=== block 1 ===
### Clock nets, block 1

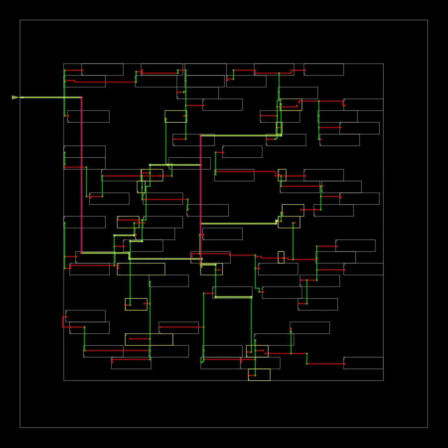

## config.mk

```make
export PLATFORM = sky130hd
export DESIGN_NAME = seg7_scan_driver_flat
export DESIGN_NICKNAME = d
export VERILOG_FILES = /design/src/rtl/seg7_pkg.sv /design/src/rtl/seg7_scan_driver_if.sv /design/src/rtl/seg7_decoder.sv /design/src/rtl/seg7_scan_driver.sv /design/src/flat_wrapper.sv
export SDC_FILE = /design/constraint.sdc
export NUM_CORES = 1
export LEC_CHECK = 0
export ABC_AREA = 0
export CORE_MARGIN = 10
export CORE_UTILIZATION = 60
export CTS_CLUSTER_SIZE = 14
export DETAILED_ROUTE_END_ITERATION = 6
export DONT_BUFFER_PORTS = 1
export GPL_TIMING_DRIVEN = 0
export PLACE_DENSITY = 0.79
export REMOVE_ABC_BUFFERS = 1
export SYNTH_ARGS = -nofsm -noshare
export SYNTH_HDL_FRONTEND = slang
export SYNTH_HIERARCHICAL = 1
export SYNTH_SLANG_ARGS = --single-unit
```

## constraint.sdc

```tcl
create_clock -name clk -period 4.4 [get_ports clk]
set_input_delay 0.44 -clock clk [delete_from_list [all_inputs] [get_ports clk]]
set_output_delay 0.44 -clock clk [all_outputs]
set_load 0.05 [all_outputs]
```

## src/rtl/seg7_pkg.sv

```systemverilog
// Shared constants for the 7-segment display drivers.
// Segment codes are active-low and ordered {g,f,e,d,c,b,a}.
package seg7_pkg;

  typedef logic [3:0] bcd_t;
  typedef logic [6:0] seg_t;

  // Upper bound on the number of digits one scan driver may multiplex.
  localparam int MAX_DIGITS = 8;

  localparam seg_t SEG_BLANK = 7'b1111111;
  localparam seg_t SEG_ERR   = 7'b0101010;

  localparam seg_t SEG_0 = 7'b1000000;
  localparam seg_t SEG_1 = 7'b1111001;
  localparam seg_t SEG_2 = 7'b0100100;
  localparam seg_t SEG_3 = 7'b0110000;
  localparam seg_t SEG_4 = 7'b0011001;
  localparam seg_t SEG_5 = 7'b0010010;
  localparam seg_t SEG_6 = 7'b0000010;
  localparam seg_t SEG_7 = 7'b1111000;
  localparam seg_t SEG_8 = 7'b0000000;
  localparam seg_t SEG_9 = 7'b0010000;

endpackage

```

## src/rtl/seg7_scan_driver_if.sv

```systemverilog
// Bus between a controller and the seg7_scan_driver.
// Optional decimal-point signals exist only when SEG7_DECIMAL_POINT_EN is defined.
//
// Handshake: there is no valid/ready pair. load is a single-cycle strobe that
// is always accepted; the value on bcd_in (and dp_in) in that cycle is captured
// and shown from the next frame boundary on. frame_done is a one-cycle
// notification with no back-pressure.
interface seg7_scan_driver_if #(
  parameter int NUM_DIGITS = 4
) ();

  logic [4*NUM_DIGITS-1:0] bcd_in;
  logic                    load;
  logic                    blank;
  logic [NUM_DIGITS-1:0]   an;
  logic [6:0]              seg7;
  logic                    frame_done;

`ifdef SEG7_DECIMAL_POINT_EN
  logic [NUM_DIGITS-1:0]   dp_in;
  logic                    dp;

  modport master (
    output bcd_in, load, blank, dp_in,
    input  an, seg7, frame_done, dp
  );

  modport slave (
    input  bcd_in, load, blank, dp_in,
    output an, seg7, frame_done, dp
  );
`else
  modport master (
    output bcd_in, load, blank,
    input  an, seg7, frame_done
  );

  modport slave (
    input  bcd_in, load, blank,
    output an, seg7, frame_done
  );
`endif

endinterface

```

## src/rtl/seg7_decoder.sv

```systemverilog
// Combinational BCD to common-anode 7-segment decoder.
// Non-decimal inputs (10..15) show the error pattern.
module seg7_decoder
  import seg7_pkg::*;
(
  input  logic [3:0] bcd,
  output logic [6:0] seg
);

  // Table lookup from nibble to active-low segment code.
  always_comb begin
    seg = SEG_ERR;
    case (bcd)
      4'd0:    seg = SEG_0;
      4'd1:    seg = SEG_1;
      4'd2:    seg = SEG_2;
      4'd3:    seg = SEG_3;
      4'd4:    seg = SEG_4;
      4'd5:    seg = SEG_5;
      4'd6:    seg = SEG_6;
      4'd7:    seg = SEG_7;
      4'd8:    seg = SEG_8;
      4'd9:    seg = SEG_9;
      default: seg = SEG_ERR;
    endcase
  end

endmodule

```

## src/rtl/seg7_scan_driver.sv

```systemverilog
// Time-multiplexed N-digit common-anode 7-segment driver with a double-buffered
// value. New values reach the display only at frame boundaries (index wrap to
// digit 0), so a frame never mixes old and new digits.
// Optional feature macro: SEG7_DECIMAL_POINT_EN (adds dp_in / dp).
module seg7_scan_driver
  import seg7_pkg::*;
#(
  parameter int NUM_DIGITS  = 4,
  parameter int REFRESH_DIV = 50000
) (
  input logic               clk,
  input logic               rst,
  seg7_scan_driver_if.slave bus
);

  localparam int IDX_W = (NUM_DIGITS > 1) ? $clog2(NUM_DIGITS) : 1;
  localparam int PRE_W = $clog2(REFRESH_DIV);
  localparam int BCD_W = 4 * NUM_DIGITS;

  localparam logic [IDX_W-1:0] LAST_IDX = IDX_W'(NUM_DIGITS - 1);
  localparam logic [PRE_W-1:0] LAST_PRE = PRE_W'(REFRESH_DIV - 1);

  if ((NUM_DIGITS < 1) || (NUM_DIGITS > MAX_DIGITS)) begin : g_bad_num_digits
    $error("seg7_scan_driver: NUM_DIGITS must be within 1..8");
  end
  if (REFRESH_DIV < 2) begin : g_bad_refresh_div
    $error("seg7_scan_driver: REFRESH_DIV must be at least 2");
  end

  logic [PRE_W-1:0]      pre_cnt;
  logic                  tick;
  logic                  boundary;
  logic [IDX_W-1:0]      idx;
  logic [IDX_W-1:0]      idx_next;
  logic [BCD_W-1:0]      shadow;
  logic [BCD_W-1:0]      active;
  logic [BCD_W-1:0]      active_next;
  logic                  pending;
  logic [3:0]            nibble;
  logic [6:0]            seg_dec;
  logic [NUM_DIGITS-1:0] an_next;

  // Scan timing: tick on the last prescaler count, boundary when the index wraps.
  always_comb begin
    tick     = (pre_cnt == LAST_PRE);
    boundary = tick && (idx == LAST_IDX);
    idx_next = (idx == LAST_IDX) ? '0 : idx + 1'b1;
  end

  // Value used for the digit shown on this edge. A load coinciding with the
  // boundary bypasses the shadow so it is visible on digit 0 immediately.
  always_comb begin
    active_next = active;
    if (boundary) begin
      if (bus.load) begin
        active_next = bus.bcd_in;
      end else if (pending) begin
        active_next = shadow;
      end
    end
  end

  // Select the nibble and one-hot-low anode pattern for the upcoming index.
  always_comb begin
    nibble  = '0;
    an_next = '1;
    for (int i = 0; i < NUM_DIGITS; i++) begin
      if (idx_next == IDX_W'(i)) begin
        nibble     = active_next[4*i +: 4];
        an_next[i] = 1'b0;
      end
    end
  end

  seg7_decoder u_decoder (
    .bcd (nibble),
    .seg (seg_dec)
  );

  // Prescaler: counts 0..REFRESH_DIV-1 and wraps.
  always_ff @(posedge clk or posedge rst) begin
    if (rst) begin
      pre_cnt <= '0;
    end else if (tick) begin
      pre_cnt <= '0;
    end else begin
      pre_cnt <= pre_cnt + 1'b1;
    end
  end

  // Digit index: starts at the last digit so the first tick selects digit 0.
  always_ff @(posedge clk or posedge rst) begin
    if (rst) begin
      idx <= LAST_IDX;
    end else if (tick) begin
      idx <= idx_next;
    end
  end

  // Shadow/active double buffer; the last load before a boundary wins.
  always_ff @(posedge clk or posedge rst) begin
    if (rst) begin
      shadow  <= '0;
      active  <= '0;
      pending <= 1'b0;
    end else begin
      active <= active_next;
      if (bus.load) begin
        shadow  <= bus.bcd_in;
        pending <= !boundary;
      end else if (boundary) begin
        pending <= 1'b0;
      end
    end
  end

  // Registered display outputs; blank darkens them but leaves scanning running.
  always_ff @(posedge clk or posedge rst) begin
    if (rst) begin
      bus.an         <= '1;
      bus.seg7       <= SEG_BLANK;
      bus.frame_done <= 1'b0;
    end else begin
      bus.frame_done <= boundary;
      if (bus.blank) begin
        bus.an   <= '1;
        bus.seg7 <= SEG_BLANK;
      end else if (tick) begin
        bus.an   <= an_next;
        bus.seg7 <= seg_dec;
      end
    end
  end

`ifdef SEG7_DECIMAL_POINT_EN
  logic [NUM_DIGITS-1:0] shadow_dp;
  logic [NUM_DIGITS-1:0] active_dp;
  logic [NUM_DIGITS-1:0] active_dp_next;
  logic                  dp_sel;

  // Decimal points follow exactly the same capture/swap rules as the digits.
  always_comb begin
    active_dp_next = active_dp;
    if (boundary) begin
      if (bus.load) begin
        active_dp_next = bus.dp_in;
      end else if (pending) begin
        active_dp_next = shadow_dp;
      end
    end
    dp_sel = 1'b0;
    for (int i = 0; i < NUM_DIGITS; i++) begin
      if (idx_next == IDX_W'(i)) begin
        dp_sel = active_dp_next[i];
      end
    end
  end

  // Decimal-point buffers, updated alongside the digit buffers.
  always_ff @(posedge clk or posedge rst) begin
    if (rst) begin
      shadow_dp <= '0;
      active_dp <= '0;
    end else begin
      active_dp <= active_dp_next;
      if (bus.load) begin
        shadow_dp <= bus.dp_in;
      end
    end
  end

  // Active-low decimal point output, dark while blanked.
  always_ff @(posedge clk or posedge rst) begin
    if (rst) begin
      bus.dp <= 1'b1;
    end else if (bus.blank) begin
      bus.dp <= 1'b1;
    end else if (tick) begin
      bus.dp <= ~dp_sel;
    end
  end
`endif

endmodule
```

## src/flat_wrapper.sv

```systemverilog
// flat-port wrapper written by rule: the top's interface ports become plain ports
module seg7_scan_driver_flat import seg7_pkg::*;
#(
  parameter int NUM_DIGITS  = 4,
  parameter int REFRESH_DIV = 50000
)
  (clk, rst, bus_bcd_in, bus_load, bus_blank, bus_an, bus_seg7, bus_frame_done);
  seg7_scan_driver_if #(.NUM_DIGITS(NUM_DIGITS)) bus_i ();
  input logic clk;
  input logic rst;
  input wire logic [$bits(bus_i.bcd_in)-1:0] bus_bcd_in;
  input wire logic [$bits(bus_i.load)-1:0] bus_load;
  input wire logic [$bits(bus_i.blank)-1:0] bus_blank;
  output wire logic [$bits(bus_i.an)-1:0] bus_an;
  output wire logic [$bits(bus_i.seg7)-1:0] bus_seg7;
  output wire logic [$bits(bus_i.frame_done)-1:0] bus_frame_done;
  assign bus_i.bcd_in = bus_bcd_in;
  assign bus_i.load = bus_load;
  assign bus_i.blank = bus_blank;
  assign bus_an = bus_i.an;
  assign bus_seg7 = bus_i.seg7;
  assign bus_frame_done = bus_i.frame_done;
  seg7_scan_driver #(.NUM_DIGITS(NUM_DIGITS), .REFRESH_DIV(REFRESH_DIV)) u_core (.clk(clk), .rst(rst), .bus(bus_i));
endmodule
```

=== block 2 ===
<file path="config.mk">
export PLATFORM = sky130hd
export DESIGN_NAME = sddr_read_capture
export DESIGN_NICKNAME = d
export VERILOG_FILES = /design/src/rtl/sddr_read_capture.sv
export SDC_FILE = /design/constraint.sdc
export NUM_CORES = 1
export LEC_CHECK = 0
export ABC_AREA = 0
export CAP_MARGIN = 15
export CORE_UTILIZATION = 56
export DETAILED_ROUTE_END_ITERATION = 7
export GPL_TIMING_DRIVEN = 0
export PLACE_DENSITY = 0.88
export SKIP_CTS_REPAIR_TIMING = 1
export SYNTH_ARGS = -nofsm -noshare
export SYNTH_HDL_FRONTEND = slang
export SYNTH_SLANG_ARGS = --single-unit
</file>
<file path="constraint.sdc">
create_clock -name cpu_clock_i -period 7.1 [get_ports cpu_clock_i]
set_clock_uncertainty 0.15 [all_clocks]
set_input_delay 1.42 -clock cpu_clock_i [delete_from_list [all_inputs] [get_ports cpu_clock_i]]
set_output_delay 1.42 -clock cpu_clock_i [all_outputs]
set_load 0.01 [all_outputs]
</file>
<file path="src/rtl/sddr_read_capture.sv">
// sddr_read_capture: after a READ issue, waits the CAS latency, then gathers two-word DQ beats
// into one burst word. The sticky overrun flag is only built when SDDR_RDCAP_OVERRUN_EN is defined.
module sddr_read_capture #(
  parameter int DATA_BITS    = 16,
  parameter int BURST_LENGTH = 8
) (
  input  logic                              cpu_clock_i,
  input  logic                              reset_n_i,
  input  logic                              read_issue_i,
  input  logic [15:0]                       cas_latency_i,
  input  logic [DATA_BITS-1:0]              ddr3_dq_i [1:0],
  output logic                              data_rsp_ready_o,
  output logic [BURST_LENGTH*DATA_BITS-1:0] data_rsp_data_o,
  output logic                              busy_o,
  output logic                              overrun_o
);

  localparam int BEATS     = BURST_LENGTH / 2;
  localparam int BEAT_BITS = $clog2(BEATS) + 1;
  localparam int PAIR_BITS = 2 * DATA_BITS;
  localparam int WORD_BITS = BURST_LENGTH * DATA_BITS;
  localparam logic [BEAT_BITS-1:0] LAST_BEAT = BEAT_BITS'(BEATS - 1);

  localparam logic [1:0] IDLE    = 2'd0;
  localparam logic [1:0] WAIT    = 2'd1;
  localparam logic [1:0] CAPTURE = 2'd2;

  logic [1:0]           state;
  logic [1:0]           next_state;
  logic [15:0]          wait_cnt;
  logic [15:0]          wait_init;
  logic [BEAT_BITS-1:0] beat_cnt;
  logic [BEAT_BITS-1:0] beat_idx;
  logic                 capture;
  logic                 last_beat;
  logic [WORD_BITS-1:0] shadow;
  logic [WORD_BITS-1:0] assembled;

  // A latency of zero behaves exactly like a latency of one.
  always_comb begin
    if (cas_latency_i == 16'd0) begin
      wait_init = 16'd0;
    end else begin
      wait_init = cas_latency_i - 16'd1;
    end
  end

  always_comb begin
    capture  = 1'b0;
    beat_idx = beat_cnt;
    case (state)
      WAIT: begin
        capture  = (wait_cnt == 16'd0);
        beat_idx = {BEAT_BITS{1'b0}};
      end
      CAPTURE: begin
        capture  = 1'b1;
        beat_idx = beat_cnt;
      end
      default: begin
        capture  = 1'b0;
        beat_idx = beat_cnt;
      end
    endcase
    last_beat = capture && (beat_idx == LAST_BEAT);
  end

  always_comb begin
    next_state = state;
    case (state)
      IDLE: begin
        if (read_issue_i) begin
          next_state = WAIT;
        end else begin
          next_state = IDLE;
        end
      end
      WAIT: begin
        if (last_beat) begin
          next_state = IDLE;
        end else if (capture) begin
          next_state = CAPTURE;
        end else begin
          next_state = WAIT;
        end
      end
      CAPTURE: begin
        if (last_beat) begin
          next_state = IDLE;
        end else begin
          next_state = CAPTURE;
        end
      end
      default: next_state = IDLE;
    endcase
  end

  // Merge the current beat into the shadow so the final word can be published in the same edge.
  always_comb begin
    assembled = shadow;
    for (int k = 0; k < BEATS; k++) begin
      if (capture && (beat_idx == BEAT_BITS'(k))) begin
        assembled[k*PAIR_BITS +: PAIR_BITS] = {ddr3_dq_i[1], ddr3_dq_i[0]};
      end else begin
        assembled[k*PAIR_BITS +: PAIR_BITS] = shadow[k*PAIR_BITS +: PAIR_BITS];
      end
    end
  end

  always_ff @(posedge cpu_clock_i) begin
    if (!reset_n_i) begin
      state            <= IDLE;
      busy_o           <= 1'b0;
      data_rsp_ready_o <= 1'b0;
      data_rsp_data_o  <= {WORD_BITS{1'b0}};
      shadow           <= {WORD_BITS{1'b0}};
      wait_cnt         <= 16'd0;
      beat_cnt         <= {BEAT_BITS{1'b0}};
    end else begin
      state            <= next_state;
      busy_o           <= (next_state != IDLE);
      data_rsp_ready_o <= last_beat;
      shadow           <= assembled;
      if (last_beat) begin
        data_rsp_data_o <= assembled;
      end
      case (state)
        IDLE: begin
          if (read_issue_i) begin
            wait_cnt <= wait_init;
            beat_cnt <= {BEAT_BITS{1'b0}};
          end
        end
        WAIT: begin
          if (wait_cnt != 16'd0) begin
            wait_cnt <= wait_cnt - 16'd1;
          end else if (!last_beat) begin
            beat_cnt <= BEAT_BITS'(1);
          end
        end
        CAPTURE: begin
          if (!last_beat) begin
            beat_cnt <= beat_idx + BEAT_BITS'(1);
          end
        end
        default: begin
          wait_cnt <= 16'd0;
          beat_cnt <= {BEAT_BITS{1'b0}};
        end
      endcase
    end
  end

`ifdef SDDR_RDCAP_OVERRUN_EN
  // Sticky: an issue arriving while a read is in flight.
  always_ff @(posedge cpu_clock_i) begin
    if (!reset_n_i) begin
      overrun_o <= 1'b0;
    end else if (read_issue_i && (state != IDLE)) begin
      overrun_o <= 1'b1;
    end
  end
`else
  assign overrun_o = 1'b0;
`endif

endmodule

</file>
### Power grid, block 1

Drawn at 4 px/um. Pins as bars on the die edge. Tap cells in gray.
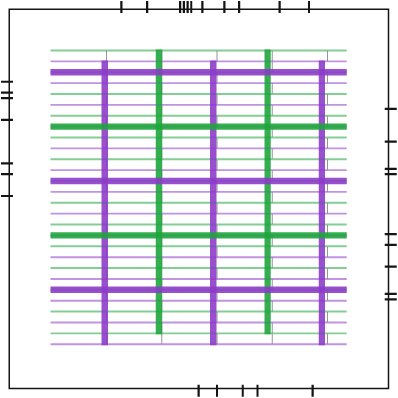
Green is VDD. Purple is VSS.
28 met1 rails follow the rows. 32 signal pins sit on the boundary. The core has 27 rows. 5 straps on met4.

About 'Clock nets' of block 1:
clk sinks: 63
worst clock skew: 0.009487 ns
Late-Pin Clk Latency: 0.34 ns

==> qor.csv, block 1 <==
stage;metric;value;unit
layout;Final Util;65.82;%
power_and_ir_drop;Reg power frac;49.9;%
power_and_ir_drop;Logic pwr share;4.5;%
setup_path;critical path's most frequent cell;a211oi_1;
setup_path;crit path buf inv count;0;
layout;most frequent cells in the layout;dfrtp_1, nand2_1, nor2_1, inv_1, o21ai_0;
die;# rows;27;
yosys;Synth Seq Share;47.91;%
clocking;cts bufs inserted;9;
clocking;CTS root buf;clkbuf_8;
setup_path;reg2reg end;u_core/bus.seg7[3]$_DFFE_PP1P_;
layout;Logic area;1556;um^2
run_status;status;finished, final reports clean;
setup_path;CP endpoint;u_core/bus.seg7[3]$_DFFE_PP1P_;
global_route;wire length of the first global-routing pass;11390;um
## block 1: worst min path at each step
| stage | start | end | cells past startpoint |
|---|---|---|---|
| floorplan | u_core/active[6]$_DFF_PP0_ | u_core/active[6]$_DFF_PP0_ | 2 |
| global placement | u_core/active[6]$_DFF_PP0_ | u_core/active[6]$_DFF_PP0_ | 2 |
| detailed placement | rst | u_core/bus.frame_done$_DFF_PP0_ | 1 |
| CTS | rst | u_core/bus.frame_done$_DFF_PP0_ | 1 |
| global route | rst | u_core/bus.frame_done$_DFF_PP0_ | 1 |
| finish | rst | u_core/shadow[5]$_DFFE_PP0P_ | 1 |
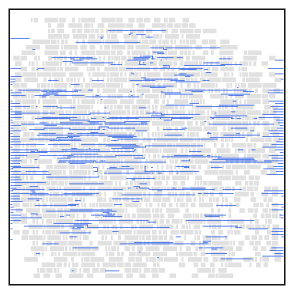
*M3 wires, block 2*
Drawn at 2 px/um.
The layer carries 3480 um of wire. 273 nets have wire on it.

==> qor.csv, block 2 <==
stage;metric;value;unit
run_status;status;finished, final reports clean;
die;IO Count;182;
final_timing;Tcrit/Tclk final;57.00;%
layout;FF+latch area;4945;um^2
yosys;number of enable flip-flop cells;0;
drt;DR pass1 iterations;6;
power_and_ir_drop;P_leak;4.296;nW
final_timing;Slew @ Worst Pin;0.7480;ns
layout;Comb area share;36.08;%
clocking;Reg clk slew, reported paths;0.07;ns
drt;met2 WL;15050;um
yosys;XOR/XNOR Area Share;0.9446;%
drt;WL final;32850;um
placed_design;GP Congestion;0.8738;
clocking;CTS root buf;clkbuf_16;
drt;remaining antenna violation count;0;
power_and_ir_drop;P_seq;0.00141;W
die;# rows;48;
layout;clkbuf count;35;
layout;Clock buf/inv share;5.837;%
layout;most frequent cells in the layout;nand2_1, dfxtp_1, a21oi_1, clkdlybuf4s50_1, a311oi_1;
setup_path;cell family with most CP delay;buffers and inverters;
setup_path;Max stage delay cell, worst path;clkbuf_1;
power_and_ir_drop;Reg power frac;48.5;%
yosys;ao+oa area frac;23.92;%
yosys;post-synth top area cell;dfxtp_1;
layout;Ant. Diodes;0;
layout;synthesis-to-finish area growth;27.79;%
yosys;Synth Instances;1248;
setup_path;crit path from;state[1]$_SDFF_PN0_;
placed_design;Placed Cells;1652;
die;chip height;137.0;um
global_route;vias in the first global route;9939;
layout;nets@finish;1514;
yosys;Yosys chip area;10200;um^2
power_and_ir_drop;Pwr top;registers;
block 2: state kept, by name, indices dropped and copies added (netlist names):
register / cells
wait_cnt: 16
data_rsp_ready_o: 1
beat_cnt: 3
busy_o: 1
data_rsp_data_o: 128
shadow: 96
state: 2
block 2: routing by layer:
layer / up-vias / track usage (%)
met3: 97 / 6.148
li1: 4860 / -
met1: 4990 / 44.73
met2: 632 / 56.59
met5: - / 0
met4: 0 / 15.26

=== block 3 ===
### M3 wires, block 3

Drawn at 1.5 px/um.
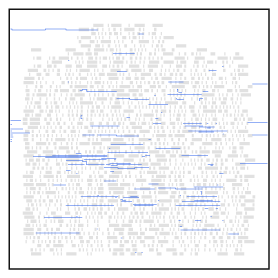

## src/rtl/reloj_ms_multicanal_if.sv

```systemverilog
// Period-write bus for the multi-channel millisecond clock divider.
// The master drives a single-cycle write of a new period into one channel.
interface reloj_ms_multicanal_if #(
  parameter int ANCHO_CANAL = 2,
  parameter int ANCHO_MS    = 16
);
  logic                   wr_en;
  logic [ANCHO_CANAL-1:0] wr_canal;
  logic [ANCHO_MS-1:0]    wr_dato;

  modport master (output wr_en, wr_canal, wr_dato);
  modport slave  (input  wr_en, wr_canal, wr_dato);
endinterface

```

## src/rtl/reloj_ms_multicanal.sv

```systemverilog
// Shared 1 ms prescaler feeding NUM_CANALES independently programmable dividers.
// Each channel emits a one-cycle pulse and a 50% square wave per period.
module reloj_ms_canal #(
  parameter int ANCHO_MS        = 16,
  parameter int PERIODO_INICIAL = 1
) (
  input  logic                clock_FPGA,
  input  logic                reset,
  input  logic                tick_i,
  input  logic                we_i,
  input  logic [ANCHO_MS-1:0] dato_i,
  input  logic                hab_i,
  output logic                pulso_o,
  output logic                reloj_o
);
  localparam logic [ANCHO_MS-1:0] UNO = ANCHO_MS'(1);

  logic [ANCHO_MS-1:0] periodo_q, periodo_d;
  logic [ANCHO_MS-1:0] contador_q, contador_d;
  logic                pulso_q, pulso_d;
  logic                reloj_q, reloj_d;

  // Write beats disable, disable beats stall, stall beats counting.
  always_comb begin
    periodo_d  = periodo_q;
    contador_d = contador_q;
    pulso_d    = 1'b0;
    reloj_d    = reloj_q;
    if (we_i) begin
      periodo_d  = dato_i;
      contador_d = '0;
    end else if (!hab_i) begin
      contador_d = '0;
      reloj_d    = 1'b0;
    end else if (periodo_q == '0) begin
      contador_d = '0;
    end else if (tick_i) begin
      if (contador_q == periodo_q - UNO) begin
        contador_d = '0;
        pulso_d    = 1'b1;
        reloj_d    = ~reloj_q;
      end else begin
        contador_d = contador_q + UNO;
      end
    end
  end

  always_ff @(posedge clock_FPGA) begin
    if (reset) begin
      periodo_q  <= ANCHO_MS'(PERIODO_INICIAL);
      contador_q <= '0;
      pulso_q    <= 1'b0;
      reloj_q    <= 1'b0;
    end else begin
      periodo_q  <= periodo_d;
      contador_q <= contador_d;
      pulso_q    <= pulso_d;
      reloj_q    <= reloj_d;
    end
  end

  assign pulso_o = pulso_q;
  assign reloj_o = reloj_q;
endmodule

module reloj_ms_multicanal #(
  parameter  int CICLOS_POR_MS   = 50000,
  parameter  int ANCHO_CANAL     = 2,
  parameter  int ANCHO_MS        = 16,
  parameter  int PERIODO_INICIAL = 1,
  localparam int NUM_CANALES     = 2**ANCHO_CANAL
) (
  input  logic                   clock_FPGA,
  input  logic                   reset,
  input  logic [NUM_CANALES-1:0] habilitar,
  reloj_ms_multicanal_if.slave   wr,
  output logic                   tick_ms,
  output logic [NUM_CANALES-1:0] pulso_N_ms,
  output logic [NUM_CANALES-1:0] reloj_N_ms
);
  localparam int               W_PRE   = $clog2(CICLOS_POR_MS);
  localparam logic [W_PRE-1:0] PRE_MAX = W_PRE'(CICLOS_POR_MS - 1);

  logic [W_PRE-1:0] presc_q, presc_d;
  logic             tick_q, tick_d;

  always_comb begin
    presc_d = presc_q + W_PRE'(1);
    tick_d  = 1'b0;
    if (presc_q == PRE_MAX) begin
      presc_d = '0;
      tick_d  = 1'b1;
    end
  end

  always_ff @(posedge clock_FPGA) begin
    if (reset) begin
      presc_q <= '0;
      tick_q  <= 1'b0;
    end else begin
      presc_q <= presc_d;
      tick_q  <= tick_d;
    end
  end

  assign tick_ms = tick_q;

  logic [NUM_CANALES-1:0] we;

  for (genvar g = 0; g < NUM_CANALES; g++) begin : g_canal
    assign we[g] = wr.wr_en && (wr.wr_canal == ANCHO_CANAL'(g));

    reloj_ms_canal #(
      .ANCHO_MS       (ANCHO_MS),
      .PERIODO_INICIAL(PERIODO_INICIAL)
    ) u_canal (
      .clock_FPGA(clock_FPGA),
      .reset     (reset),
      .tick_i    (tick_q),
      .we_i      (we[g]),
      .dato_i    (wr.wr_dato),
      .hab_i     (habilitar[g]),
      .pulso_o   (pulso_N_ms[g]),
      .reloj_o   (reloj_N_ms[g])
    );
  end
endmodule

```

## src/flat_wrapper.sv

```systemverilog
// flat-port wrapper written by rule: the top's interface ports become plain ports
module reloj_ms_multicanal_flat 
#(
  parameter  int CICLOS_POR_MS   = 50000,
  parameter  int ANCHO_CANAL     = 2,
  parameter  int ANCHO_MS        = 16,
  parameter  int PERIODO_INICIAL = 1,
  localparam int NUM_CANALES     = 2**ANCHO_CANAL
)
  (clock_FPGA, reset, habilitar, tick_ms, pulso_N_ms, reloj_N_ms, wr_wr_en, wr_wr_canal, wr_wr_dato);
  reloj_ms_multicanal_if #(.ANCHO_CANAL(ANCHO_CANAL), .ANCHO_MS(ANCHO_MS)) wr_i ();
  input  logic clock_FPGA;
  input  logic reset;
  input  logic [NUM_CANALES-1:0] habilitar;
  output logic tick_ms;
  output logic [NUM_CANALES-1:0] pulso_N_ms;
  output logic [NUM_CANALES-1:0] reloj_N_ms;
  input wire logic [$bits(wr_i.wr_en)-1:0] wr_wr_en;
  input wire logic [$bits(wr_i.wr_canal)-1:0] wr_wr_canal;
  input wire logic [$bits(wr_i.wr_dato)-1:0] wr_wr_dato;
  assign wr_i.wr_en = wr_wr_en;
  assign wr_i.wr_canal = wr_wr_canal;
  assign wr_i.wr_dato = wr_wr_dato;
  reloj_ms_multicanal #(.CICLOS_POR_MS(CICLOS_POR_MS), .ANCHO_CANAL(ANCHO_CANAL), .ANCHO_MS(ANCHO_MS), .PERIODO_INICIAL(PERIODO_INICIAL)) u_core (.clock_FPGA(clock_FPGA), .reset(reset), .habilitar(habilitar), .wr(wr_i), .tick_ms(tick_ms), .pulso_N_ms(pulso_N_ms), .reloj_N_ms(reloj_N_ms));
endmodule
```

## config.mk

```make
export PLATFORM = sky130hd
export DESIGN_NAME = reloj_ms_multicanal_flat
export DESIGN_NICKNAME = d
export VERILOG_FILES = /design/src/rtl/reloj_ms_multicanal_if.sv /design/src/rtl/reloj_ms_multicanal.sv /design/src/flat_wrapper.sv
export SDC_FILE = /design/constraint.sdc
export NUM_CORES = 1
export LEC_CHECK = 0
export ABC_AREA = 1
export CAP_MARGIN = 20
export CELL_PAD_IN_SITES_DETAIL_PLACEMENT = 1
export CELL_PAD_IN_SITES_GLOBAL_PLACEMENT = 1
export CORE_MARGIN = 8
export CORE_UTILIZATION = 45
export DETAILED_ROUTE_END_ITERATION = 8
export HOLD_SLACK_MARGIN = 0.1
export PLACE_DENSITY_LB_ADDON = 0.3
export SLEW_MARGIN = 0
export SYNTH_ARGS = -nofsm -noshare
export SYNTH_HDL_FRONTEND = slang
export SYNTH_HIERARCHICAL = 1
export SYNTH_SLANG_ARGS = --single-unit
export TNS_END_PERCENT = 20
```

## constraint.sdc

```tcl
create_clock -name clock_FPGA -period 2.99 [get_ports clock_FPGA]
set_clock_uncertainty 0.2 [all_clocks]
set_input_delay 0.897 -clock clock_FPGA [delete_from_list [all_inputs] [get_ports clock_FPGA]]
set_output_delay 0.897 -clock clock_FPGA [all_outputs]
set_load 0.005 [all_outputs]
```

=== block 4 ===
===== src/rtl/uart_pkg.sv =====
// Shared types and constants for the UART receive path.
package uart_pkg;

  typedef enum logic [2:0] {
    IDLE,
    START,
    DATA,
    PARITY,
    STOP
  } rx_state_t;

  localparam int OVERSAMPLE = 8;
  localparam int MID_SAMPLE = 3;

endpackage


===== src/rtl/uart_rx_sync.sv =====
// Two-flop synchronizer for rx plus baud_clk rising-edge detector.
// rx_s lags rx by 2 cycles; tick is combinational off baud_clk and one flop, no backpressure.
module uart_rx_sync (
  input  logic clk,
  input  logic reset,
  input  logic baud_clk,
  input  logic rx,
  output logic rx_s,
  output logic tick
);

  logic rx_m_q, rx_m_d;
  logic rx_s_q, rx_s_d;
  logic baud_q, baud_d;

  always_comb begin
    rx_m_d = rx;
    rx_s_d = rx_m_q;
    baud_d = baud_clk;
  end

  // Synchronizer resets to the idle-high line level so reset cannot look like a start bit.
  always_ff @(posedge clk) begin
    if (!reset) begin
      rx_m_q <= 1'b1;
      rx_s_q <= 1'b1;
      baud_q <= 1'b0;
    end else begin
      rx_m_q <= rx_m_d;
      rx_s_q <= rx_s_d;
      baud_q <= baud_d;
    end
  end

  assign rx_s = rx_s_q;
  assign tick = baud_clk & ~baud_q;

endmodule


===== src/rtl/uart_rx.sv =====
// UART receiver: 8x oversampled, LSB first, optional parity, one stop bit.
// data_valid pulses on the stop-bit tick (~mid stop bit); no backpressure, frames are never held.
module uart_rx
  import uart_pkg::*;
#(
  parameter int DATA_BITS  = 8,
  parameter int OVERSAMPLE = 8
) (
  input  logic                 clk,
  input  logic                 reset,
  input  logic                 baud_clk,
  input  logic                 rx,
  input  logic                 parity_en,
  input  logic                 parity_odd,
  output logic [DATA_BITS-1:0] data_out,
  output logic                 data_valid,
  output logic                 parity_err,
  output logic                 frame_err,
  output logic                 busy
);

  localparam int BW = (DATA_BITS > 1) ? $clog2(DATA_BITS) : 1;
  localparam logic [2:0]    LAST_SAMPLE = 3'(OVERSAMPLE - 1);
  localparam logic [2:0]    MID         = 3'(MID_SAMPLE);
  localparam logic [BW-1:0] LAST_BIT    = BW'(DATA_BITS - 1);

  logic rx_s;
  logic tick;

  uart_rx_sync u_sync (
    .clk      (clk),
    .reset    (reset),
    .baud_clk (baud_clk),
    .rx       (rx),
    .rx_s     (rx_s),
    .tick     (tick)
  );

  rx_state_t            state_q, state_d;
  logic [2:0]           scnt_q, scnt_d;
  logic [BW-1:0]        bcnt_q, bcnt_d;
  logic [DATA_BITS-1:0] shift_q, shift_d;
  logic [DATA_BITS-1:0] data_q, data_d;
  logic                 par_en_q, par_en_d;
  logic                 par_odd_q, par_odd_d;
  logic                 par_mis_q, par_mis_d;
  logic                 valid_q, valid_d;
  logic                 perr_q, perr_d;
  logic                 ferr_q, ferr_d;
  logic                 armed_q, armed_d;

  always_comb begin
    state_d   = state_q;
    scnt_d    = scnt_q;
    bcnt_d    = bcnt_q;
    shift_d   = shift_q;
    data_d    = data_q;
    par_en_d  = par_en_q;
    par_odd_d = par_odd_q;
    par_mis_d = par_mis_q;
    valid_d   = 1'b0;
    perr_d    = perr_q;
    ferr_d    = ferr_q;
    armed_d   = armed_q;

    if (tick) begin
      scnt_d = scnt_q + 3'd1;
    end

    case (state_q)
      IDLE: begin
        scnt_d = '0;
        if (rx_s) begin
          armed_d = 1'b1;
        end
        // Parity mode is frozen here so mid-frame changes cannot corrupt the check.
        if (armed_q && !rx_s) begin
          state_d   = START;
          par_en_d  = parity_en;
          par_odd_d = parity_odd;
          par_mis_d = 1'b0;
        end
      end
      START: begin
        if (tick && scnt_q == MID) begin
          scnt_d = '0;
          if (!rx_s) begin
            state_d = DATA;
            bcnt_d  = '0;
          end else begin
            state_d = IDLE;
          end
        end
      end
      DATA: begin
        if (tick && scnt_q == LAST_SAMPLE) begin
          shift_d = DATA_BITS'({rx_s, shift_q} >> 1);
          bcnt_d  = bcnt_q + 1'b1;
          if (bcnt_q == LAST_BIT) begin
            state_d = par_en_q ? PARITY : STOP;
          end
        end
      end
      PARITY: begin
        if (tick && scnt_q == LAST_SAMPLE) begin
          par_mis_d = (^shift_q) ^ rx_s ^ par_odd_q;
          state_d   = STOP;
        end
      end
      STOP: begin
        if (tick && scnt_q == LAST_SAMPLE) begin
          data_d  = shift_q;
          valid_d = 1'b1;
          ferr_d  = ~rx_s;
          perr_d  = par_en_q & par_mis_q;
          // A low stop bit may be a break; wait for the line to go high before re-arming.
          if (!rx_s) begin
            armed_d = 1'b0;
          end
          state_d = IDLE;
        end
      end
      default: state_d = IDLE;
    endcase
  end

  always_ff @(posedge clk) begin
    if (!reset) begin
      state_q   <= IDLE;
      scnt_q    <= '0;
      bcnt_q    <= '0;
      shift_q   <= '0;
      data_q    <= '0;
      par_en_q  <= 1'b0;
      par_odd_q <= 1'b0;
      par_mis_q <= 1'b0;
      valid_q   <= 1'b0;
      perr_q    <= 1'b0;
      ferr_q    <= 1'b0;
      armed_q   <= 1'b1;
    end else begin
      state_q   <= state_d;
      scnt_q    <= scnt_d;
      bcnt_q    <= bcnt_d;
      shift_q   <= shift_d;
      data_q    <= data_d;
      par_en_q  <= par_en_d;
      par_odd_q <= par_odd_d;
      par_mis_q <= par_mis_d;
      valid_q   <= valid_d;
      perr_q    <= perr_d;
      ferr_q    <= ferr_d;
      armed_q   <= armed_d;
    end
  end

  assign data_out   = data_q;
  assign data_valid = valid_q;
  assign parity_err = perr_q;
  assign frame_err  = ferr_q;
  assign busy       = (state_q != IDLE);

endmodule


===== config.mk =====
export PLATFORM = sky130hd
export DESIGN_NAME = uart_rx
export DESIGN_NICKNAME = d
export VERILOG_FILES = /design/src/rtl/uart_pkg.sv /design/src/rtl/uart_rx_sync.sv /design/src/rtl/uart_rx.sv
export SDC_FILE = /design/constraint.sdc
export NUM_CORES = 1
export LEC_CHECK = 0
export CORE_UTILIZATION = 55
export DETAILED_ROUTE_END_ITERATION = 7
export GPL_TIMING_DRIVEN = 0
export PLACE_DENSITY = 0.83
export RECOVER_POWER = 50
export SYNTH_ARGS = -nofsm -noshare
export SYNTH_HDL_FRONTEND = slang
export SYNTH_SLANG_ARGS = --single-unit
export TNS_END_PERCENT = 30

===== constraint.sdc =====
create_clock -name clk -period 4.1 [get_ports clk]
set_clock_uncertainty 0.1 [all_clocks]
set_input_delay 0.82 -clock clk [delete_from_list [all_inputs] [get_ports clk]]
set_output_delay 0.82 -clock clk [all_outputs]
set_load 0.005 [all_outputs]


==> screenshots <==
Power grid.
shot_01.png
Drawn at 6 px/um. Pins as bars on the die edge. Tap cells in gray.
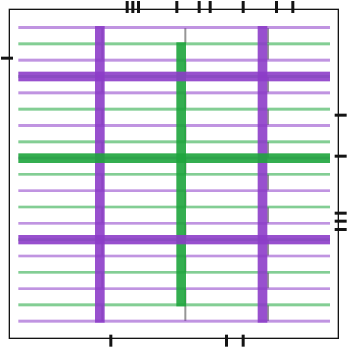
shot_02.png
Drawn at 2 px/um. Pins as bars on the die edge. Tap cells in gray.
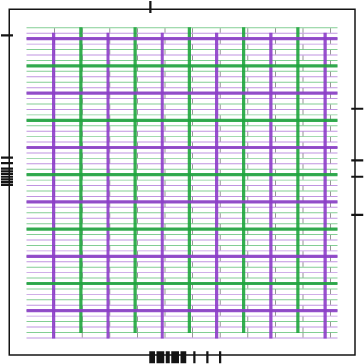
| picture | from |
|---|---|
| shot_01.png | block 4 |
| shot_02.png | block 3 |

### M3 wires, block 4

Drawn at 4 px/um.
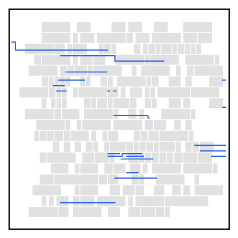
The layer holds 5.1% of the routed length. The layer carries 154 um of wire. 15 nets have wire on it.

==> qor.csv, block 4 <==
stage;metric;value;unit
drt;Routed WL per cell;12.94;um
layout;FF+latch area;700.7;um^2
clocking;CTS Hold Bufs;0;
setup_path;Register-to-Register Path Depth;7;
layout;Top cell excl fill/tap;nand2_1;
final_timing;post-layout minimum cycle time;2.821;ns
power_and_ir_drop;peak supply drop;0.4182;mV
yosys;Mapped Area;1521;um^2
die;die area;2981;um^2
setup_path;cell family with most CP delay;buffers and inverters;
setup_path;Data arrival, critical path;1.90;ns
yosys;Dominant flop cell;dfxtp_1;
layout;Seq/total area;38.73;%
yosys;Synth flops;35;
clocking;Late-Pin Clk Latency;0.35;ns
layout;Clock buf/inv share;5.602;%
run_status;status;finished, final reports clean;
global_route;initial antenna violation count;0;
die;chip height;54.60;um
[block 4: state kept, by name, indices dropped and copies added, names as in the netlist]
signal,cells
bcnt_q,3
state_q,3
frame_err,1
par_en_q,1
data_out,8
u_sync.rx_m_q,1
u_sync.baud_q,1
scnt_q,3
shift_q,8
par_mis_q,1
data_valid,1
parity_err,1
u_sync.rx_s,1
par_odd_q,1
armed_q,1
[block 4: power by group]
group	internal (W)	total, W	switching [W]
Sequential	0.000343	0.000344	0.00000171
Clock	0.000190	0.000308	0.000118
Combinational	0.0000125	0.0000276	0.0000151
Total	0.000545	0.000680	0.000134
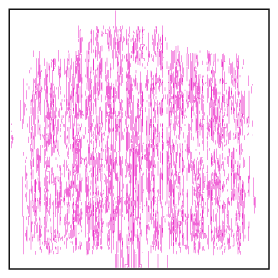
*The metal 2 layer, block 3*
Drawn at 1.5 px/um.
The layer carries 16400 um of wire. The longest straight run is 62.9 um. The layer holds 48% of the routed length. 1566 nets have wire on it. The wires run mostly vertical.

About 'M3 wires' of block 3:
The layer holds 3.4% of the routed length. The layer carries 1160 um of wire. 76 nets have wire on it. The longest straight run is 49.2 um. The wires run mostly horizontal.

==> qor.csv, block 3 <==
stage;metric;value;unit
clocking;CTS tree;done;
layout;share of cells above drive strength 1;14.06;%
layout;Logic area;6558;um^2
layout;Clock buf/inv share;4.862;%
die;Die Width;172.1;um
global_route;largest net degree at the start of global routing;30;
yosys;Synth async-reset ratio;0;%
setup_path;crit path from;wr_wr_canal[0];
min_path;hold endpoint;u_core/presc_q[15]$_SDFF_PP0_;
clocking;Reg clk slew, reported paths;0.07;ns
drt;DR WL met3;1155;um
setup_path;reg2reg end;u_core/g_canal[2].u_canal/contador_q[14]$_SDFFE_PP0P_;
final_timing;maximum clock rate;0.3771;GHz
yosys;adder share;1.027;%
setup_path;Worst Path Max Fanout;29;
yosys;post-synth top area cell;dfxtp_1;
setup_path;Worst Setup End Kind;register;
setup_path;worst setup path category;in2reg;
yosys;Mapped Area;10970;um^2
run_status;status;finished, final reports clean;
setup_path;CP peak stage delay;0.51;ns
yosys;Cell variety after synth;38;
die;chip height;172.1;um
global_route;GRT Total Usage;23.76;%
drt;DR vias/cell;5.226;
power_and_ir_drop;NetSw;0.001697;W
setup_path;r2r setup slk;0.41;ns
setup_path;cell family with most CP delay;buffers and inverters;
power_and_ir_drop;Pwr top;clock;
global_route;met3 usage;3.607;%
layout;clkbuf count;20;
block 3: metrics by stage:
stage          instances  cell area (um^2)  setup slack (ns)  hold WS, ns  power, W
4_1_cts             2116             12250            0.3597       0.2819  0.005457
5_1_grt             2116             12250            0.1414       0.3150  0.005674
3_5_place_dp        2084             11650           0.02963       0.2716  0.003207
6_report            2116             12250            0.3383       0.2780  0.005416
2_1_floorplan       1739             10970            0.4092       0.2381  0.002918
3_3_place_gp        2084             11650           0.04431       0.2536  0.003169

=== block 5 ===
### Power grid, block 5

Drawn at 4 px/um. Pins as bars on the die edge. Tap cells in gray.
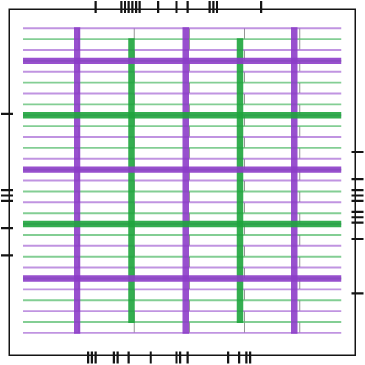

$ cat src/rtl/jump_physics_pkg.sv
// Shared types and default constants for the jump_physics vertical-motion engine.
// Position and velocity are fixed point with FRAC fractional bits (units of 1/16 px).
// Contents:
//   state_t       GROUND / RISE / FALL encodings
//   Y_W, FRAC,    pixel width, fraction width,
//   V_W, P_W,     velocity width, position register width,
//   S_W           wide signed width for the position sum
//   *_DEF         default motion constants in Q.FRAC
//   to_fixed()    pixel row -> Q.FRAC position
package jump_physics_pkg;

  localparam int Y_W  = 32'sd11;
  localparam int FRAC = 32'sd4;
  localparam int V_W  = 32'sd12;
  localparam int P_W  = Y_W + FRAC;
  // Two extra bits: one for the sign, one for headroom so pos + vel never wraps.
  localparam int S_W  = P_W + 32'sd2;

  localparam logic signed [V_W-1:0] GRAVITY_DEF = 12'sd8;
  localparam logic signed [V_W-1:0] FAST_G_DEF  = 12'sd32;
  localparam logic signed [V_W-1:0] V0_DEF      = -12'sd96;
  localparam logic signed [V_W-1:0] V_CUT_DEF   = -12'sd32;
  localparam logic signed [V_W-1:0] V_MAX_DEF   = 12'sd128;

  typedef enum logic [1:0] {
    ST_GROUND = 2'd0,
    ST_RISE   = 2'd1,
    ST_FALL   = 2'd2
  } state_t;

  function automatic logic [P_W-1:0] to_fixed(input logic [Y_W-1:0] y);
    return {y, {FRAC{1'b0}}};
  endfunction

endpackage

$ cat src/rtl/jump_physics_if.sv
// Control/render bundle for jump_physics.
// master: drives tick, ground_y, jump_req, fast_fall; observes the motion outputs.
// slave : the physics engine (receives controls, drives jump_ack, land, airborne,
//         state, y_pos, vel).
interface jump_physics_if;
  import jump_physics_pkg::*;

  logic                  tick;
  logic [Y_W-1:0]        ground_y;
  logic                  jump_req;
  logic                  fast_fall;
  logic                  jump_ack;
  logic                  land;
  logic                  airborne;
  state_t                state;
  logic [Y_W-1:0]        y_pos;
  logic signed [V_W-1:0] vel;

  modport master (
    output tick, ground_y, jump_req, fast_fall,
    input  jump_ack, land, airborne, state, y_pos, vel
  );

  modport slave (
    input  tick, ground_y, jump_req, fast_fall,
    output jump_ack, land, airborne, state, y_pos, vel
  );

endinterface

$ cat src/rtl/jump_physics_velocity_integrator.sv
// Combinational velocity update for one frame tick.
// Ports:
//   i_vel        current signed velocity (Q.FRAC)
//   i_fast_fall  selects FAST_G instead of GRAVITY
//   i_jump_req   jump button level
//   i_rising     engine is in RISE (short-hop cap only applies there)
//   o_vel_next   vel + g, saturated to [min, V_MAX], then short-hop capped
//   o_apex       o_vel_next >= 0 (upward motion has ended)
module velocity_integrator
  import jump_physics_pkg::*;
#(
  parameter logic signed [V_W-1:0] GRAVITY = GRAVITY_DEF,
  parameter logic signed [V_W-1:0] FAST_G  = FAST_G_DEF,
  parameter logic signed [V_W-1:0] V_CUT   = V_CUT_DEF,
  parameter logic signed [V_W-1:0] V_MAX   = V_MAX_DEF
) (
  input  logic                  i_fast_fall,
  input  logic                  i_jump_req,
  input  logic                  i_rising,
  input  logic signed [V_W-1:0] i_vel,
  output logic signed [V_W-1:0] o_vel_next,
  output logic                  o_apex
);

  localparam logic signed [V_W:0] VMAX_X = {V_MAX[V_W-1], V_MAX};
  localparam logic signed [V_W:0] VMIN_X = {2'b11, {(V_W-1){1'b0}}};

  logic signed [V_W-1:0] w_g;
  logic signed [V_W:0]   w_sum;
  logic signed [V_W-1:0] w_sat;

  // Gravity add in one extra bit, clamp to the representable/terminal range, then apply the
  // early-release cap that turns a held jump into a short hop.
  always_comb begin
    w_g   = i_fast_fall ? FAST_G : GRAVITY;
    w_sum = {i_vel[V_W-1], i_vel} + {w_g[V_W-1], w_g};
    if (w_sum > VMAX_X) begin
      w_sat = V_MAX;
    end else if (w_sum < VMIN_X) begin
      w_sat = VMIN_X[V_W-1:0];
    end else begin
      w_sat = w_sum[V_W-1:0];
    end
    if (i_rising && !i_jump_req && (w_sat < V_CUT)) begin
      o_vel_next = V_CUT;
    end else begin
      o_vel_next = w_sat;
    end
    o_apex = ~o_vel_next[V_W-1];
  end

endmodule

$ cat src/rtl/jump_physics.sv
// Fixed-point vertical-motion engine for the player sprite: GROUND/RISE/FALL FSM that integrates
// position and velocity once per frame tick, with short hop, fast-fall, terminal velocity,
// ceiling clamp and a one-cycle landing strobe. All outputs are registered.
// Ports:
//   clk  system clock
//   rst  synchronous active-high reset (aborts any jump straight to GROUND, no land pulse)
//   bus  jump_physics_if.slave: tick, ground_y, jump_req, fast_fall in;
//        jump_ack, land, airborne, state, y_pos, vel out
module jump_physics
  import jump_physics_pkg::*;
#(
  parameter logic signed [V_W-1:0] GRAVITY = GRAVITY_DEF,
  parameter logic signed [V_W-1:0] FAST_G  = FAST_G_DEF,
  parameter logic signed [V_W-1:0] V0      = V0_DEF,
  parameter logic signed [V_W-1:0] V_CUT   = V_CUT_DEF,
  parameter logic signed [V_W-1:0] V_MAX   = V_MAX_DEF
) (
  input  logic         clk,
  input  logic         rst,
  jump_physics_if.slave bus
);

  state_t                r_state, w_state_next;
  logic [P_W-1:0]        r_pos, w_pos_next;
  logic signed [V_W-1:0] r_vel, w_vel_next;
  logic                  r_ack, w_ack_next;
  logic                  r_land, w_land_next;
  logic                  r_airborne;

  logic [P_W-1:0]        w_ground_fx;
  logic signed [S_W-1:0] w_ground_cmp;
  logic signed [S_W-1:0] w_vel_sx;
  logic signed [S_W-1:0] w_p_sum;
  logic signed [V_W-1:0] w_v_int;
  logic                  w_apex;

  assign w_ground_fx  = to_fixed(bus.ground_y);
  assign w_ground_cmp = $signed({2'b00, w_ground_fx});
  assign w_vel_sx     = {{(S_W-V_W){r_vel[V_W-1]}}, r_vel};
  // Wide signed sum so an overshoot above the top of the screen shows up as negative.
  assign w_p_sum      = $signed({2'b00, r_pos}) + w_vel_sx;

  velocity_integrator #(
    .GRAVITY (GRAVITY),
    .FAST_G  (FAST_G),
    .V_CUT   (V_CUT),
    .V_MAX   (V_MAX)
  ) u_vel (
    .i_fast_fall (bus.fast_fall),
    .i_jump_req  (bus.jump_req),
    .i_rising    (r_state == ST_RISE),
    .i_vel       (r_vel),
    .o_vel_next  (w_v_int),
    .o_apex      (w_apex)
  );

  // Next-state and next-register values for the motion FSM.
  always_comb begin
    w_state_next = r_state;
    w_pos_next   = r_pos;
    w_vel_next   = r_vel;
    w_ack_next   = 1'b0;
    w_land_next  = 1'b0;
    case (r_state)
      ST_GROUND: begin
        // Standing: follow the ground line every cycle, launch only on a tick.
        w_pos_next = w_ground_fx;
        w_vel_next = {V_W{1'b0}};
        if (bus.tick && bus.jump_req) begin
          w_vel_next   = V0;
          w_state_next = ST_RISE;
          w_ack_next   = 1'b1;
        end else begin
          w_state_next = ST_GROUND;
        end
      end
      ST_RISE, ST_FALL: begin
        if (bus.tick) begin
          // Landing wins over the ceiling clamp.
          if (w_p_sum >= w_ground_cmp) begin
            w_pos_next   = w_ground_fx;
            w_vel_next   = {V_W{1'b0}};
            w_state_next = ST_GROUND;
            w_land_next  = 1'b1;
          end else if (w_p_sum[S_W-1]) begin
            w_pos_next   = {P_W{1'b0}};
            w_vel_next   = {V_W{1'b0}};
            w_state_next = ST_FALL;
          end else begin
            w_pos_next   = w_p_sum[P_W-1:0];
            w_vel_next   = w_v_int;
            w_state_next = w_apex ? ST_FALL : r_state;
          end
        end else begin
          w_state_next = r_state;
        end
      end
      default: begin
        w_state_next = ST_GROUND;
        w_pos_next   = w_ground_fx;
        w_vel_next   = {V_W{1'b0}};
      end
    endcase
  end

  // State, position, velocity and pulse registers.
  always_ff @(posedge clk) begin
    if (rst) begin
      r_state    <= ST_GROUND;
      r_pos      <= w_ground_fx;
      r_vel      <= {V_W{1'b0}};
      r_ack      <= 1'b0;
      r_land     <= 1'b0;
      r_airborne <= 1'b0;
    end else begin
      r_state    <= w_state_next;
      r_pos      <= w_pos_next;
      r_vel      <= w_vel_next;
      r_ack      <= w_ack_next;
      r_land     <= w_land_next;
      r_airborne <= (w_state_next != ST_GROUND);
    end
  end

  assign bus.jump_ack = r_ack;
  assign bus.land     = r_land;
  assign bus.airborne = r_airborne;
  assign bus.state    = r_state;
  assign bus.y_pos    = r_pos[P_W-1:FRAC];
  assign bus.vel      = r_vel;

endmodule

$ cat src/flat_wrapper.sv
// flat-port wrapper written by rule: the top's interface ports become plain ports
module jump_physics_flat import jump_physics_pkg::*;
#(
  parameter logic signed [V_W-1:0] GRAVITY = GRAVITY_DEF,
  parameter logic signed [V_W-1:0] FAST_G  = FAST_G_DEF,
  parameter logic signed [V_W-1:0] V0      = V0_DEF,
  parameter logic signed [V_W-1:0] V_CUT   = V_CUT_DEF,
  parameter logic signed [V_W-1:0] V_MAX   = V_MAX_DEF
)
  (clk, rst, bus_tick, bus_ground_y, bus_jump_req, bus_fast_fall, bus_jump_ack, bus_land, bus_airborne, bus_state, bus_y_pos, bus_vel);
  jump_physics_if bus_i ();
  input  logic clk;
  input  logic rst;
  input wire logic [$bits(bus_i.tick)-1:0] bus_tick;
  input wire logic [$bits(bus_i.ground_y)-1:0] bus_ground_y;
  input wire logic [$bits(bus_i.jump_req)-1:0] bus_jump_req;
  input wire logic [$bits(bus_i.fast_fall)-1:0] bus_fast_fall;
  output wire logic [$bits(bus_i.jump_ack)-1:0] bus_jump_ack;
  output wire logic [$bits(bus_i.land)-1:0] bus_land;
  output wire logic [$bits(bus_i.airborne)-1:0] bus_airborne;
  output wire logic [$bits(bus_i.state)-1:0] bus_state;
  output wire logic [$bits(bus_i.y_pos)-1:0] bus_y_pos;
  output wire logic [$bits(bus_i.vel)-1:0] bus_vel;
  assign bus_i.tick = bus_tick;
  assign bus_i.ground_y = bus_ground_y;
  assign bus_i.jump_req = bus_jump_req;
  assign bus_i.fast_fall = bus_fast_fall;
  assign bus_jump_ack = bus_i.jump_ack;
  assign bus_land = bus_i.land;
  assign bus_airborne = bus_i.airborne;
  assign bus_state = bus_i.state;
  assign bus_y_pos = bus_i.y_pos;
  assign bus_vel = bus_i.vel;
  jump_physics #(.GRAVITY(GRAVITY), .FAST_G(FAST_G), .V0(V0), .V_CUT(V_CUT), .V_MAX(V_MAX)) u_core (.clk(clk), .rst(rst), .bus(bus_i));
endmodule
$ cat config.mk
export PLATFORM = sky130hd
export DESIGN_NAME = jump_physics_flat
export DESIGN_NICKNAME = d
export VERILOG_FILES = /design/src/rtl/jump_physics_pkg.sv /design/src/rtl/jump_physics_if.sv /design/src/rtl/jump_physics_velocity_integrator.sv /design/src/rtl/jump_physics.sv /design/src/flat_wrapper.sv
export SDC_FILE = /design/constraint.sdc
export NUM_CORES = 1
export LEC_CHECK = 0
export ABC_AREA = 1
export CAP_MARGIN = 20
export CORE_MARGIN = 3
export CORE_UTILIZATION = 51
export CTS_CLUSTER_DIAMETER = 150
export CTS_CLUSTER_SIZE = 24
export DETAILED_ROUTE_END_ITERATION = 12
export MAX_ROUTING_LAYER = met4
export PLACE_DENSITY = 0.83
export SKIP_LAST_GASP = 1
export SYNTH_ARGS = -nofsm -noshare
export SYNTH_HDL_FRONTEND = slang
export SYNTH_HIERARCHICAL = 1
export SYNTH_SLANG_ARGS = --single-unit
$ cat constraint.sdc
create_clock -name clk -period 3.25 [get_ports clk]
set_input_delay 0.65 -clock clk [delete_from_list [all_inputs] [get_ports clk]]
set_output_delay 0.65 -clock clk [all_outputs]
set_load 0.005 [all_outputs]
=== block 6 ===
`src/rtl/mult_pkg.sv`:
```
// Shared definitions for the sequential shift-add multiplier: state encoding
// and a plain-arithmetic reference product used by benches.
package mult_pkg;

    localparam int STATE_W = 2;

    typedef enum logic [STATE_W-1:0] {
        S_IDLE = 2'd0,
        S_CALC = 2'd1,
        S_DONE = 2'd2
    } state_t;

    // Product of two n-bit operands (n <= 31), truncated to 2n bits.
    function automatic logic [63:0] ref_product(
        input int unsigned n,
        input logic [31:0] a,
        input logic [31:0] b,
        input logic        sgn
    );
        logic [31:0] w_mask_n;
        logic [63:0] w_mask_2n;
        longint      sa;
        longint      sb;
        longint      prod;
        w_mask_n  = (32'd1 << n) - 32'd1;
        w_mask_2n = (64'd1 << (2 * n)) - 64'd1;
        sa = longint'({32'd0, a & w_mask_n});
        sb = longint'({32'd0, b & w_mask_n});
        if (sgn && a[n-1]) sa = sa - (longint'(1) << n);
        if (sgn && b[n-1]) sb = sb - (longint'(1) << n);
        prod = sa * sb;
        return 64'(prod) & w_mask_2n;
    endfunction

endpackage

```
`src/rtl/multiplier_seq_nbit.sv`:
```
// Radix-2 shift-add multiplier: unsigned magnitudes are multiplied over N
// cycles and the sign is reapplied on the final iteration.
module multiplier_seq_nbit
    import mult_pkg::*;
#(
    parameter int N = 6
) (
    input  logic           clk,
    input  logic           rst,
    input  logic           start,
    input  logic [N-1:0]   m,
    input  logic [N-1:0]   q,
    input  logic           is_signed,
    output logic [2*N-1:0] P,
    output logic           busy,
    output logic           done
);

    localparam int CW = $clog2(N) + 1;

    state_t           r_state;
    state_t           w_state_next;
    logic [2*N-1:0]   r_acc;
    logic [2*N-1:0]   r_mcand;
    logic [N-1:0]     r_mplier;
    logic [CW-1:0]    r_count;
    logic             r_neg;
    logic [2*N-1:0]   r_p;
    logic             r_done;

    logic             w_accept;
    logic             w_last;
    logic [N-1:0]     w_m_mag;
    logic [N-1:0]     w_q_mag;
    logic [2*N-1:0]   w_acc_sum;

    assign w_accept = start && ((r_state == S_IDLE) || (r_state == S_DONE));
    assign w_last   = (r_state == S_CALC) && (r_count == CW'(N - 1));

    // Negating -2^(N-1) wraps to 2^(N-1), which is exact as an unsigned N-bit value.
    assign w_m_mag   = (is_signed && m[N-1]) ? N'(-m) : m;
    assign w_q_mag   = (is_signed && q[N-1]) ? N'(-q) : q;
    assign w_acc_sum = r_acc + (r_mplier[0] ? r_mcand : '0);

    always_comb begin
        w_state_next = r_state;
        case (r_state)
            S_IDLE:  if (start) w_state_next = S_CALC;
            S_CALC:  if (w_last) w_state_next = S_DONE;
            S_DONE:  w_state_next = start ? S_CALC : S_IDLE;
            default: w_state_next = S_IDLE;
        endcase
    end

    always_ff @(posedge clk) begin
        if (rst) begin
            r_state <= S_IDLE;
        end else begin
            r_state <= w_state_next;
        end
    end

    always_ff @(posedge clk) begin
        if (rst) begin
            r_acc    <= '0;
            r_mcand  <= '0;
            r_mplier <= '0;
            r_count  <= '0;
            r_neg    <= 1'b0;
            r_p      <= '0;
            r_done   <= 1'b0;
        end else begin
            r_done <= 1'b0;
            if (w_accept) begin
                r_mcand  <= {{N{1'b0}}, w_m_mag};
                r_mplier <= w_q_mag;
                r_neg    <= is_signed & (m[N-1] ^ q[N-1]);
                r_acc    <= '0;
                r_count  <= '0;
            end else if (r_state == S_CALC) begin
                r_acc    <= w_acc_sum;
                r_mcand  <= r_mcand << 1;
                r_mplier <= r_mplier >> 1;
                r_count  <= r_count + CW'(1);
                if (w_last) begin
                    r_p    <= r_neg ? -w_acc_sum : w_acc_sum;
                    r_done <= 1'b1;
                end
            end
        end
    end

    assign P    = r_p;
    assign done = r_done;
    assign busy = (r_state == S_CALC);

endmodule

```
`config.mk`:
```
export PLATFORM = sky130hd
export DESIGN_NAME = multiplier_seq_nbit
export DESIGN_NICKNAME = d
export VERILOG_FILES = /design/src/rtl/mult_pkg.sv /design/src/rtl/multiplier_seq_nbit.sv
export SDC_FILE = /design/constraint.sdc
export NUM_CORES = 1
export LEC_CHECK = 0
export ABC_AREA = 0
export CORE_MARGIN = 1.5
export CORE_UTILIZATION = 25
export DETAILED_ROUTE_END_ITERATION = 10
export PLACE_DENSITY = 0.43
export SETUP_SLACK_MARGIN = 0.5
export SLEW_MARGIN = 25
export SYNTH_ARGS = -nofsm -noshare
export SYNTH_HDL_FRONTEND = slang
export SYNTH_SLANG_ARGS = --single-unit
```
`constraint.sdc`:
```
create_clock -name clk -period 6.4 [get_ports clk]
set_input_delay 1.6 -clock clk [delete_from_list [all_inputs] [get_ports clk]]
set_output_delay 1.6 -clock clk [all_outputs]
set_load 0.005 [all_outputs]
```
=== block 7 ===
$ cat src/rtl/instruction_encoder.sv
// Turns host commands plus a write-data stream into 32-bit STORE/LOAD/GO
// micro-instructions and issues them one at a time through a single output slot.
module instruction_encoder #(
  parameter int INSTR_WIDTH          = 32,
  parameter int WRITE_DATA_LENGTH    = 16,
  parameter int WRITE_ADDRESS_LENGTH = 14,
  parameter int READ_ADDRESS_LENGTH  = 14,
  parameter int LEN_WIDTH            = 15
) (
  input  logic                            clk_i,
  input  logic                            rst_i,
  input  logic                            cmd_valid_i,
  output logic                            cmd_ready_o,
  input  logic [1:0]                      cmd_op_i,
  input  logic [WRITE_ADDRESS_LENGTH-1:0] cmd_addr_i,
  input  logic [READ_ADDRESS_LENGTH-1:0]  cmd_end_addr_i,
  input  logic [LEN_WIDTH-1:0]            cmd_len_i,
  input  logic                            data_valid_i,
  output logic                            data_ready_o,
  input  logic [WRITE_DATA_LENGTH-1:0]    data_i,
  output logic [INSTR_WIDTH-1:0]          instr_o,
  output logic                            instr_valid_o,
  input  logic                            instr_ready_i,
  output logic                            busy_o,
  output logic                            err_o
);

  typedef enum logic {
    S_IDLE  = 1'b0,
    S_STORE = 1'b1
  } state_t;

  state_t                          state_q, state_d;
  logic [WRITE_ADDRESS_LENGTH-1:0] addr_q, addr_d;
  logic [LEN_WIDTH-1:0]            remain_q, remain_d;
  logic [INSTR_WIDTH-1:0]          instr_q, instr_d;
  logic                            valid_q, valid_d;
  logic                            err_q, err_d;

  logic slot_free;
  logic cmd_fire;
  logic data_fire;

  assign slot_free    = !valid_q || instr_ready_i;
  assign cmd_ready_o  = !rst_i && (state_q == S_IDLE) && slot_free;
  assign data_ready_o = !rst_i && (state_q == S_STORE) && slot_free;
  assign cmd_fire     = cmd_valid_i && cmd_ready_o;
  assign data_fire    = data_valid_i && data_ready_o;

  assign instr_o       = instr_q;
  assign instr_valid_o = valid_q;
  assign err_o         = err_q;
  assign busy_o        = (state_q != S_IDLE) || valid_q;

  always_comb begin
    state_d  = state_q;
    addr_d   = addr_q;
    remain_d = remain_q;
    instr_d  = instr_q;
    // a drain clears the slot unless something new loads on the same edge
    valid_d  = valid_q && !instr_ready_i;
    err_d    = 1'b0;
    case (state_q)
      S_IDLE: begin
        if (cmd_fire) begin
          case (cmd_op_i)
            2'b00: begin
              if (cmd_len_i != '0) begin
                addr_d   = cmd_addr_i;
                remain_d = cmd_len_i;
                state_d  = S_STORE;
              end
            end
            2'b01: begin
              if (cmd_addr_i <= cmd_end_addr_i) begin
                instr_d = {2'b01, 1'b0, cmd_addr_i, 1'b0, cmd_end_addr_i};
                valid_d = 1'b1;
              end else begin
                err_d = 1'b1;
              end
            end
            2'b10: begin
              instr_d = {2'b10, {(INSTR_WIDTH-2){1'b0}}};
              valid_d = 1'b1;
            end
            default: err_d = 1'b1;
          endcase
        end
      end
      S_STORE: begin
        if (data_fire) begin
          instr_d  = {2'b00, addr_q, data_i};
          valid_d  = 1'b1;
          addr_d   = addr_q + WRITE_ADDRESS_LENGTH'(1);
          remain_d = remain_q - LEN_WIDTH'(1);
          if (remain_q == LEN_WIDTH'(1)) begin
            state_d = S_IDLE;
          end
        end
      end
      default: state_d = S_IDLE;
    endcase
  end

  always_ff @(posedge clk_i or posedge rst_i) begin
    if (rst_i) begin
      state_q  <= S_IDLE;
      addr_q   <= '0;
      remain_q <= '0;
      instr_q  <= '0;
      valid_q  <= 1'b0;
      err_q    <= 1'b0;
    end else begin
      state_q  <= state_d;
      addr_q   <= addr_d;
      remain_q <= remain_d;
      instr_q  <= instr_d;
      valid_q  <= valid_d;
      err_q    <= err_d;
    end
  end

endmodule

$ cat config.mk
export PLATFORM = sky130hd
export DESIGN_NAME = instruction_encoder
export DESIGN_NICKNAME = d
export VERILOG_FILES = /design/src/rtl/instruction_encoder.sv
export SDC_FILE = /design/constraint.sdc
export NUM_CORES = 1
export LEC_CHECK = 0
export CORE_ASPECT_RATIO = 0.7
export CORE_MARGIN = 4
export CORE_UTILIZATION = 40
export CTS_CLUSTER_DIAMETER = 30
export CTS_CLUSTER_SIZE = 40
export DETAILED_ROUTE_END_ITERATION = 10
export GPL_TIMING_DRIVEN = 0
export HOLD_SLACK_MARGIN = 0.06
export PLACE_DENSITY = 0.69
export SYNTH_ARGS = -nofsm -noshare
export SYNTH_HDL_FRONTEND = slang
export SYNTH_SLANG_ARGS = --single-unit
$ cat constraint.sdc
create_clock -name clk_i -period 4.5 [get_ports clk_i]
set_clock_uncertainty 0.1 [all_clocks]
set_input_delay 0.9 -clock clk_i [delete_from_list [all_inputs] [get_ports clk_i]]
set_output_delay 0.9 -clock clk_i [all_outputs]
set_load 0.05 [all_outputs]
### The metal 2 layer, block 7

Drawn at 2 px/um.
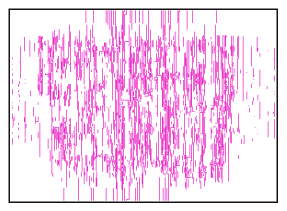
The wires run mostly vertical. The layer carries 6710 um of wire. The layer holds 42% of the routed length. 598 nets have wire on it. The longest straight run is 45.6 um.

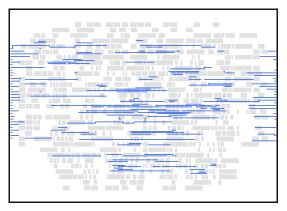
*M3 wires, block 7*
Drawn at 2 px/um.
The longest straight run is 57.5 um. The layer holds 11% of the routed length. 143 nets have wire on it. The wires run mostly horizontal.

==> qor.csv, block 7 <==
stage;metric;value;unit
placed_design;Port Buffers;102;
global_route;grt ovf;0;
final_timing;max-slew violations;0;
yosys;Syn. warnings;0;
clocking;Late-Pin Clk Latency;0.34;ns
layout;Non-clk bufs;149;
run_status;status;finished, final reports clean;
layout;clkbuf count;9;
drt;# DRC;0;
layout;Max-area cell class;logic gates;
final_timing;Max-slew headroom;40.97;%
die;die area;12760;um^2
drt;DR WL met3;1753;um
yosys;Synth flops;64;
min_path;Hold Crit Class;reg2reg;
-- block 7: metrics by stage --
stage                     instances  setup slack (ns)  hold slack [ns]  TNS (ns)  util [%]
after floorplan                 511            0.7010           0.3694         0         -
after global placement          761           -0.8115           0.3937    -40.37     53.10
after detailed placement        761            0.6061           0.4150         0     53.12
after CTS                       777            0.7812           0.4268         0     55.85
after global routing            777            0.6336           0.4548         0     55.85
final                           777            0.7319           0.4396         0     55.85
-- block 7: worst register-to-register path, stage by stage (launching register included) --
cell and delay [ns]:
dfrtp_1 0.41, nor4_1 0.77, nand3b_1 0.25, nor3_1 0.35, a31oi_1 0.15, o22a_1 0.23
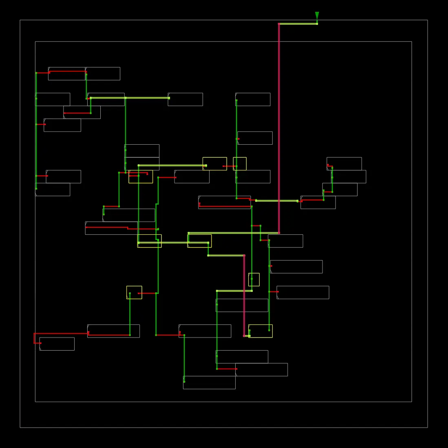
*Clock nets, block 5*
clkbuf count: 5
Power Clock: 0.000329 W
Seq Cell Count: 32
worst clock skew: 0.01030 ns
clk sinks: 32

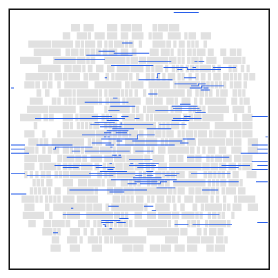
*M3 wires, block 5*
Drawn at 3 px/um.
The wires run mostly horizontal. The layer carries 987 um of wire. The layer holds 9.4% of the routed length. 101 nets have wire on it. The longest straight run is 52.0 um.

About 'Power grid' of block 5:
Purple is VSS. Green is VDD.
5 straps on met5. The core has 28 rows. 44 signal pins sit on the boundary. 75 tap cells.

==> qor.csv, block 5 <==
stage;metric;value;unit
run_status;status;complete, but fails checks;
run_status;failing checks;negative setup slack;
final_timing;slack of the critical path;-0.1203;ns
drt;# DRC;0;
setup_path;crit path from;u_core/r_pos[5]$_DFFE_PP_;
yosys;post-synth top area cell;nand2_1;
final_timing;maximum clock rate;0.2967;GHz
final_timing;final setup fails;19;
layout;final cell count without fillers;664;
power_and_ir_drop;Reg power frac;31.1;%
die;die area;7423;um^2
clocking;CTS tree;done;
placed_design;Port Buffers;43;
global_route;grt ovf;0;
min_path;hold endpoint;u_core/r_pos[0]$_SDFFE_PP0P_;
power_and_ir_drop;design internal power;0.0008933;W
die;IO Count;44;
yosys;Mapped Area;3277;um^2
final_timing;Fin Hold WS;0.5002;ns
## block 5: layer usage
metal	track usage, %	up-vias	share of wire, %	routed length, um
met5	-	-	0	0
met4	9.353	0	2.8	297
met3	4.515	40	9.3	987
met2	44.78	219	48	5046
met1	35.50	1695	40	4227
li1	-	1755	-	-
## block 5: registers in the layout, indices dropped and copies added, names as in the netlist
signal	count
u_core/bus.airborne	1
u_core/bus.jump_ack	1
u_core/bus.land	1
u_core/bus.state	2
u_core/bus.vel	12
u_core/r_pos	15
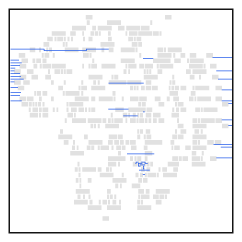
*M3 wires, block 6*
Drawn at 2 px/um.
The layer carries 238 um of wire. The layer holds 3.6% of the routed length. 34 nets have wire on it. The wires run mostly horizontal. The longest straight run is 21.2 um.

==> qor.csv, block 6 <==
stage;metric;value;unit
run_status;status;finished, final reports clean;
clocking;CTS tree;done;
setup_path;crit path from;r_mplier[0]$_SDFFE_PP0P_;
die;die area;12330;um^2
global_route;met2 GRT Util;17.57;%
final_timing;RSZ-0062 raised after global routing;false;
job;max cap viols;0;
yosys;Mapped Area;2919;um^2
clocking;Resize count post-CTS;0;
layout;most frequent cells in the layout;nand2_1, dfxtp_1, nor2_1, a21oi_1, clkdlybuf4s50_1;
min_path;hold endpoint;r_acc[4]$_SDFFE_PP0P_;
drt;DR vias/cell;4.637;
die;Die Width;111.1;um
final_timing;slack of the critical path;2.854;ns
yosys;cells in synth_stat.txt;365;
drt;Vias;2453;
setup_path;Worst Path Max Fanout;13;
setup_path;CP endpoint;P[10]$_SDFFE_PP0P_;
setup_path;Register-to-Register Path Depth;12;
layout;share of cells above drive strength 1;5.440;%
layout;final cell count without fillers;529;
layout;Top cell excl fill/tap;nand2_1;
power_and_ir_drop;switch share;27.73;%
setup_path;reg2reg end;P[10]$_SDFFE_PP0P_;
drt;met2 WL;2813;um
yosys;Synth Instances;365;
global_route;met3 usage;2.351;%
placed_design;Placed Cells;521;
layout;Comb area share;51.05;%
power_and_ir_drop;Comb. pwr;0.0000888;W
layout;Non-clock inverters;12;
layout;clkbuf count;5;
global_route;grt ovf;0;
[block 6: cells in the mapped netlist, drive strengths merged, types with 9 or more instances]
master   n  area (um^2)
a21oi   30        153.9
inv     12        45.04
ha      16        200.2
a311oi   9        78.83
and2    13        85.09
xor2    18        157.7
nor2    40        150.1
clkbuf  13        68.82
dfxtp   50         1001
a211oi  19        147.6
nand2   65        244.0
xnor2   13        113.9
[block 6: sequential cells by signal (all words and copies together) (netlist names)]
register,count
done,1
r_neg,1
r_count,4
r_state,2
P,12
r_mcand,12
r_mplier,6
r_acc,12

=== block 8 ===
### M3 wires, block 8

Drawn at 1 px/um.
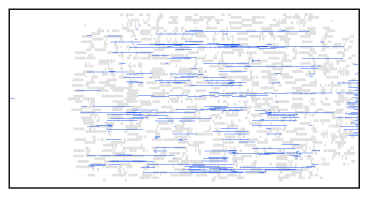

==> config.mk <==
export PLATFORM = sky130hd
export DESIGN_NAME = banco_registradores_param
export DESIGN_NICKNAME = d
export VERILOG_FILES = /design/src/rtl/banco_registradores_param.sv
export SDC_FILE = /design/constraint.sdc
export NUM_CORES = 1
export LEC_CHECK = 0
export ABC_AREA = 1
export CAP_MARGIN = 20
export CORE_ASPECT_RATIO = 0.5
export CORE_MARGIN = 3
export CORE_UTILIZATION = 25
export DETAILED_ROUTE_END_ITERATION = 16
export PLACE_DENSITY = 0.37
export SLEW_MARGIN = 20
export SYNTH_ARGS = -nofsm -noshare
export SYNTH_HDL_FRONTEND = slang
export SYNTH_SLANG_ARGS = --single-unit
export TNS_END_PERCENT = 1
==> constraint.sdc <==
create_clock -name clk -period 3 [get_ports clk]
set_clock_uncertainty 0.1 [all_clocks]
set_input_delay 0.6 -clock clk [delete_from_list [all_inputs] [get_ports clk]]
set_output_delay 0.6 -clock clk [all_outputs]
set_load 0.02 [all_outputs]
==> src/rtl/banco_registradores_param.sv <==
// Parametrised register file: two registered read ports, one write port, immediate override on A.
// Optional macro BANCO_BYPASS_EN forwards a same-cycle write to the matching read port(s).
module banco_registradores_param #(
  parameter int unsigned DATA_W   = 16,
  parameter int unsigned ADDR_W   = 4,
  parameter int unsigned ZERO_REG = 0
) (
  input  logic              clk,
  input  logic              rst,
  input  logic [ADDR_W-1:0] reg_a,
  input  logic [ADDR_W-1:0] reg_b,
  input  logic [ADDR_W-1:0] reg_c,
  input  logic              we,
  input  logic [DATA_W-1:0] dado,
  input  logic [DATA_W-1:0] imediato,
  input  logic              flag_imediato,
  output logic [DATA_W-1:0] saida_a,
  output logic [DATA_W-1:0] saida_b,
  output logic              pronto
);

  localparam int unsigned Depth = 2 ** ADDR_W;

  typedef enum logic [0:0] {StInit, StRun} state_e;

  state_e            state_q;
  logic [ADDR_W-1:0] cnt_q;
  logic [DATA_W-1:0] regs_q [Depth];
  logic [DATA_W-1:0] saida_a_q, saida_b_q;
  logic              pronto_q;

  logic              wr_en;
  logic [DATA_W-1:0] rd_a, rd_b;

  // A write to index 0 is dropped when the zero register is enabled.
  always_comb begin
    wr_en = we;
    if ((ZERO_REG != 0) && (reg_c == '0)) begin
      wr_en = 1'b0;
    end
  end

  always_comb begin
    rd_a = regs_q[reg_a];
    if ((ZERO_REG != 0) && (reg_a == '0)) begin
      rd_a = '0;
    end
`ifdef BANCO_BYPASS_EN
    if (wr_en && (reg_c == reg_a)) begin
      rd_a = dado;
    end
`endif
    if (flag_imediato) begin
      rd_a = imediato;
    end
  end

  always_comb begin
    rd_b = regs_q[reg_b];
    if ((ZERO_REG != 0) && (reg_b == '0)) begin
      rd_b = '0;
    end
`ifdef BANCO_BYPASS_EN
    if (wr_en && (reg_c == reg_b)) begin
      rd_b = dado;
    end
`endif
  end

  // Storage is deliberately left untouched in reset; the INIT sweep clears it afterwards.
  always_ff @(posedge clk) begin
    if (rst) begin
      state_q   <= StInit;
      cnt_q     <= '0;
      saida_a_q <= '0;
      saida_b_q <= '0;
      pronto_q  <= 1'b0;
    end else begin
      unique case (state_q)
        StInit: begin
          regs_q[cnt_q] <= '0;
          cnt_q         <= cnt_q + 1'b1;
          if (cnt_q == '1) begin
            state_q  <= StRun;
            pronto_q <= 1'b1;
          end
        end
        StRun: begin
          saida_a_q <= rd_a;
          saida_b_q <= rd_b;
          if (wr_en) begin
            regs_q[reg_c] <= dado;
          end
        end
        default: state_q <= StInit;
      endcase
    end
  end

  assign saida_a = saida_a_q;
  assign saida_b = saida_b_q;
  assign pronto  = pronto_q;

endmodule

=== block 9 ===
### src/rtl/fetch_sequencer_if.sv
// Instruction-memory fetch bus between the fetch sequencer (master) and the
// instruction memory (slave).
interface fetch_sequencer_if #(
    parameter int ADDR_W  = 10,
    parameter int INSTR_W = 32
);
    logic               imem_req;
    logic [ADDR_W-1:0]  imem_addr;
    logic               imem_ack;
    logic [INSTR_W-1:0] imem_data;

    modport master (
        output imem_req,
        output imem_addr,
        input  imem_ack,
        input  imem_data
    );

    modport slave (
        input  imem_req,
        input  imem_addr,
        output imem_ack,
        output imem_data
    );
endinterface

### src/rtl/fetch_sequencer.sv
// Fetch/execute/update sequencer: fetches from instruction memory, waits for
// the execute stage, then strobes the program counter (sequential or branch).
module fetch_sequencer #(
    parameter int ADDR_W      = 10,
    parameter int INSTR_W     = 32,
    parameter int ACK_TIMEOUT = 15
) (
    input  logic               clock,
    input  logic               CLEAR,
    input  logic               start,
    input  logic [ADDR_W-1:0]  pc_value,
    fetch_sequencer_if.master  imem,
    output logic [INSTR_W-1:0] instr,
    output logic               instr_valid,
    input  logic               exec_done,
    input  logic               branch_taken,
    input  logic [ADDR_W-1:0]  branch_target,
    input  logic               halt,
    output logic               PC_ENABLE,
    output logic               JMP_SGNL,
    output logic [ADDR_W-1:0]  ADDRESS,
    output logic               fault,
    output logic [15:0]        retired,
    output logic [2:0]         state
);

    localparam logic [2:0] IDLE   = 3'd0;
    localparam logic [2:0] FETCH  = 3'd1;
    localparam logic [2:0] EXEC   = 3'd2;
    localparam logic [2:0] UPDATE = 3'd3;
    localparam logic [2:0] HALTED = 3'd4;
    localparam logic [2:0] FAULT  = 3'd5;

    localparam int              CNT_W     = $clog2(ACK_TIMEOUT + 1);
    // Last zero-ack cycle count before the fetch is declared dead.
    localparam logic [CNT_W-1:0] WAIT_LAST = CNT_W'(ACK_TIMEOUT - 1);

    logic              halt_q;
    logic              br_taken_q;
    logic [ADDR_W-1:0] br_target_q;
    logic [CNT_W-1:0]  wait_cnt;

    // NOTE: sequential state uses non-blocking assignments so every register
    // samples pre-edge values regardless of statement order.
    always_ff @(posedge clock or posedge CLEAR) begin
        if (CLEAR) begin
            state       <= IDLE;
            instr       <= '0;
            instr_valid <= 1'b0;
            fault       <= 1'b0;
            retired     <= '0;
            halt_q      <= 1'b0;
            br_taken_q  <= 1'b0;
            br_target_q <= '0;
            wait_cnt    <= '0;
        end else begin
            instr_valid <= 1'b0;
            if (halt && (state == FETCH || state == EXEC || state == UPDATE))
                halt_q <= 1'b1;
            if (state != FETCH)
                wait_cnt <= '0;

            case (state)
                IDLE: if (start) state <= FETCH;
                FETCH: begin
                    if (imem.imem_ack) begin
                        instr       <= imem.imem_data;
                        instr_valid <= 1'b1;
                        state       <= EXEC;
                    end else if (wait_cnt == WAIT_LAST) begin
                        fault <= 1'b1;
                        state <= FAULT;
                    end else begin
                        wait_cnt <= wait_cnt + 1'b1;
                    end
                end
                EXEC: begin
                    if (exec_done) begin
                        br_taken_q  <= branch_taken;
                        br_target_q <= branch_target;
                        state       <= UPDATE;
                    end
                end
                UPDATE: begin
                    if (retired != 16'hFFFF)
                        retired <= retired + 16'd1;
                    // A halt arriving during UPDATE itself also stops here.
                    state <= (halt_q || halt) ? HALTED : FETCH;
                end
                default: ; // HALTED and FAULT only leave through CLEAR
            endcase
        end
    end

    // Outputs decode straight from state so CLEAR drops them asynchronously.
    // NOTE: every output gets a default first, so no path infers a latch.
    always_comb begin
        imem.imem_req  = 1'b0;
        imem.imem_addr = '0;
        PC_ENABLE      = 1'b0;
        JMP_SGNL       = 1'b0;
        ADDRESS        = '0;
        if (state == FETCH) begin
            imem.imem_req  = 1'b1;
            imem.imem_addr = pc_value;
        end
        if (state == UPDATE) begin
            PC_ENABLE = 1'b1;
            JMP_SGNL  = ~br_taken_q;
            ADDRESS   = br_taken_q ? br_target_q : pc_value;
        end
    end

endmodule

### src/flat_wrapper.sv
// flat-port wrapper written by rule: the top's interface ports become plain ports
module fetch_sequencer_flat 
#(
    parameter int ADDR_W      = 10,
    parameter int INSTR_W     = 32,
    parameter int ACK_TIMEOUT = 15
)
  (clock, CLEAR, start, pc_value, instr, instr_valid, exec_done, branch_taken, branch_target, halt, PC_ENABLE, JMP_SGNL, ADDRESS, fault, retired, state, imem_imem_req, imem_imem_addr, imem_imem_ack, imem_imem_data);
  fetch_sequencer_if #(.ADDR_W(ADDR_W), .INSTR_W(INSTR_W)) imem_i ();
  input  logic clock;
  input  logic CLEAR;
  input  logic start;
  input  logic [ADDR_W-1:0] pc_value;
  output logic [INSTR_W-1:0] instr;
  output logic instr_valid;
  input  logic exec_done;
  input  logic branch_taken;
  input  logic [ADDR_W-1:0] branch_target;
  input  logic halt;
  output logic PC_ENABLE;
  output logic JMP_SGNL;
  output logic [ADDR_W-1:0] ADDRESS;
  output logic fault;
  output logic [15:0] retired;
  output logic [2:0] state;
  output wire logic [$bits(imem_i.imem_req)-1:0] imem_imem_req;
  output wire logic [$bits(imem_i.imem_addr)-1:0] imem_imem_addr;
  input wire logic [$bits(imem_i.imem_ack)-1:0] imem_imem_ack;
  input wire logic [$bits(imem_i.imem_data)-1:0] imem_imem_data;
  assign imem_imem_req = imem_i.imem_req;
  assign imem_imem_addr = imem_i.imem_addr;
  assign imem_i.imem_ack = imem_imem_ack;
  assign imem_i.imem_data = imem_imem_data;
  fetch_sequencer #(.ADDR_W(ADDR_W), .INSTR_W(INSTR_W), .ACK_TIMEOUT(ACK_TIMEOUT)) u_core (.clock(clock), .CLEAR(CLEAR), .start(start), .pc_value(pc_value), .imem(imem_i), .instr(instr), .instr_valid(instr_valid), .exec_done(exec_done), .branch_taken(branch_taken), .branch_target(branch_target), .halt(halt), .PC_ENABLE(PC_ENABLE), .JMP_SGNL(JMP_SGNL), .ADDRESS(ADDRESS), .fault(fault), .retired(retired), .state(state));
endmodule
### config.mk
export PLATFORM = sky130hd
export DESIGN_NAME = fetch_sequencer_flat
export DESIGN_NICKNAME = d
export VERILOG_FILES = /design/src/rtl/fetch_sequencer_if.sv /design/src/rtl/fetch_sequencer.sv /design/src/flat_wrapper.sv
export SDC_FILE = /design/constraint.sdc
export NUM_CORES = 1
export LEC_CHECK = 0
export ABC_AREA = 1
export CORE_MARGIN = 2
export CORE_UTILIZATION = 35
export DETAILED_ROUTE_END_ITERATION = 12
export GPL_TIMING_DRIVEN = 0
export HOLD_SLACK_MARGIN = 0.08
export MAX_ROUTING_LAYER = met4
export PLACE_DENSITY_LB_ADDON = 0.15
export SYNTH_ARGS = -nofsm -noshare
export SYNTH_HDL_FRONTEND = slang
export SYNTH_SLANG_ARGS = --single-unit
### constraint.sdc
create_clock -name clock -period 3.2 [get_ports clock]
set_input_delay 0.48 -clock clock [delete_from_list [all_inputs] [get_ports clock]]
set_output_delay 0.48 -clock clock [all_outputs]
set_load 0.005 [all_outputs]
=== block 10 ===
$ cat config.mk
export PLATFORM = sky130hd
export DESIGN_NAME = codec_cmm_sad_acc_tree
export DESIGN_NICKNAME = d
export VERILOG_FILES = /design/src/rtl/codec_cmm_pkg.sv /design/src/rtl/codec_cmm_tree_level.sv /design/src/rtl/codec_cmm_sad_acc_tree.sv
export SDC_FILE = /design/constraint.sdc
export NUM_CORES = 1
export LEC_CHECK = 0
export ABC_AREA = 1
export CAP_MARGIN = 20
export CORE_UTILIZATION = 55
export DETAILED_ROUTE_END_ITERATION = 16
export PLACE_DENSITY = 0.77
export SYNTH_ARGS = -nofsm -noshare
export SYNTH_HDL_FRONTEND = slang
export SYNTH_SLANG_ARGS = --single-unit
$ cat constraint.sdc
create_clock -name clk -period 4.8 [get_ports clk]
set_input_delay 0.96 -clock clk [delete_from_list [all_inputs] [get_ports clk]]
set_output_delay 0.96 -clock clk [all_outputs]
set_load 0.02 [all_outputs]
$ cat src/rtl/codec_cmm_pkg.sv
// Shared definitions for the cmm adder-tree family: mode encodings,
// accumulator states and width helpers used to size the reduction tree.
package codec_cmm_pkg;

  localparam logic MODE_SUM = 1'b0;
  localparam logic MODE_SAD = 1'b1;

  typedef enum logic {
    ST_IDLE = 1'b0,
    ST_ACC  = 1'b1
  } acc_state_e;

  // Number of nodes after lvl halving steps (ceil each step), starting from n lanes.
  function automatic int tree_nodes(input int n, input int lvl);
    int k;
    k = n;
    for (int i = 0; i < lvl; i++) begin
      k = (k + 1) / 2;
    end
    return k;
  endfunction

  // Width of one beat sum: lane width plus one bit per tree level.
  function automatic int beat_width(input int dw, input int n);
    return dw + $clog2(n);
  endfunction

  // Width of the beat counter, able to hold max_beats itself.
  function automatic int cnt_width(input int max_beats);
    return $clog2(max_beats + 1);
  endfunction

endpackage

$ cat src/rtl/codec_cmm_tree_level.sv
// One registered reduction level: NIN inputs of W bits fold into
// ceil(NIN/2) outputs of W+1 bits. Node j adds input j and input j+NOUT;
// with an odd input count the middle input passes through unchanged.
module codec_cmm_tree_level #(
  parameter int NIN = 2,
  parameter int W   = 8,
  localparam int NOUT = (NIN + 1) / 2
) (
  input  logic                  clk,
  input  logic                  rst_n,
  input  logic                  vld_i,
  input  logic [NIN*W-1:0]      data_i,
  output logic [NOUT*(W+1)-1:0] data_o
);

  localparam int NPAIR = NIN / 2;

  logic [NOUT*(W+1)-1:0] data_d, data_q;

  for (genvar j = 0; j < NOUT; j++) begin : g_node
    if (j < NPAIR) begin : g_pair
      assign data_d[j*(W+1) +: W+1] = {1'b0, data_i[j*W +: W]} + {1'b0, data_i[(j+NOUT)*W +: W]};
    end else begin : g_pass
      assign data_d[j*(W+1) +: W+1] = {1'b0, data_i[j*W +: W]};
    end
  end

  // Level register: loads only on a valid beat, holds otherwise.
  always_ff @(posedge clk or negedge rst_n) begin
    if (!rst_n) begin
      data_q <= '0;
    end else if (vld_i) begin
      data_q <= data_d;
    end
  end

  assign data_o = data_q;

endmodule

$ cat src/rtl/codec_cmm_sad_acc_tree.sv
// N-lane SUM/SAD reduction tree with a multi-beat block accumulator.
// Front-end stage, LV tree levels and one accumulator stage give a fixed
// latency of LV+2 cycles; no backpressure.
//
// state   | meaning
// IDLE    | no block open, waiting for a sop beat
// ACC     | block open, accumulating beats until eop
module codec_cmm_sad_acc_tree import codec_cmm_pkg::*; #(
  parameter int N         = 16,
  parameter int DW        = 8,
  parameter int MAX_BEATS = 16,
  localparam int LV = $clog2(N),
  localparam int SW = beat_width(DW, N),
  localparam int AW = cnt_width(MAX_BEATS),
  localparam int OW = SW + AW
) (
  input  logic          clk,
  input  logic          rst_n,
  input  logic          i_vld,
  input  logic          i_sop,
  input  logic          i_eop,
  input  logic          i_mode,
  input  logic [N*DW-1:0] i_a,
  input  logic [N*DW-1:0] i_b,
  input  logic          i_err_clr,
  output logic          o_vld,
  output logic [OW-1:0] o_sum,
  output logic [AW-1:0] o_beats,
  output logic          o_ovf,
  output logic          o_seq_err
);

  logic [N*DW-1:0] lane_d, lane_q;
  logic [LV:0]     vld_q, sop_q, eop_q;
  logic [SW-1:0]   beat;

  // Unsigned subtract both ways and pick the non-negative one for SAD.
  for (genvar k = 0; k < N; k++) begin : g_lane
    logic [DW-1:0] a_k, b_k, d_ab, d_ba;
    assign a_k  = i_a[k*DW +: DW];
    assign b_k  = i_b[k*DW +: DW];
    assign d_ab = a_k - b_k;
    assign d_ba = b_k - a_k;
    assign lane_d[k*DW +: DW] = (i_mode == MODE_SAD) ? ((a_k >= b_k) ? d_ab : d_ba) : a_k;
  end

  // Front-end lane register, loaded only on valid beats.
  always_ff @(posedge clk or negedge rst_n) begin
    if (!rst_n) begin
      lane_q <= '0;
    end else if (i_vld) begin
      lane_q <= lane_d;
    end
  end

  // Valid/sop/eop chain; bit L is the valid of data entering tree level L.
  always_ff @(posedge clk or negedge rst_n) begin
    if (!rst_n) begin
      vld_q <= '0;
      sop_q <= '0;
      eop_q <= '0;
    end else begin
      vld_q <= {vld_q[LV-1:0], i_vld};
      sop_q <= {sop_q[LV-1:0], i_vld & i_sop};
      eop_q <= {eop_q[LV-1:0], i_vld & i_eop};
    end
  end

  for (genvar L = 0; L < LV; L++) begin : g_lvl
    localparam int NIN = tree_nodes(N, L);
    localparam int W   = DW + L;
    logic [NIN*W-1:0]                      lvl_in;
    logic [tree_nodes(N, L+1)*(W+1)-1:0]   lvl_out;
    if (L == 0) begin : g_first
      assign lvl_in = lane_q;
    end else begin : g_next
      assign lvl_in = g_lvl[L-1].lvl_out;
    end
    codec_cmm_tree_level #(.NIN(NIN), .W(W)) u_lvl (
      .clk    (clk),
      .rst_n  (rst_n),
      .vld_i  (vld_q[L]),
      .data_i (lvl_in),
      .data_o (lvl_out)
    );
  end

  assign beat = g_lvl[LV-1].lvl_out;

  acc_state_e    state_q, state_d;
  logic [OW-1:0] acc_q, acc_d, sum_q, sum_d;
  logic [AW-1:0] cnt_q, cnt_d, beats_q, beats_d;
  logic          ovf_q, ovf_d, seq_q, seq_d, out_vld_q, out_vld_d;
  logic          ovf_set, seq_set;
  logic [OW-1:0] beat_ext;

  assign beat_ext = {{AW{1'b0}}, beat};

  // Accumulator FSM: open/extend/close blocks on tree-output beats.
  always_comb begin
    state_d   = state_q;
    acc_d     = acc_q;
    cnt_d     = cnt_q;
    sum_d     = sum_q;
    beats_d   = beats_q;
    out_vld_d = 1'b0;
    ovf_set   = 1'b0;
    seq_set   = 1'b0;
    if (vld_q[LV]) begin
      if (sop_q[LV]) begin
        seq_set = (state_q == ST_ACC);
        acc_d   = beat_ext;
        cnt_d   = AW'(1);
        state_d = ST_ACC;
      end else if (state_q == ST_IDLE) begin
        seq_set = 1'b1;
      end else if (cnt_q == AW'(MAX_BEATS)) begin
        ovf_set = 1'b1;
      end else begin
        acc_d = acc_q + beat_ext;
        cnt_d = cnt_q + 1'b1;
      end
      if (eop_q[LV] && (state_d == ST_ACC)) begin
        out_vld_d = 1'b1;
        sum_d     = acc_d;
        beats_d   = cnt_d;
        state_d   = ST_IDLE;
      end
    end
    ovf_d = ovf_set | (ovf_q & ~i_err_clr);
    seq_d = seq_set | (seq_q & ~i_err_clr);
  end

  // Accumulator, result and sticky flag registers.
  always_ff @(posedge clk or negedge rst_n) begin
    if (!rst_n) begin
      state_q   <= ST_IDLE;
      acc_q     <= '0;
      cnt_q     <= '0;
      sum_q     <= '0;
      beats_q   <= '0;
      out_vld_q <= 1'b0;
      ovf_q     <= 1'b0;
      seq_q     <= 1'b0;
    end else begin
      state_q   <= state_d;
      acc_q     <= acc_d;
      cnt_q     <= cnt_d;
      sum_q     <= sum_d;
      beats_q   <= beats_d;
      out_vld_q <= out_vld_d;
      ovf_q     <= ovf_d;
      seq_q     <= seq_d;
    end
  end

  assign o_vld     = out_vld_q;
  assign o_sum     = sum_q;
  assign o_beats   = beats_q;
  assign o_ovf     = ovf_q;
  assign o_seq_err = seq_q;

endmodule

### Power grid, block 8

Drawn at 1.5 px/um. Pins as bars on the die edge. Tap cells in gray.
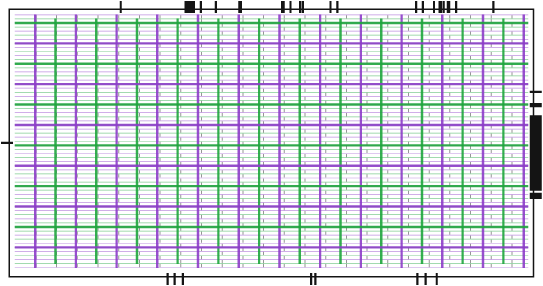
Green is VDD. Purple is VSS.
25 straps on met4. 81 signal pins sit on the boundary.

## Picture notes: 'M3 wires' of block 8
The longest straight run is 126 um. The layer carries 4560 um of wire. The layer holds 7.5% of the routed length. 175 nets have wire on it. The wires run mostly horizontal.

==> qor.csv, block 8 <==
stage;metric;value;unit
run_status;status;finished, final reports clean;
job;max cap viols;0;
clocking;Reg clk slew, reported paths;0.06;ns
setup_path;Worst Path Required;3.13;ns
die;# rows;62;
die;Die Width;348.5;um
layout;nets@finish;1842;
setup_path;Max stage delay cell, worst path;o21ai_0;
drt;# DRC;0;
yosys;Synth async-reset ratio;0;%
final_timing;slack of the critical path;0.3673;ns
min_path;hold endpoint;saida_a[2]$_SDFFE_PP0P_;
yosys;Syn. warnings;0;
yosys;cells in synth_stat.txt;1716;
layout;Ant. Diodes;0;
job;Tool Warnings;26;
drt;DRT iter0 DRCs;1245;
global_route;GRT Total Usage;19.45;%
final_timing;RSZ-0062 raised after global routing;false;
yosys;post-synth top area cell;edfxtp_1;
setup_path;worst path cell trace;clkdlybuf4s50_1, inv_1, nand3_2, o21ai_0, nand2_1, nor2_2, buf_4;
setup_path;cell family with most CP delay;simple AND/OR/NAND/NOR gates;
clocking;buffer count from post-CTS setup fixing;0;
setup_path;crit path from;rst;
global_route;met2 GRT Util;28.89;%
die;die area;61790;um^2
power_and_ir_drop;NetSw;0.002399;W
final_timing;max-slew violations;0;
drt;DR WL met3;4556;um
global_route;initial antenna violation count;1;
layout;post-route cell area;17750;um^2
final_timing;setup TNS;0;ns
layout;final cell count without fillers;2583;
setup_path;Reg2Reg Launch Point;state_q$_SDFF_PP0_;
placed_design;GP Congestion;0.8149;
clocking;CTS tree;done;
final_timing;final setup fails;0;
yosys;number of enable flip-flop cells;256;
drt;met2 WL;25590;um
final_timing;maximum clock rate;0.3798;GHz
global_route;grt met1 use;29.15;%
setup_path;r2r setup slk;0.60;ns
drt;WL final;61030;um
block 8: layout make-up:
class / count / area [um^2]
Sequential cell: 294 / 8449
Fill cell: 6094 / 39970
Inverter: 53 / 203.9
Clock inverter: 7 / 66.31
Multi-Input combinational cell: 1251 / 5365
Clock buffer: 51 / 988.4
Tap cell: 768 / 960.9
Timing Repair Buffer: 159 / 1712
block 8: tightest hold or removal path, delay by kind of cell, from the launching register on:
| kind | cells | cell delay, ns |
|---|---|---|
| flip-flops | 1 | 0.31 |
| AND/OR/NAND/NOR | 1 | 0.06 |
| AND-OR/OR-AND | 1 | 0.05 |
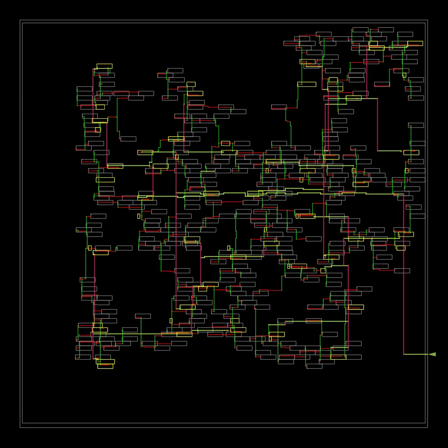
*Clock nets, block 10*
clk sinks: 337
Late-Pin Clk Latency: 0.56 ns

==> qor.csv, block 10 <==
stage;metric;value;unit
layout;Max-area cell class;logic gates;
layout;Non-clk bufs;303;
clocking;Reg clk slew, reported paths;0.06;ns
placed_design;DP Area;35310;um^2
layout;synthesis-to-finish area growth;13.70;%
setup_path;r2r setup slk;1.86;ns
layout;Multi-In Gates;3528;
global_route;grt met1 use;35.75;%
min_path;Hold Crit Class;reg2reg;
yosys;most frequent cells after synthesis;nand2_1, inv_1, ha_1;
final_timing;post-layout minimum cycle time;2.945;ns
setup_path;Max stage delay cell, worst path;dfrtp_1;
final_timing;setup TNS;0;ns
run_status;status;finished, final reports clean;
global_route;met3 usage;2.952;%
die;# rows;88;
layout;FF+latch area;8433;um^2
-- block 10: power by group --
| group | switching (W) | internal (W) |
|---|---|---|
| combinational | 0.00432 | 0.00288 |
| sequential | 0.000705 | 0.00365 |
| clock | 0.00120 | 0.00179 |
| total | 0.00622 | 0.00832 |
-- block 10: sequential cells by signal, indices dropped and copies added (netlist names) --
register / flops
g_lvl.u_lvl.data_o: 146
g_lvl.lvl_in: 128
acc_q: 17
o_sum: 17
cnt_q: 5
eop_q: 5
o_beats: 5
sop_q: 5
vld_q: 5
o_ovf: 1
o_seq_err: 1
o_vld: 1
state_q: 1
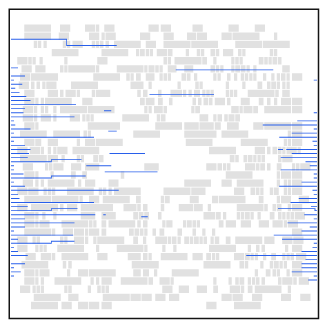
*M3 wires, block 9*
Drawn at 3 px/um.
The longest straight run is 35.6 um. 98 nets have wire on it.

==> qor.csv, block 9 <==
stage;metric;value;unit
yosys;Synth Seq Share;50.75;%
placed_design;Port Buffers;134;
global_route;Most Crowded Layer GR;met2;
drt;remaining antenna violation count;0;
setup_path;crit path from;u_core.state[2]$_DFFE_PP0P_;
global_route;largest net degree at the start of global routing;70;
min_path;Worst Hold Path Cells;1;
setup_path;critical path's most frequent cell;nand2_1;
layout;nets@finish;661;
power_and_ir_drop;Power Clock;0.000844;W
setup_path;worst setup path category;reg2out;
power_and_ir_drop;Overall Power;0.001909;W
yosys;Mapped Area;3402;um^2
drt;WL final;8771;um
layout;filler cell count;915;
layout;Ant. Diodes;0;
yosys;Synth flops;69;
run_status;status;finished, final reports clean;
placed_design;Setup WS pre-CTS;0.9678;ns
[block 9: cells in the final DEF (no fill, tap or decap), drive strengths merged, types with 4 or more instances in the layout]
master	count
clkinv	4
clkbuf	14
buf	11
dfrtp	69
inv	42
o21ai	29
nand3	29
a21oi	5
clkdlybuf4s50	134
nor2	34
nand2	210
xor2	7
[block 9: state kept, by name, indices dropped and copies added, names as in the netlist]
signal	count
u_core.instr	32
u_core.retired	16
u_core.br_target_q	10
u_core.wait_cnt	4
u_core.state	3
u_core.br_taken_q	1
u_core.fault	1
u_core.halt_q	1
u_core.instr_valid	1

=== block 11 ===
### Clock nets, block 11

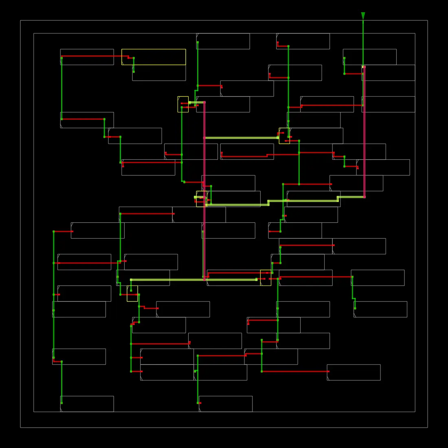

===== src/rtl/demux8bit_stream.sv =====
// demux8bit_stream: registered 1:2 stream demultiplexer.
// Each input beat carries a select bit and is steered into one of two
// per-channel FIFOs. Because each channel buffers independently, a stalled
// sink only blocks the input when the current beat targets its full FIFO.
// Each channel keeps a wrapping count of delivered beats for downstream
// error/approximation bookkeeping.
module demux8bit_stream #(
  parameter int WIDTH = 8,
  parameter int DEPTH = 2,
  parameter int CNT_W = 8
) (
  input  logic             clk,
  input  logic             rst_n,
  input  logic             in_valid,
  output logic             in_ready,
  input  logic             in_sel,
  input  logic [WIDTH-1:0] in_data,
  output logic             y0_valid,
  input  logic             y0_ready,
  output logic [WIDTH-1:0] y0_data,
  output logic             y1_valid,
  input  logic             y1_ready,
  output logic [WIDTH-1:0] y1_data,
  output logic [CNT_W-1:0] y0_cnt,
  output logic [CNT_W-1:0] y1_cnt
);

  localparam int PW = (DEPTH > 1) ? $clog2(DEPTH) : 1;
  localparam int OW = PW + 1;
  localparam logic [OW-1:0] OCC_FULL = OW'(DEPTH);

  // Pointer advance; DEPTH is a power of two so natural overflow wraps to 0.
  function automatic logic [PW-1:0] ptr_inc(input logic [PW-1:0] p);
    return p + PW'(1);
  endfunction

  logic [WIDTH-1:0] mem_r    [2][DEPTH];
  logic [PW-1:0]    wr_ptr_r [2];
  logic [PW-1:0]    rd_ptr_r [2];
  logic [OW-1:0]    occ_r    [2];
  logic [CNT_W-1:0] cnt_r    [2];

  logic [1:0] full_s;
  logic [1:0] valid_s;
  logic [1:0] push_s;
  logic [1:0] pop_s;
  logic [1:0] out_ready_s;
  logic       in_ready_s;

  // Per-channel status and handshake decode; ready depends only on in_sel and occupancy.
  always_comb begin
    full_s      = 2'b00;
    valid_s     = 2'b00;
    push_s      = 2'b00;
    pop_s       = 2'b00;
    out_ready_s = {y1_ready, y0_ready};
    for (int k = 0; k < 2; k++) begin
      full_s[k]  = (occ_r[k] == OCC_FULL);
      valid_s[k] = (occ_r[k] != {OW{1'b0}});
    end
    in_ready_s = ~full_s[in_sel];
    for (int k = 0; k < 2; k++) begin
      push_s[k] = in_valid & in_ready_s & (in_sel == 1'(k));
      pop_s[k]  = valid_s[k] & out_ready_s[k];
    end
  end

  assign in_ready = in_ready_s;
  assign y0_valid = valid_s[0];
  assign y1_valid = valid_s[1];
  assign y0_data  = mem_r[0][rd_ptr_r[0]];
  assign y1_data  = mem_r[1][rd_ptr_r[1]];
  assign y0_cnt   = cnt_r[0];
  assign y1_cnt   = cnt_r[1];

  // FIFO storage, pointers, occupancy and delivered-beat counters for both channels.
  always_ff @(posedge clk or negedge rst_n) begin
    if (!rst_n) begin
      for (int k = 0; k < 2; k++) begin
        for (int e = 0; e < DEPTH; e++) begin
          mem_r[k][e] <= {WIDTH{1'b0}};
        end
        wr_ptr_r[k] <= {PW{1'b0}};
        rd_ptr_r[k] <= {PW{1'b0}};
        occ_r[k]    <= {OW{1'b0}};
        cnt_r[k]    <= {CNT_W{1'b0}};
      end
    end else begin
      for (int k = 0; k < 2; k++) begin
        if (push_s[k]) begin
          mem_r[k][wr_ptr_r[k]] <= in_data;
          wr_ptr_r[k]           <= ptr_inc(wr_ptr_r[k]);
        end
        if (pop_s[k]) begin
          rd_ptr_r[k] <= ptr_inc(rd_ptr_r[k]);
          cnt_r[k]    <= cnt_r[k] + CNT_W'(1);
        end
        case ({push_s[k], pop_s[k]})
          2'b10:   occ_r[k] <= occ_r[k] + OW'(1);
          2'b01:   occ_r[k] <= occ_r[k] - OW'(1);
          default: occ_r[k] <= occ_r[k];
        endcase
      end
    end
  end

endmodule


===== config.mk =====
export PLATFORM = sky130hd
export DESIGN_NAME = demux8bit_stream
export DESIGN_NICKNAME = d
export VERILOG_FILES = /design/src/rtl/demux8bit_stream.sv
export SDC_FILE = /design/constraint.sdc
export NUM_CORES = 1
export LEC_CHECK = 0
export CAP_MARGIN = 20
export CORE_MARGIN = 2
export CORE_UTILIZATION = 58
export CTS_BUF_LIST = sky130_fd_sc_hd__clkbuf_2
export CTS_CLUSTER_DIAMETER = 60
export DETAILED_ROUTE_END_ITERATION = 12
export PLACE_DENSITY = 0.93
export SYNTH_ARGS = -nofsm -noshare
export SYNTH_HDL_FRONTEND = slang
export SYNTH_SLANG_ARGS = --single-unit

===== constraint.sdc =====
create_clock -name clk -period 2.75 [get_ports clk]
set_clock_uncertainty 0.1 [all_clocks]
set_input_delay 0.55 -clock clk [delete_from_list [all_inputs] [get_ports clk]]
set_output_delay 0.55 -clock clk [all_outputs]
set_load 0.1 [all_outputs]

=== block 12 ===
<file path="src/rtl/clock_display_scan.sv">
// Six-digit common-anode seven-segment scan driver with per-frame digit snapshot,
// per-digit blink and decimal point, invalid-code dash and hour-tens blanking.
module clock_display_scan #(
  parameter int SCAN_DIV     = 50000,
  parameter int BLINK_FRAMES = 64,
  parameter bit LZ_BLANK     = 1'b1
) (
  input  logic        CP,
  input  logic        CR,
  input  logic        EN,
  input  logic [23:0] D,
  input  logic [5:0]  BLINK,
  input  logic [5:0]  DP,
  output logic [5:0]  AN,
  output logic [6:0]  SEG,
  output logic        DPo,
  output logic        FRAME
);

  localparam int CW = (SCAN_DIV > 1) ? $clog2(SCAN_DIV) : 1;
  localparam int FW = (BLINK_FRAMES > 1) ? $clog2(BLINK_FRAMES) : 1;
  localparam logic [CW-1:0] CNT_MAX = CW'(SCAN_DIV - 1);
  localparam logic [FW-1:0] FRM_MAX = FW'(BLINK_FRAMES - 1);

  logic [CW-1:0] r_cnt;
  logic [2:0]    r_slot;
  logic [FW-1:0] r_frame_cnt;
  logic          r_blink_phase;
  logic [23:0]   r_sh_d;
  logic [5:0]    r_sh_blink;
  logic [5:0]    r_sh_dp;
  logic [5:0]    r_an;
  logic [6:0]    r_seg;
  logic          r_dpo;
  logic          r_frame;

  logic          w_tick;
  logic          w_frame_start;
  logic [3:0]    w_digit;
  logic          w_blank;
  logic [6:0]    w_seg;
  logic [5:0]    w_an;

  // Active-low {g..a} pattern; codes above 9 render as a dash.
  function automatic logic [6:0] seg_decode(input logic [3:0] digit);
    logic [6:0] pat;
    case (digit)
      4'd0:    pat = 7'b1000000;
      4'd1:    pat = 7'b1111001;
      4'd2:    pat = 7'b0100100;
      4'd3:    pat = 7'b0110000;
      4'd4:    pat = 7'b0011001;
      4'd5:    pat = 7'b0010010;
      4'd6:    pat = 7'b0000010;
      4'd7:    pat = 7'b1111000;
      4'd8:    pat = 7'b0000000;
      4'd9:    pat = 7'b0010000;
      default: pat = 7'b0111111;
    endcase
    return pat;
  endfunction

  assign w_tick        = EN && (r_cnt == CNT_MAX);
  assign w_frame_start = w_tick && (r_slot == 3'd5);
  assign w_digit       = r_sh_d[{r_slot, 2'b00} +: 4];
  assign w_blank       = (r_blink_phase && r_sh_blink[r_slot]) ||
                         (LZ_BLANK && (r_slot == 3'd5) && (w_digit == 4'd0));
  assign w_seg         = seg_decode(w_digit);

  always_comb begin
    w_an = 6'b111111;
    if (EN) begin
      w_an = ~(6'b000001 << r_slot);
    end else begin
      w_an = 6'b111111;
    end
  end

  // Outputs reflect the slot/shadow state present before this edge, so the
  // first digit of a new frame already uses the fresh snapshot.
  always_ff @(posedge CP) begin
    if (CR) begin
      r_cnt         <= '0;
      r_slot        <= 3'd0;
      r_frame_cnt   <= '0;
      r_blink_phase <= 1'b0;
      r_sh_d        <= 24'h000000;
      r_sh_blink    <= 6'b000000;
      r_sh_dp       <= 6'b000000;
      r_an          <= 6'b111111;
      r_seg         <= 7'b1111111;
      r_dpo         <= 1'b1;
      r_frame       <= 1'b0;
    end else begin
      r_an    <= w_an;
      r_seg   <= w_blank ? 7'b1111111 : w_seg;
      r_dpo   <= w_blank | ~r_sh_dp[r_slot];
      r_frame <= w_frame_start;
      if (EN) begin
        r_cnt <= w_tick ? '0 : r_cnt + CW'(1);
      end
      if (w_tick) begin
        r_slot <= (r_slot == 3'd5) ? 3'd0 : r_slot + 3'd1;
      end
      if (w_frame_start) begin
        r_sh_d     <= D;
        r_sh_blink <= BLINK;
        r_sh_dp    <= DP;
        if (r_frame_cnt == FRM_MAX) begin
          r_frame_cnt   <= '0;
          r_blink_phase <= ~r_blink_phase;
        end else begin
          r_frame_cnt <= r_frame_cnt + FW'(1);
        end
      end
    end
  end

  assign AN    = r_an;
  assign SEG   = r_seg;
  assign DPo   = r_dpo;
  assign FRAME = r_frame;

endmodule

</file>
<file path="config.mk">
export PLATFORM = sky130hd
export DESIGN_NAME = clock_display_scan
export DESIGN_NICKNAME = d
export VERILOG_FILES = /design/src/rtl/clock_display_scan.sv
export SDC_FILE = /design/constraint.sdc
export NUM_CORES = 1
export LEC_CHECK = 0
export CORE_UTILIZATION = 38
export CTS_CLUSTER_SIZE = 14
export DETAILED_ROUTE_END_ITERATION = 10
export PLACE_DENSITY = 0.74
export SYNTH_ARGS = -nofsm -noshare
export SYNTH_HDL_FRONTEND = slang
export SYNTH_SLANG_ARGS = --single-unit
</file>
<file path="constraint.sdc">
create_clock -name CP -period 3 [get_ports CP]
set_clock_uncertainty 0.2 [all_clocks]
set_input_delay 0.6 -clock CP [delete_from_list [all_inputs] [get_ports CP]]
set_output_delay 0.6 -clock CP [all_outputs]
set_load 0.02 [all_outputs]
</file>
=== block 13 ===
===== config.mk =====
export PLATFORM = sky130hd
export DESIGN_NAME = output_packer
export DESIGN_NICKNAME = d
export VERILOG_FILES = /design/src/rtl/output_packer.sv
export SDC_FILE = /design/constraint.sdc
export NUM_CORES = 1
export LEC_CHECK = 0
export ABC_AREA = 1
export CAP_MARGIN = 20
export CORE_UTILIZATION = 50
export DETAILED_ROUTE_END_ITERATION = 7
export GPL_TIMING_DRIVEN = 0
export HOLD_SLACK_MARGIN = 0.12
export PLACE_DENSITY = 0.75
export SETUP_SLACK_MARGIN = 0.05
export SLEW_MARGIN = 20
export SYNTH_ARGS = -nofsm -noshare
export SYNTH_HDL_FRONTEND = slang
export SYNTH_SLANG_ARGS = --single-unit

===== constraint.sdc =====
create_clock -name clk -period 8.23 [get_ports clk]
set_clock_uncertainty 0.2 [all_clocks]
set_input_delay 2.469 -clock clk [delete_from_list [all_inputs] [get_ports clk]]
set_output_delay 2.469 -clock clk [all_outputs]
set_load 0.05 [all_outputs]

===== src/rtl/output_packer.sv =====
// output_packer: packs core bytes into 16-bit words and buffers them in a FWFT FIFO for the host side
module output_packer #(
  parameter int DEPTH = 16,
  parameter logic [7:0] PAD_BYTE = 8'h00
) (
  input  logic                     clk,
  input  logic                     rst,
  input  logic [7:0]               din,
  input  logic                     wr_en,
  input  logic                     eop,
  output logic                     full,
  input  logic                     rd_en,
  output logic [15:0]              dout,
  output logic                     empty,
  output logic [$clog2(DEPTH):0]   word_count,
  output logic                     half
);
  localparam int AW = $clog2(DEPTH);
  localparam int CW = AW + 1;
  localparam logic [CW-1:0] FULL_CNT = CW'(DEPTH);
  logic [15:0]   mem [DEPTH];
  logic [AW-1:0] wr_ptr, rd_ptr;
  logic [7:0]    pack;
  logic [CW-1:0] cnt_nxt;
  logic [15:0]   push_word;
  logic          wr_acc, push, pop;
  // accept/push/pop decode and the word formed from the held byte or the pad
  always_comb begin
    wr_acc    = wr_en & ~full;
    push      = wr_acc & (half | eop);
    pop       = rd_en & ~empty;
    push_word = half ? {din, pack} : {PAD_BYTE, din};
    cnt_nxt   = word_count + CW'(push) - CW'(pop);
  end
  // pack register, pointers and registered occupancy flags
  always_ff @(posedge clk or posedge rst) begin
    if (rst) begin
      pack       <= '0;
      half       <= 1'b0;
      wr_ptr     <= '0;
      rd_ptr     <= '0;
      word_count <= '0;
      empty      <= 1'b1;
      full       <= 1'b0;
    end else begin
      if (wr_acc) half <= ~half & ~eop;
      if (wr_acc & ~half & ~eop) pack <= din;
      if (push) wr_ptr <= wr_ptr + 1'b1;
      if (pop) rd_ptr <= rd_ptr + 1'b1;
      word_count <= cnt_nxt;
      empty      <= cnt_nxt == '0;
      full       <= cnt_nxt == FULL_CNT;
    end
  end
  // word storage written on push; read asynchronously at the head
  always_ff @(posedge clk) begin
    if (push) mem[wr_ptr] <= push_word;
  end
  assign dout = mem[rd_ptr];
endmodule


### Metal layers overlaid, block 11

Drawn at 6 px/um.
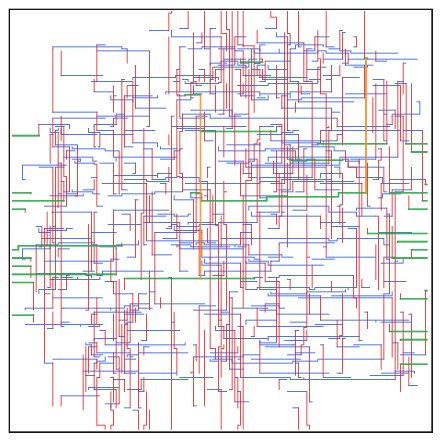
Orange is M4, wire length 53.0 um. Blue is M1, wire length 2050 um. Green is M3, wire length 217 um. Red is M2, wire length 2290 um.

About 'Clock nets' of block 11:
clkbuf count: 5
clk sinks: 56

==> qor.csv, block 11 <==
stage;metric;value;unit
drt;Routed met1 length;2052;um
global_route;initial antenna violation count;0;
final_timing;final setup fails;0;
clocking;CTS root buf;clkbuf_2;
layout;Largest Register;mem_r;
die;Core Area;4294;um^2
job;Tool Warnings;26;
yosys;most frequent cells after synthesis;dfrtp_1, mux2_2, xnor2_1;
setup_path;r2r setup slk;0.90;ns
placed_design;Placed Cells;282;
yosys;Syn. warnings;0;
run_status;status;finished, final reports clean;
setup_path;Worst Path Max Fanout;9;
setup_path;Worst Setup End Kind;primary output;
drt;top layer in use;met4;
layout;Non-clk bufs;53;
final_timing;Max-slew headroom;65.90;%
[block 11: critical path, cell delays in order (launching register included)]
cell and delay, ns:
dfrtp_1 0.69, mux2_2 0.39, buf_4 0.23
[block 11: how the worst max path moves through the flow]
| stage | slack [ns] | endpoint |
|---|---|---|
| floorplan | 0.02 | in_ready |
| global placement | 0.39 | mem_r[17]$_DFFE_PN0P_ |
| detailed placement | 0.34 | mem_r[20]$_DFFE_PN0P_ |
| CTS | 0.33 | y1_data[7] |
| global route | 0.27 | y1_data[0] |
| finish | 0.37 | y1_data[2] |
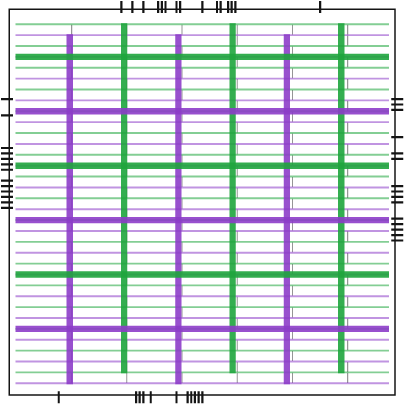
*Power grid, block 12*
Drawn at 4 px/um. Pins as bars on the die edge. Tap cells in gray.
Purple is VSS. Green is VDD.
54 signal pins sit on the boundary. 34 met1 rails follow the rows. 6 straps on met5. The core has 33 rows.

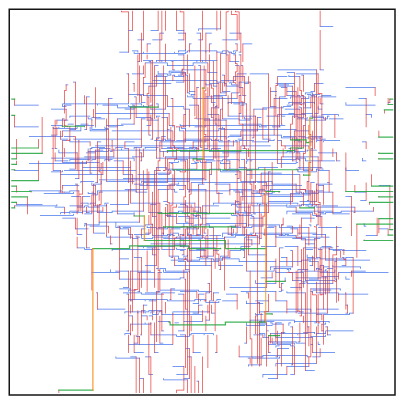
*Metal layers overlaid, block 12*
Drawn at 4 px/um.
Red is M2, wire length 3520 um. Green is M3, wire length 343 um. Orange is M4, wire length 106 um. Blue is M1, wire length 3240 um.

==> qor.csv, block 12 <==
stage;metric;value;unit
yosys;number of enable flip-flop cells;0;
yosys;cells in synth_stat.txt;398;
setup_path;CP endpoint;SEG[2]$_SDFF_PP1_;
yosys;Dominant flop cell;dfxtp_1;
final_timing;Max-slew headroom;64.81;%
global_route;met3 usage;4.107;%
yosys;Synth Instances;398;
die;Core Area;8382;um^2
layout;Non-clk bufs;64;
final_timing;setup TNS;0;ns
clocking;buffer count from post-CTS setup fixing;0;
yosys;ao+oa area frac;11.02;%
setup_path;cell family with most CP delay;AND-OR/OR-AND gates;
layout;Data buffer area share;14.37;%
setup_path;crit path buf inv count;0;
yosys;XOR/XNOR Area Share;4.430;%
run_status;status;finished, final reports clean;
global_route;grt met1 use;21.19;%
yosys;Synth Seq Share;45.87;%
global_route;met2 GRT Util;28.90;%
clocking;Resize count post-CTS;0;
layout;Seq/total area;36.45;%
setup_path;Reg2Reg Launch Point;r_slot[1]$_SDFFE_PP0N_;
global_route;initial antenna violation count;0;
layout;filler cell count;778;
final_timing;post-layout minimum cycle time;2.649;ns
clocking;cts bufs inserted;9;
yosys;Mapped Area;3361;um^2
-- block 12: sequential cells by signal (all words and copies together), names as in the netlist --
| signal | count |
|---|---|
| r_blink_phase | 1 |
| DPo | 1 |
| FRAME | 1 |
| r_sh_d | 24 |
| r_cnt | 16 |
| SEG | 7 |
| r_frame_cnt | 6 |
| AN | 6 |
| r_sh_blink | 6 |
| r_sh_dp | 6 |
| r_slot | 3 |
-- block 12: worst min-delay path, delay by kind of cell, from the launching register on --
kind | cells | cell delay, ns
simple gates | 1 | 0.05
flops | 1 | 0.31
compound gates | 1 | 0.05
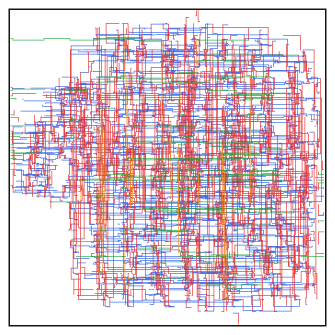
*Metal layers overlaid, block 13*
Drawn at 2 px/um.
Orange is M4, wire length 1000 um. Blue is M1, wire length 12200 um. Green is M3, wire length 2480 um. Red is M2, wire length 13000 um.

==> qor.csv, block 13 <==
stage;metric;value;unit
yosys;largest cells by area after synthesis;edfxtp_1, nand2_1, dfrtp_1;
placed_design;Setup WS pre-CTS;2.735;ns
drt;Routed met1 length;12220;um
layout;most frequent cells in the layout;nand2_1, edfxtp_1, inv_1, nor2_1, nand3_1;
clocking;H-tree depth;1;
final_timing;max-slew violations;0;
yosys;Synth Seq Share;68.57;%
setup_path;CP endpoint;dout[13];
global_route;met3 usage;2.808;%
drt;DR vias/cell;5.107;
global_route;vias in the first global route;7669;
setup_path;Max stage delay cell, worst path;clkdlybuf4s50_1;
final_timing;post-layout minimum cycle time;5.620;ns
yosys;Synth Instances;1180;
drt;WL final;28670;um
setup_path;crit path buf inv count;4;
setup_path;critical path's most frequent cell;nand2_1;
final_timing;RSZ-0062 raised after global routing;false;
drt;remaining antenna violation count;0;
drt;DR WL met3;2482;um
run_status;status;finished, final reports clean;
[block 13: flip-flops by register name, summed over array words and instances (netlist names)]
register and count:
wr_ptr 4, pack 8, empty 1, mem 256, full 1, rd_ptr 4
half 1, word_count 5
[block 13: layout make-up]
type	instances	share of cell area, %
flip-flops and latches	280	59.34
multi-input cells	714	22.03
clock buffers	34	5.330
repair buffers	49	3.628
inverters	134	3.601
well taps	319	2.857
plain buffers	52	2.060
clock inverters	19	1.156

=== block 14 ===
`src/rtl/apu_lp_pkg.sv`:
```
// apu_lp_pkg: shared state encoding and default sizes for the low-power Q-channel sequencer
package apu_lp_pkg;
  localparam int DEVICE_WIDTH_DEF = 3;
  localparam int IDLE_DELAY_WIDTH_DEF = 4;
  typedef enum logic [2:0] {
    ST_RUN,
    ST_REQ,
    ST_UNWIND_DENY,
    ST_UNWIND,
    ST_STOPPED,
    ST_WAKE
  } lp_state_e;
endpackage

```
`src/rtl/apu_lp_idle_timer.sv`:
```
// apu_lp_idle_timer: saturating idle counter compared against a live delay value
module apu_lp_idle_timer #(
  parameter int WIDTH = 4
) (
  input  logic             clk,
  input  logic             rst,
  input  logic             clear,
  input  logic [WIDTH-1:0] compare,
  output logic             expired
);
  logic [WIDTH-1:0] cnt;
  assign expired = cnt == compare;
  always_ff @(posedge clk)
    if (rst || clear) cnt <= '0;
    else if (!(&cnt)) cnt <= cnt + WIDTH'(1);
endmodule

```
`src/rtl/apu_lp_qch_sequencer.sv`:
```
// apu_lp_qch_sequencer: idle-driven Q-channel quiesce/wake sequencer with registered outputs
module apu_lp_qch_sequencer
  import apu_lp_pkg::*;
#(
  parameter int DEVICE_WIDTH = DEVICE_WIDTH_DEF,
  parameter int IDLE_DELAY_WIDTH = IDLE_DELAY_WIDTH_DEF
) (
  input  logic                        i_clk,
  input  logic                        i_rst,
  input  logic                        i_low_power_en,
  input  logic [IDLE_DELAY_WIDTH-1:0] i_low_power_idle_delay,
  input  logic                        i_wake_req,
  output logic [DEVICE_WIDTH-1:0]     o_devices_qreq_n,
  input  logic [DEVICE_WIDTH-1:0]     i_devices_qaccept_n,
  input  logic [DEVICE_WIDTH-1:0]     i_devices_qdeny,
  input  logic [DEVICE_WIDTH-1:0]     i_devices_qactive,
  output logic                        o_clk_en,
  output logic                        o_low_power_active,
  output logic                        o_deny_seen
);
  localparam int IW = DEVICE_WIDTH > 1 ? $clog2(DEVICE_WIDTH) : 1;
  localparam logic [IW-1:0] LAST = IW'(DEVICE_WIDTH - 1);
  lp_state_e state, state_n;
  logic [IW-1:0] idx, idx_n;
  logic abort, abort_n, wake_cond, expired, deny, accept, first;
  logic [DEVICE_WIDTH-1:0] qreq_nx;
  assign wake_cond = i_wake_req | (|i_devices_qactive) | !i_low_power_en;
  assign deny = i_devices_qdeny[idx];
  assign accept = !i_devices_qaccept_n[idx];
  assign first = idx == '0;
  apu_lp_idle_timer #(.WIDTH(IDLE_DELAY_WIDTH)) u_timer (
    .clk(i_clk),
    .rst(i_rst),
    .clear(state != ST_RUN || wake_cond),
    .compare(i_low_power_idle_delay),
    .expired(expired)
  );
  always_comb begin
    state_n = state;
    idx_n = idx;
    abort_n = abort;
    case (state)
      ST_RUN: if (!wake_cond && expired) begin
        state_n = ST_REQ;
        idx_n = '0;
      end
      ST_REQ: begin
        abort_n = abort | wake_cond;
        if (deny) state_n = ST_UNWIND_DENY;
        else if (accept) begin
          state_n = abort ? ST_UNWIND : idx == LAST ? ST_STOPPED : ST_REQ;
          idx_n = abort || idx == LAST ? idx : idx + IW'(1);
        end
      end
      ST_UNWIND_DENY: if (!deny) begin
        state_n = first ? ST_RUN : ST_UNWIND;
        idx_n = first ? idx : idx - IW'(1);
      end
      ST_UNWIND, ST_WAKE: if (!accept) begin
        state_n = first ? ST_RUN : state;
        idx_n = first ? idx : idx - IW'(1);
      end
      ST_STOPPED: if (wake_cond) begin
        state_n = ST_WAKE;
        idx_n = LAST;
      end
      default: state_n = ST_RUN;
    endcase
    if (state_n == ST_RUN) abort_n = 1'b0;
    // devices below idx stay quiesced; REQ also holds the indexed device low
    qreq_nx = '1;
    for (int j = 0; j < DEVICE_WIDTH; j++)
      qreq_nx[j] = state_n == ST_STOPPED ? 1'b0 : state_n == ST_RUN ? 1'b1 :
                   state_n == ST_REQ ? IW'(j) > idx_n : IW'(j) >= idx_n;
  end
  always_ff @(posedge i_clk)
    if (i_rst) begin
      state <= ST_RUN;
      idx <= '0;
      abort <= 1'b0;
      o_devices_qreq_n <= '1;
      o_clk_en <= 1'b1;
      o_low_power_active <= 1'b0;
      o_deny_seen <= 1'b0;
    end else begin
      state <= state_n;
      idx <= idx_n;
      abort <= abort_n;
      o_devices_qreq_n <= qreq_nx;
      o_clk_en <= state_n != ST_STOPPED;
      o_low_power_active <= state_n == ST_STOPPED;
      o_deny_seen <= o_deny_seen | (state == ST_REQ && deny);
    end
endmodule

```
`config.mk`:
```
export PLATFORM = sky130hd
export DESIGN_NAME = apu_lp_qch_sequencer
export DESIGN_NICKNAME = d
export VERILOG_FILES = /design/src/rtl/apu_lp_pkg.sv /design/src/rtl/apu_lp_idle_timer.sv /design/src/rtl/apu_lp_qch_sequencer.sv
export SDC_FILE = /design/constraint.sdc
export NUM_CORES = 1
export LEC_CHECK = 0
export CORE_MARGIN = 3
export CORE_UTILIZATION = 29
export DETAILED_ROUTE_END_ITERATION = 6
export PLACE_DENSITY = 0.59
export REMOVE_ABC_BUFFERS = 1
export SLEW_MARGIN = 25
export SYNTH_ARGS = -nofsm -noshare
export SYNTH_HDL_FRONTEND = slang
export SYNTH_SLANG_ARGS = --single-unit
```
`constraint.sdc`:
```
create_clock -name i_clk -period 3.8 [get_ports i_clk]
set_input_delay 1.14 -clock i_clk [delete_from_list [all_inputs] [get_ports i_clk]]
set_output_delay 1.14 -clock i_clk [all_outputs]
set_load 0.005 [all_outputs]
```
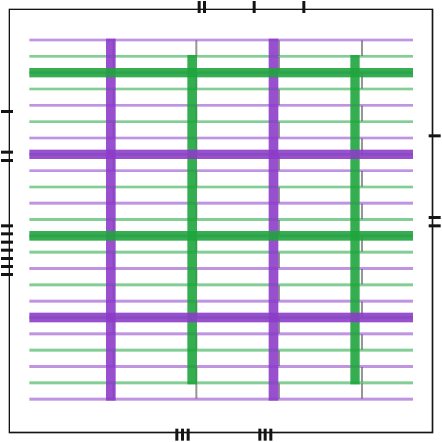
*Power grid, block 14*
Drawn at 6 px/um. Pins as bars on the die edge. Tap cells in gray.
Purple is VSS. Green is VDD.
4 straps on met4. The core has 22 rows. 23 met1 rails follow the rows.

[worst reg2reg max path, delay by kind of cell, from the launching register on]
kind | cells | cell delay (ns)
fa+ha+maj | 1 | 0.29
compound gates | 3 | 0.65
mux | 1 | 0.35
buf+inv | 1 | 0.17
simple gates | 3 | 0.63
flops | 1 | 0.61
[flip-flops by register name (all words and copies together) (netlist names)]
signal,flops
u_timer.cnt,4
o_devices_qreq_n,3
state,3
idx,2
abort,1
o_clk_en,1
o_deny_seen,1
o_low_power_active,1
==> qor.csv <==
stage;metric;value;unit
yosys;adder share;4.175;%
die;Tapcells;48;
yosys;Area leader share;26.72;%
drt;DR vias/cell;5.473;
clocking;Resize count post-CTS;0;
layout;Seq/total area;21.28;%
clocking;clock buffer depth;2;
setup_path;Worst Path Max Fanout;4;
power_and_ir_drop;Power Clock;0.000148;W
global_route;vias in the first global route;1187;
power_and_ir_drop;NetSw;0.00007163;W
global_route;wire length of the first global-routing pass;5237;um
clocking;Reg clk slew, reported paths;0.06;ns
yosys;largest cells by area after synthesis;dfxtp_1, nor2_1, mux2i_1;
layout;Comb area share;53.95;%
yosys;post-synth top area cell;dfxtp_1;
clocking;buffer count from post-CTS setup fixing;0;
yosys;Synth Area per Inst;7.834;um^2
clocking;CTS root buf;clkbuf_8;
yosys;most frequent cells after synthesis;nor2_1, dfxtp_1, nand2_1;
layout;share of cells above drive strength 1;6.977;%
final_timing;final setup fails;0;
layout;synthesis-to-finish area growth;25.57;%
global_route;initial antenna violation count;0;
power_and_ir_drop;design internal power;0.0002811;W
job;max cap viols;0;
yosys;Synth async-reset ratio;0;%
drt;Routed WL per cell;13.54;um
final_timing;worst clock skew;0.004389;ns
setup_path;r2r setup slk;1.03;ns
placed_design;detailed placer's ending HPWL;2330;um
layout;clkbuf count;4;
layout;Ant. Diodes;0;
yosys;ao+oa area frac;22.55;%
yosys;Dominant flop cell;dfxtp_1;
setup_path;worst path cell trace;clkdlybuf4s50_1, or4b_4, or2_1, or4_1, nand4_1, o211ai_2, and3_4, o31ai_2;
drt;top layer in use;met3;
clocking;CTS tree;done;
die;Die Width;70.29;um
layout;nets@finish;194;
power_and_ir_drop;Comb. pwr;0.0000357;W
placed_design;Placed Cells;216;
run_status;status;finished, final reports clean;
clocking;H-tree depth;1;
clocking;CTS Hold Bufs;0;


## Gallery

Metal layers overlaid.
Plate I
Drawn at 4 px/um.
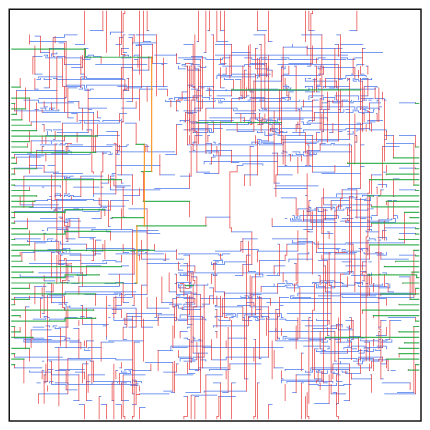
Plate II
Drawn at 3 px/um.
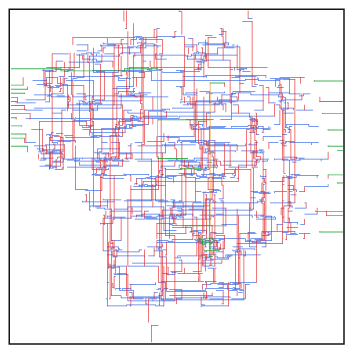
Plate III
Drawn at 1.5 px/um.
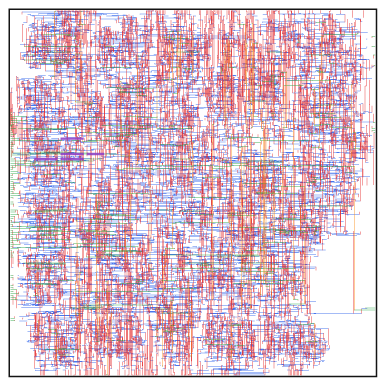
Plate IV
Drawn at 2 px/um.
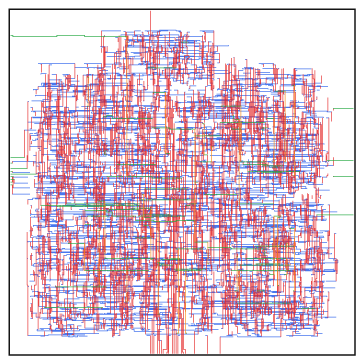
Plate V
Drawn at 3 px/um.
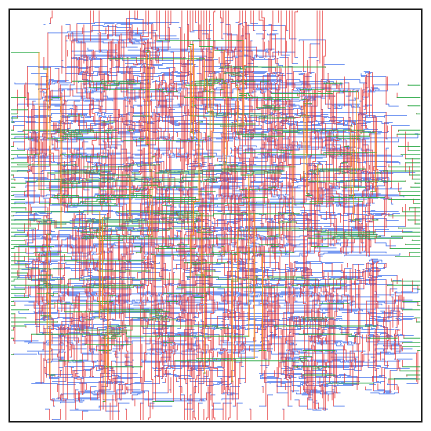
Plate VI
Drawn at 1.5 px/um.
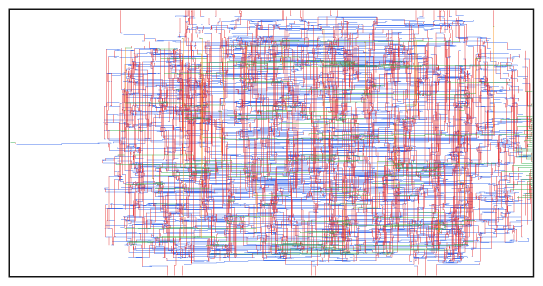
Plate I: block 9
Plate II: block 6
Plate IV: block 3
Plate III: block 10
Plate VI: block 8
Plate V: block 2


==> notes/layouts.md <==
Pictures saved along the way, in no particular order.

Power grid.
(a)
Drawn at 3 px/um. Pins as bars on the die edge. Tap cells in gray.
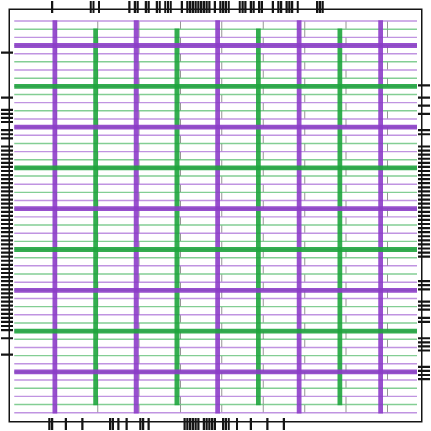
(b)
Drawn at 3 px/um. Pins as bars on the die edge. Tap cells in gray.
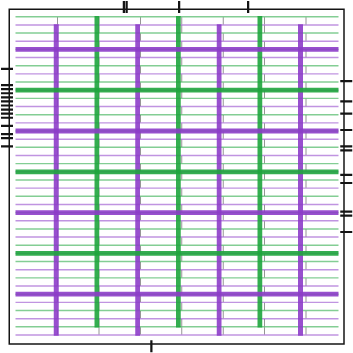
(c)
Drawn at 3 px/um. Pins as bars on the die edge. Tap cells in gray.
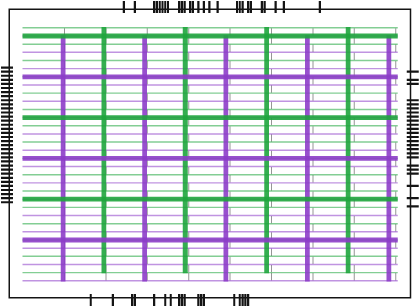
(d)
Drawn at 1.5 px/um. Pins as bars on the die edge. Tap cells in gray.
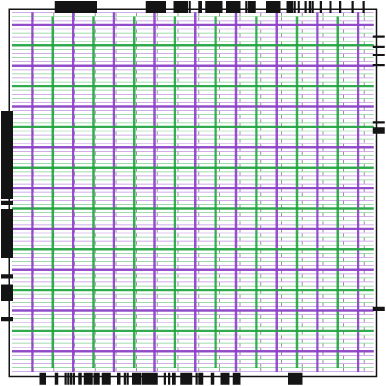
(e)
Drawn at 4 px/um. Pins as bars on the die edge. Tap cells in gray.
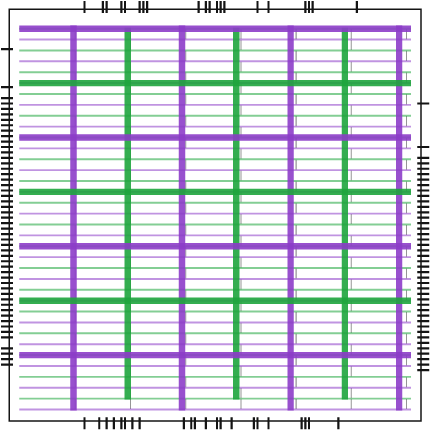
(f)
Drawn at 6 px/um. Pins as bars on the die edge. Tap cells in gray.
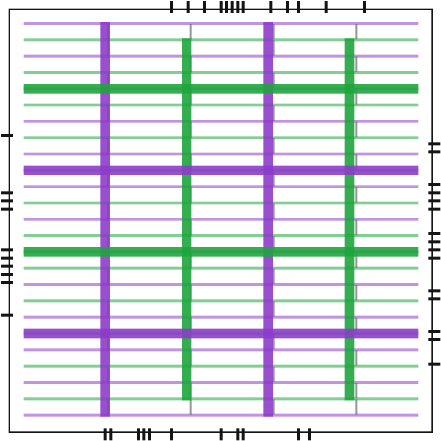
- most pins: (d)
- largest die: (d)
block 10 -> (d)
block 6 -> (b)
block 2 -> (a)
block 9 -> (e)
block 7 -> (c)
block 11 -> (f)

Key to (e):
Purple is VSS. Green is VDD.
7 straps on met4. 129 tap cells.

No activity file was given, so power comes from the tool's default toggle rates.
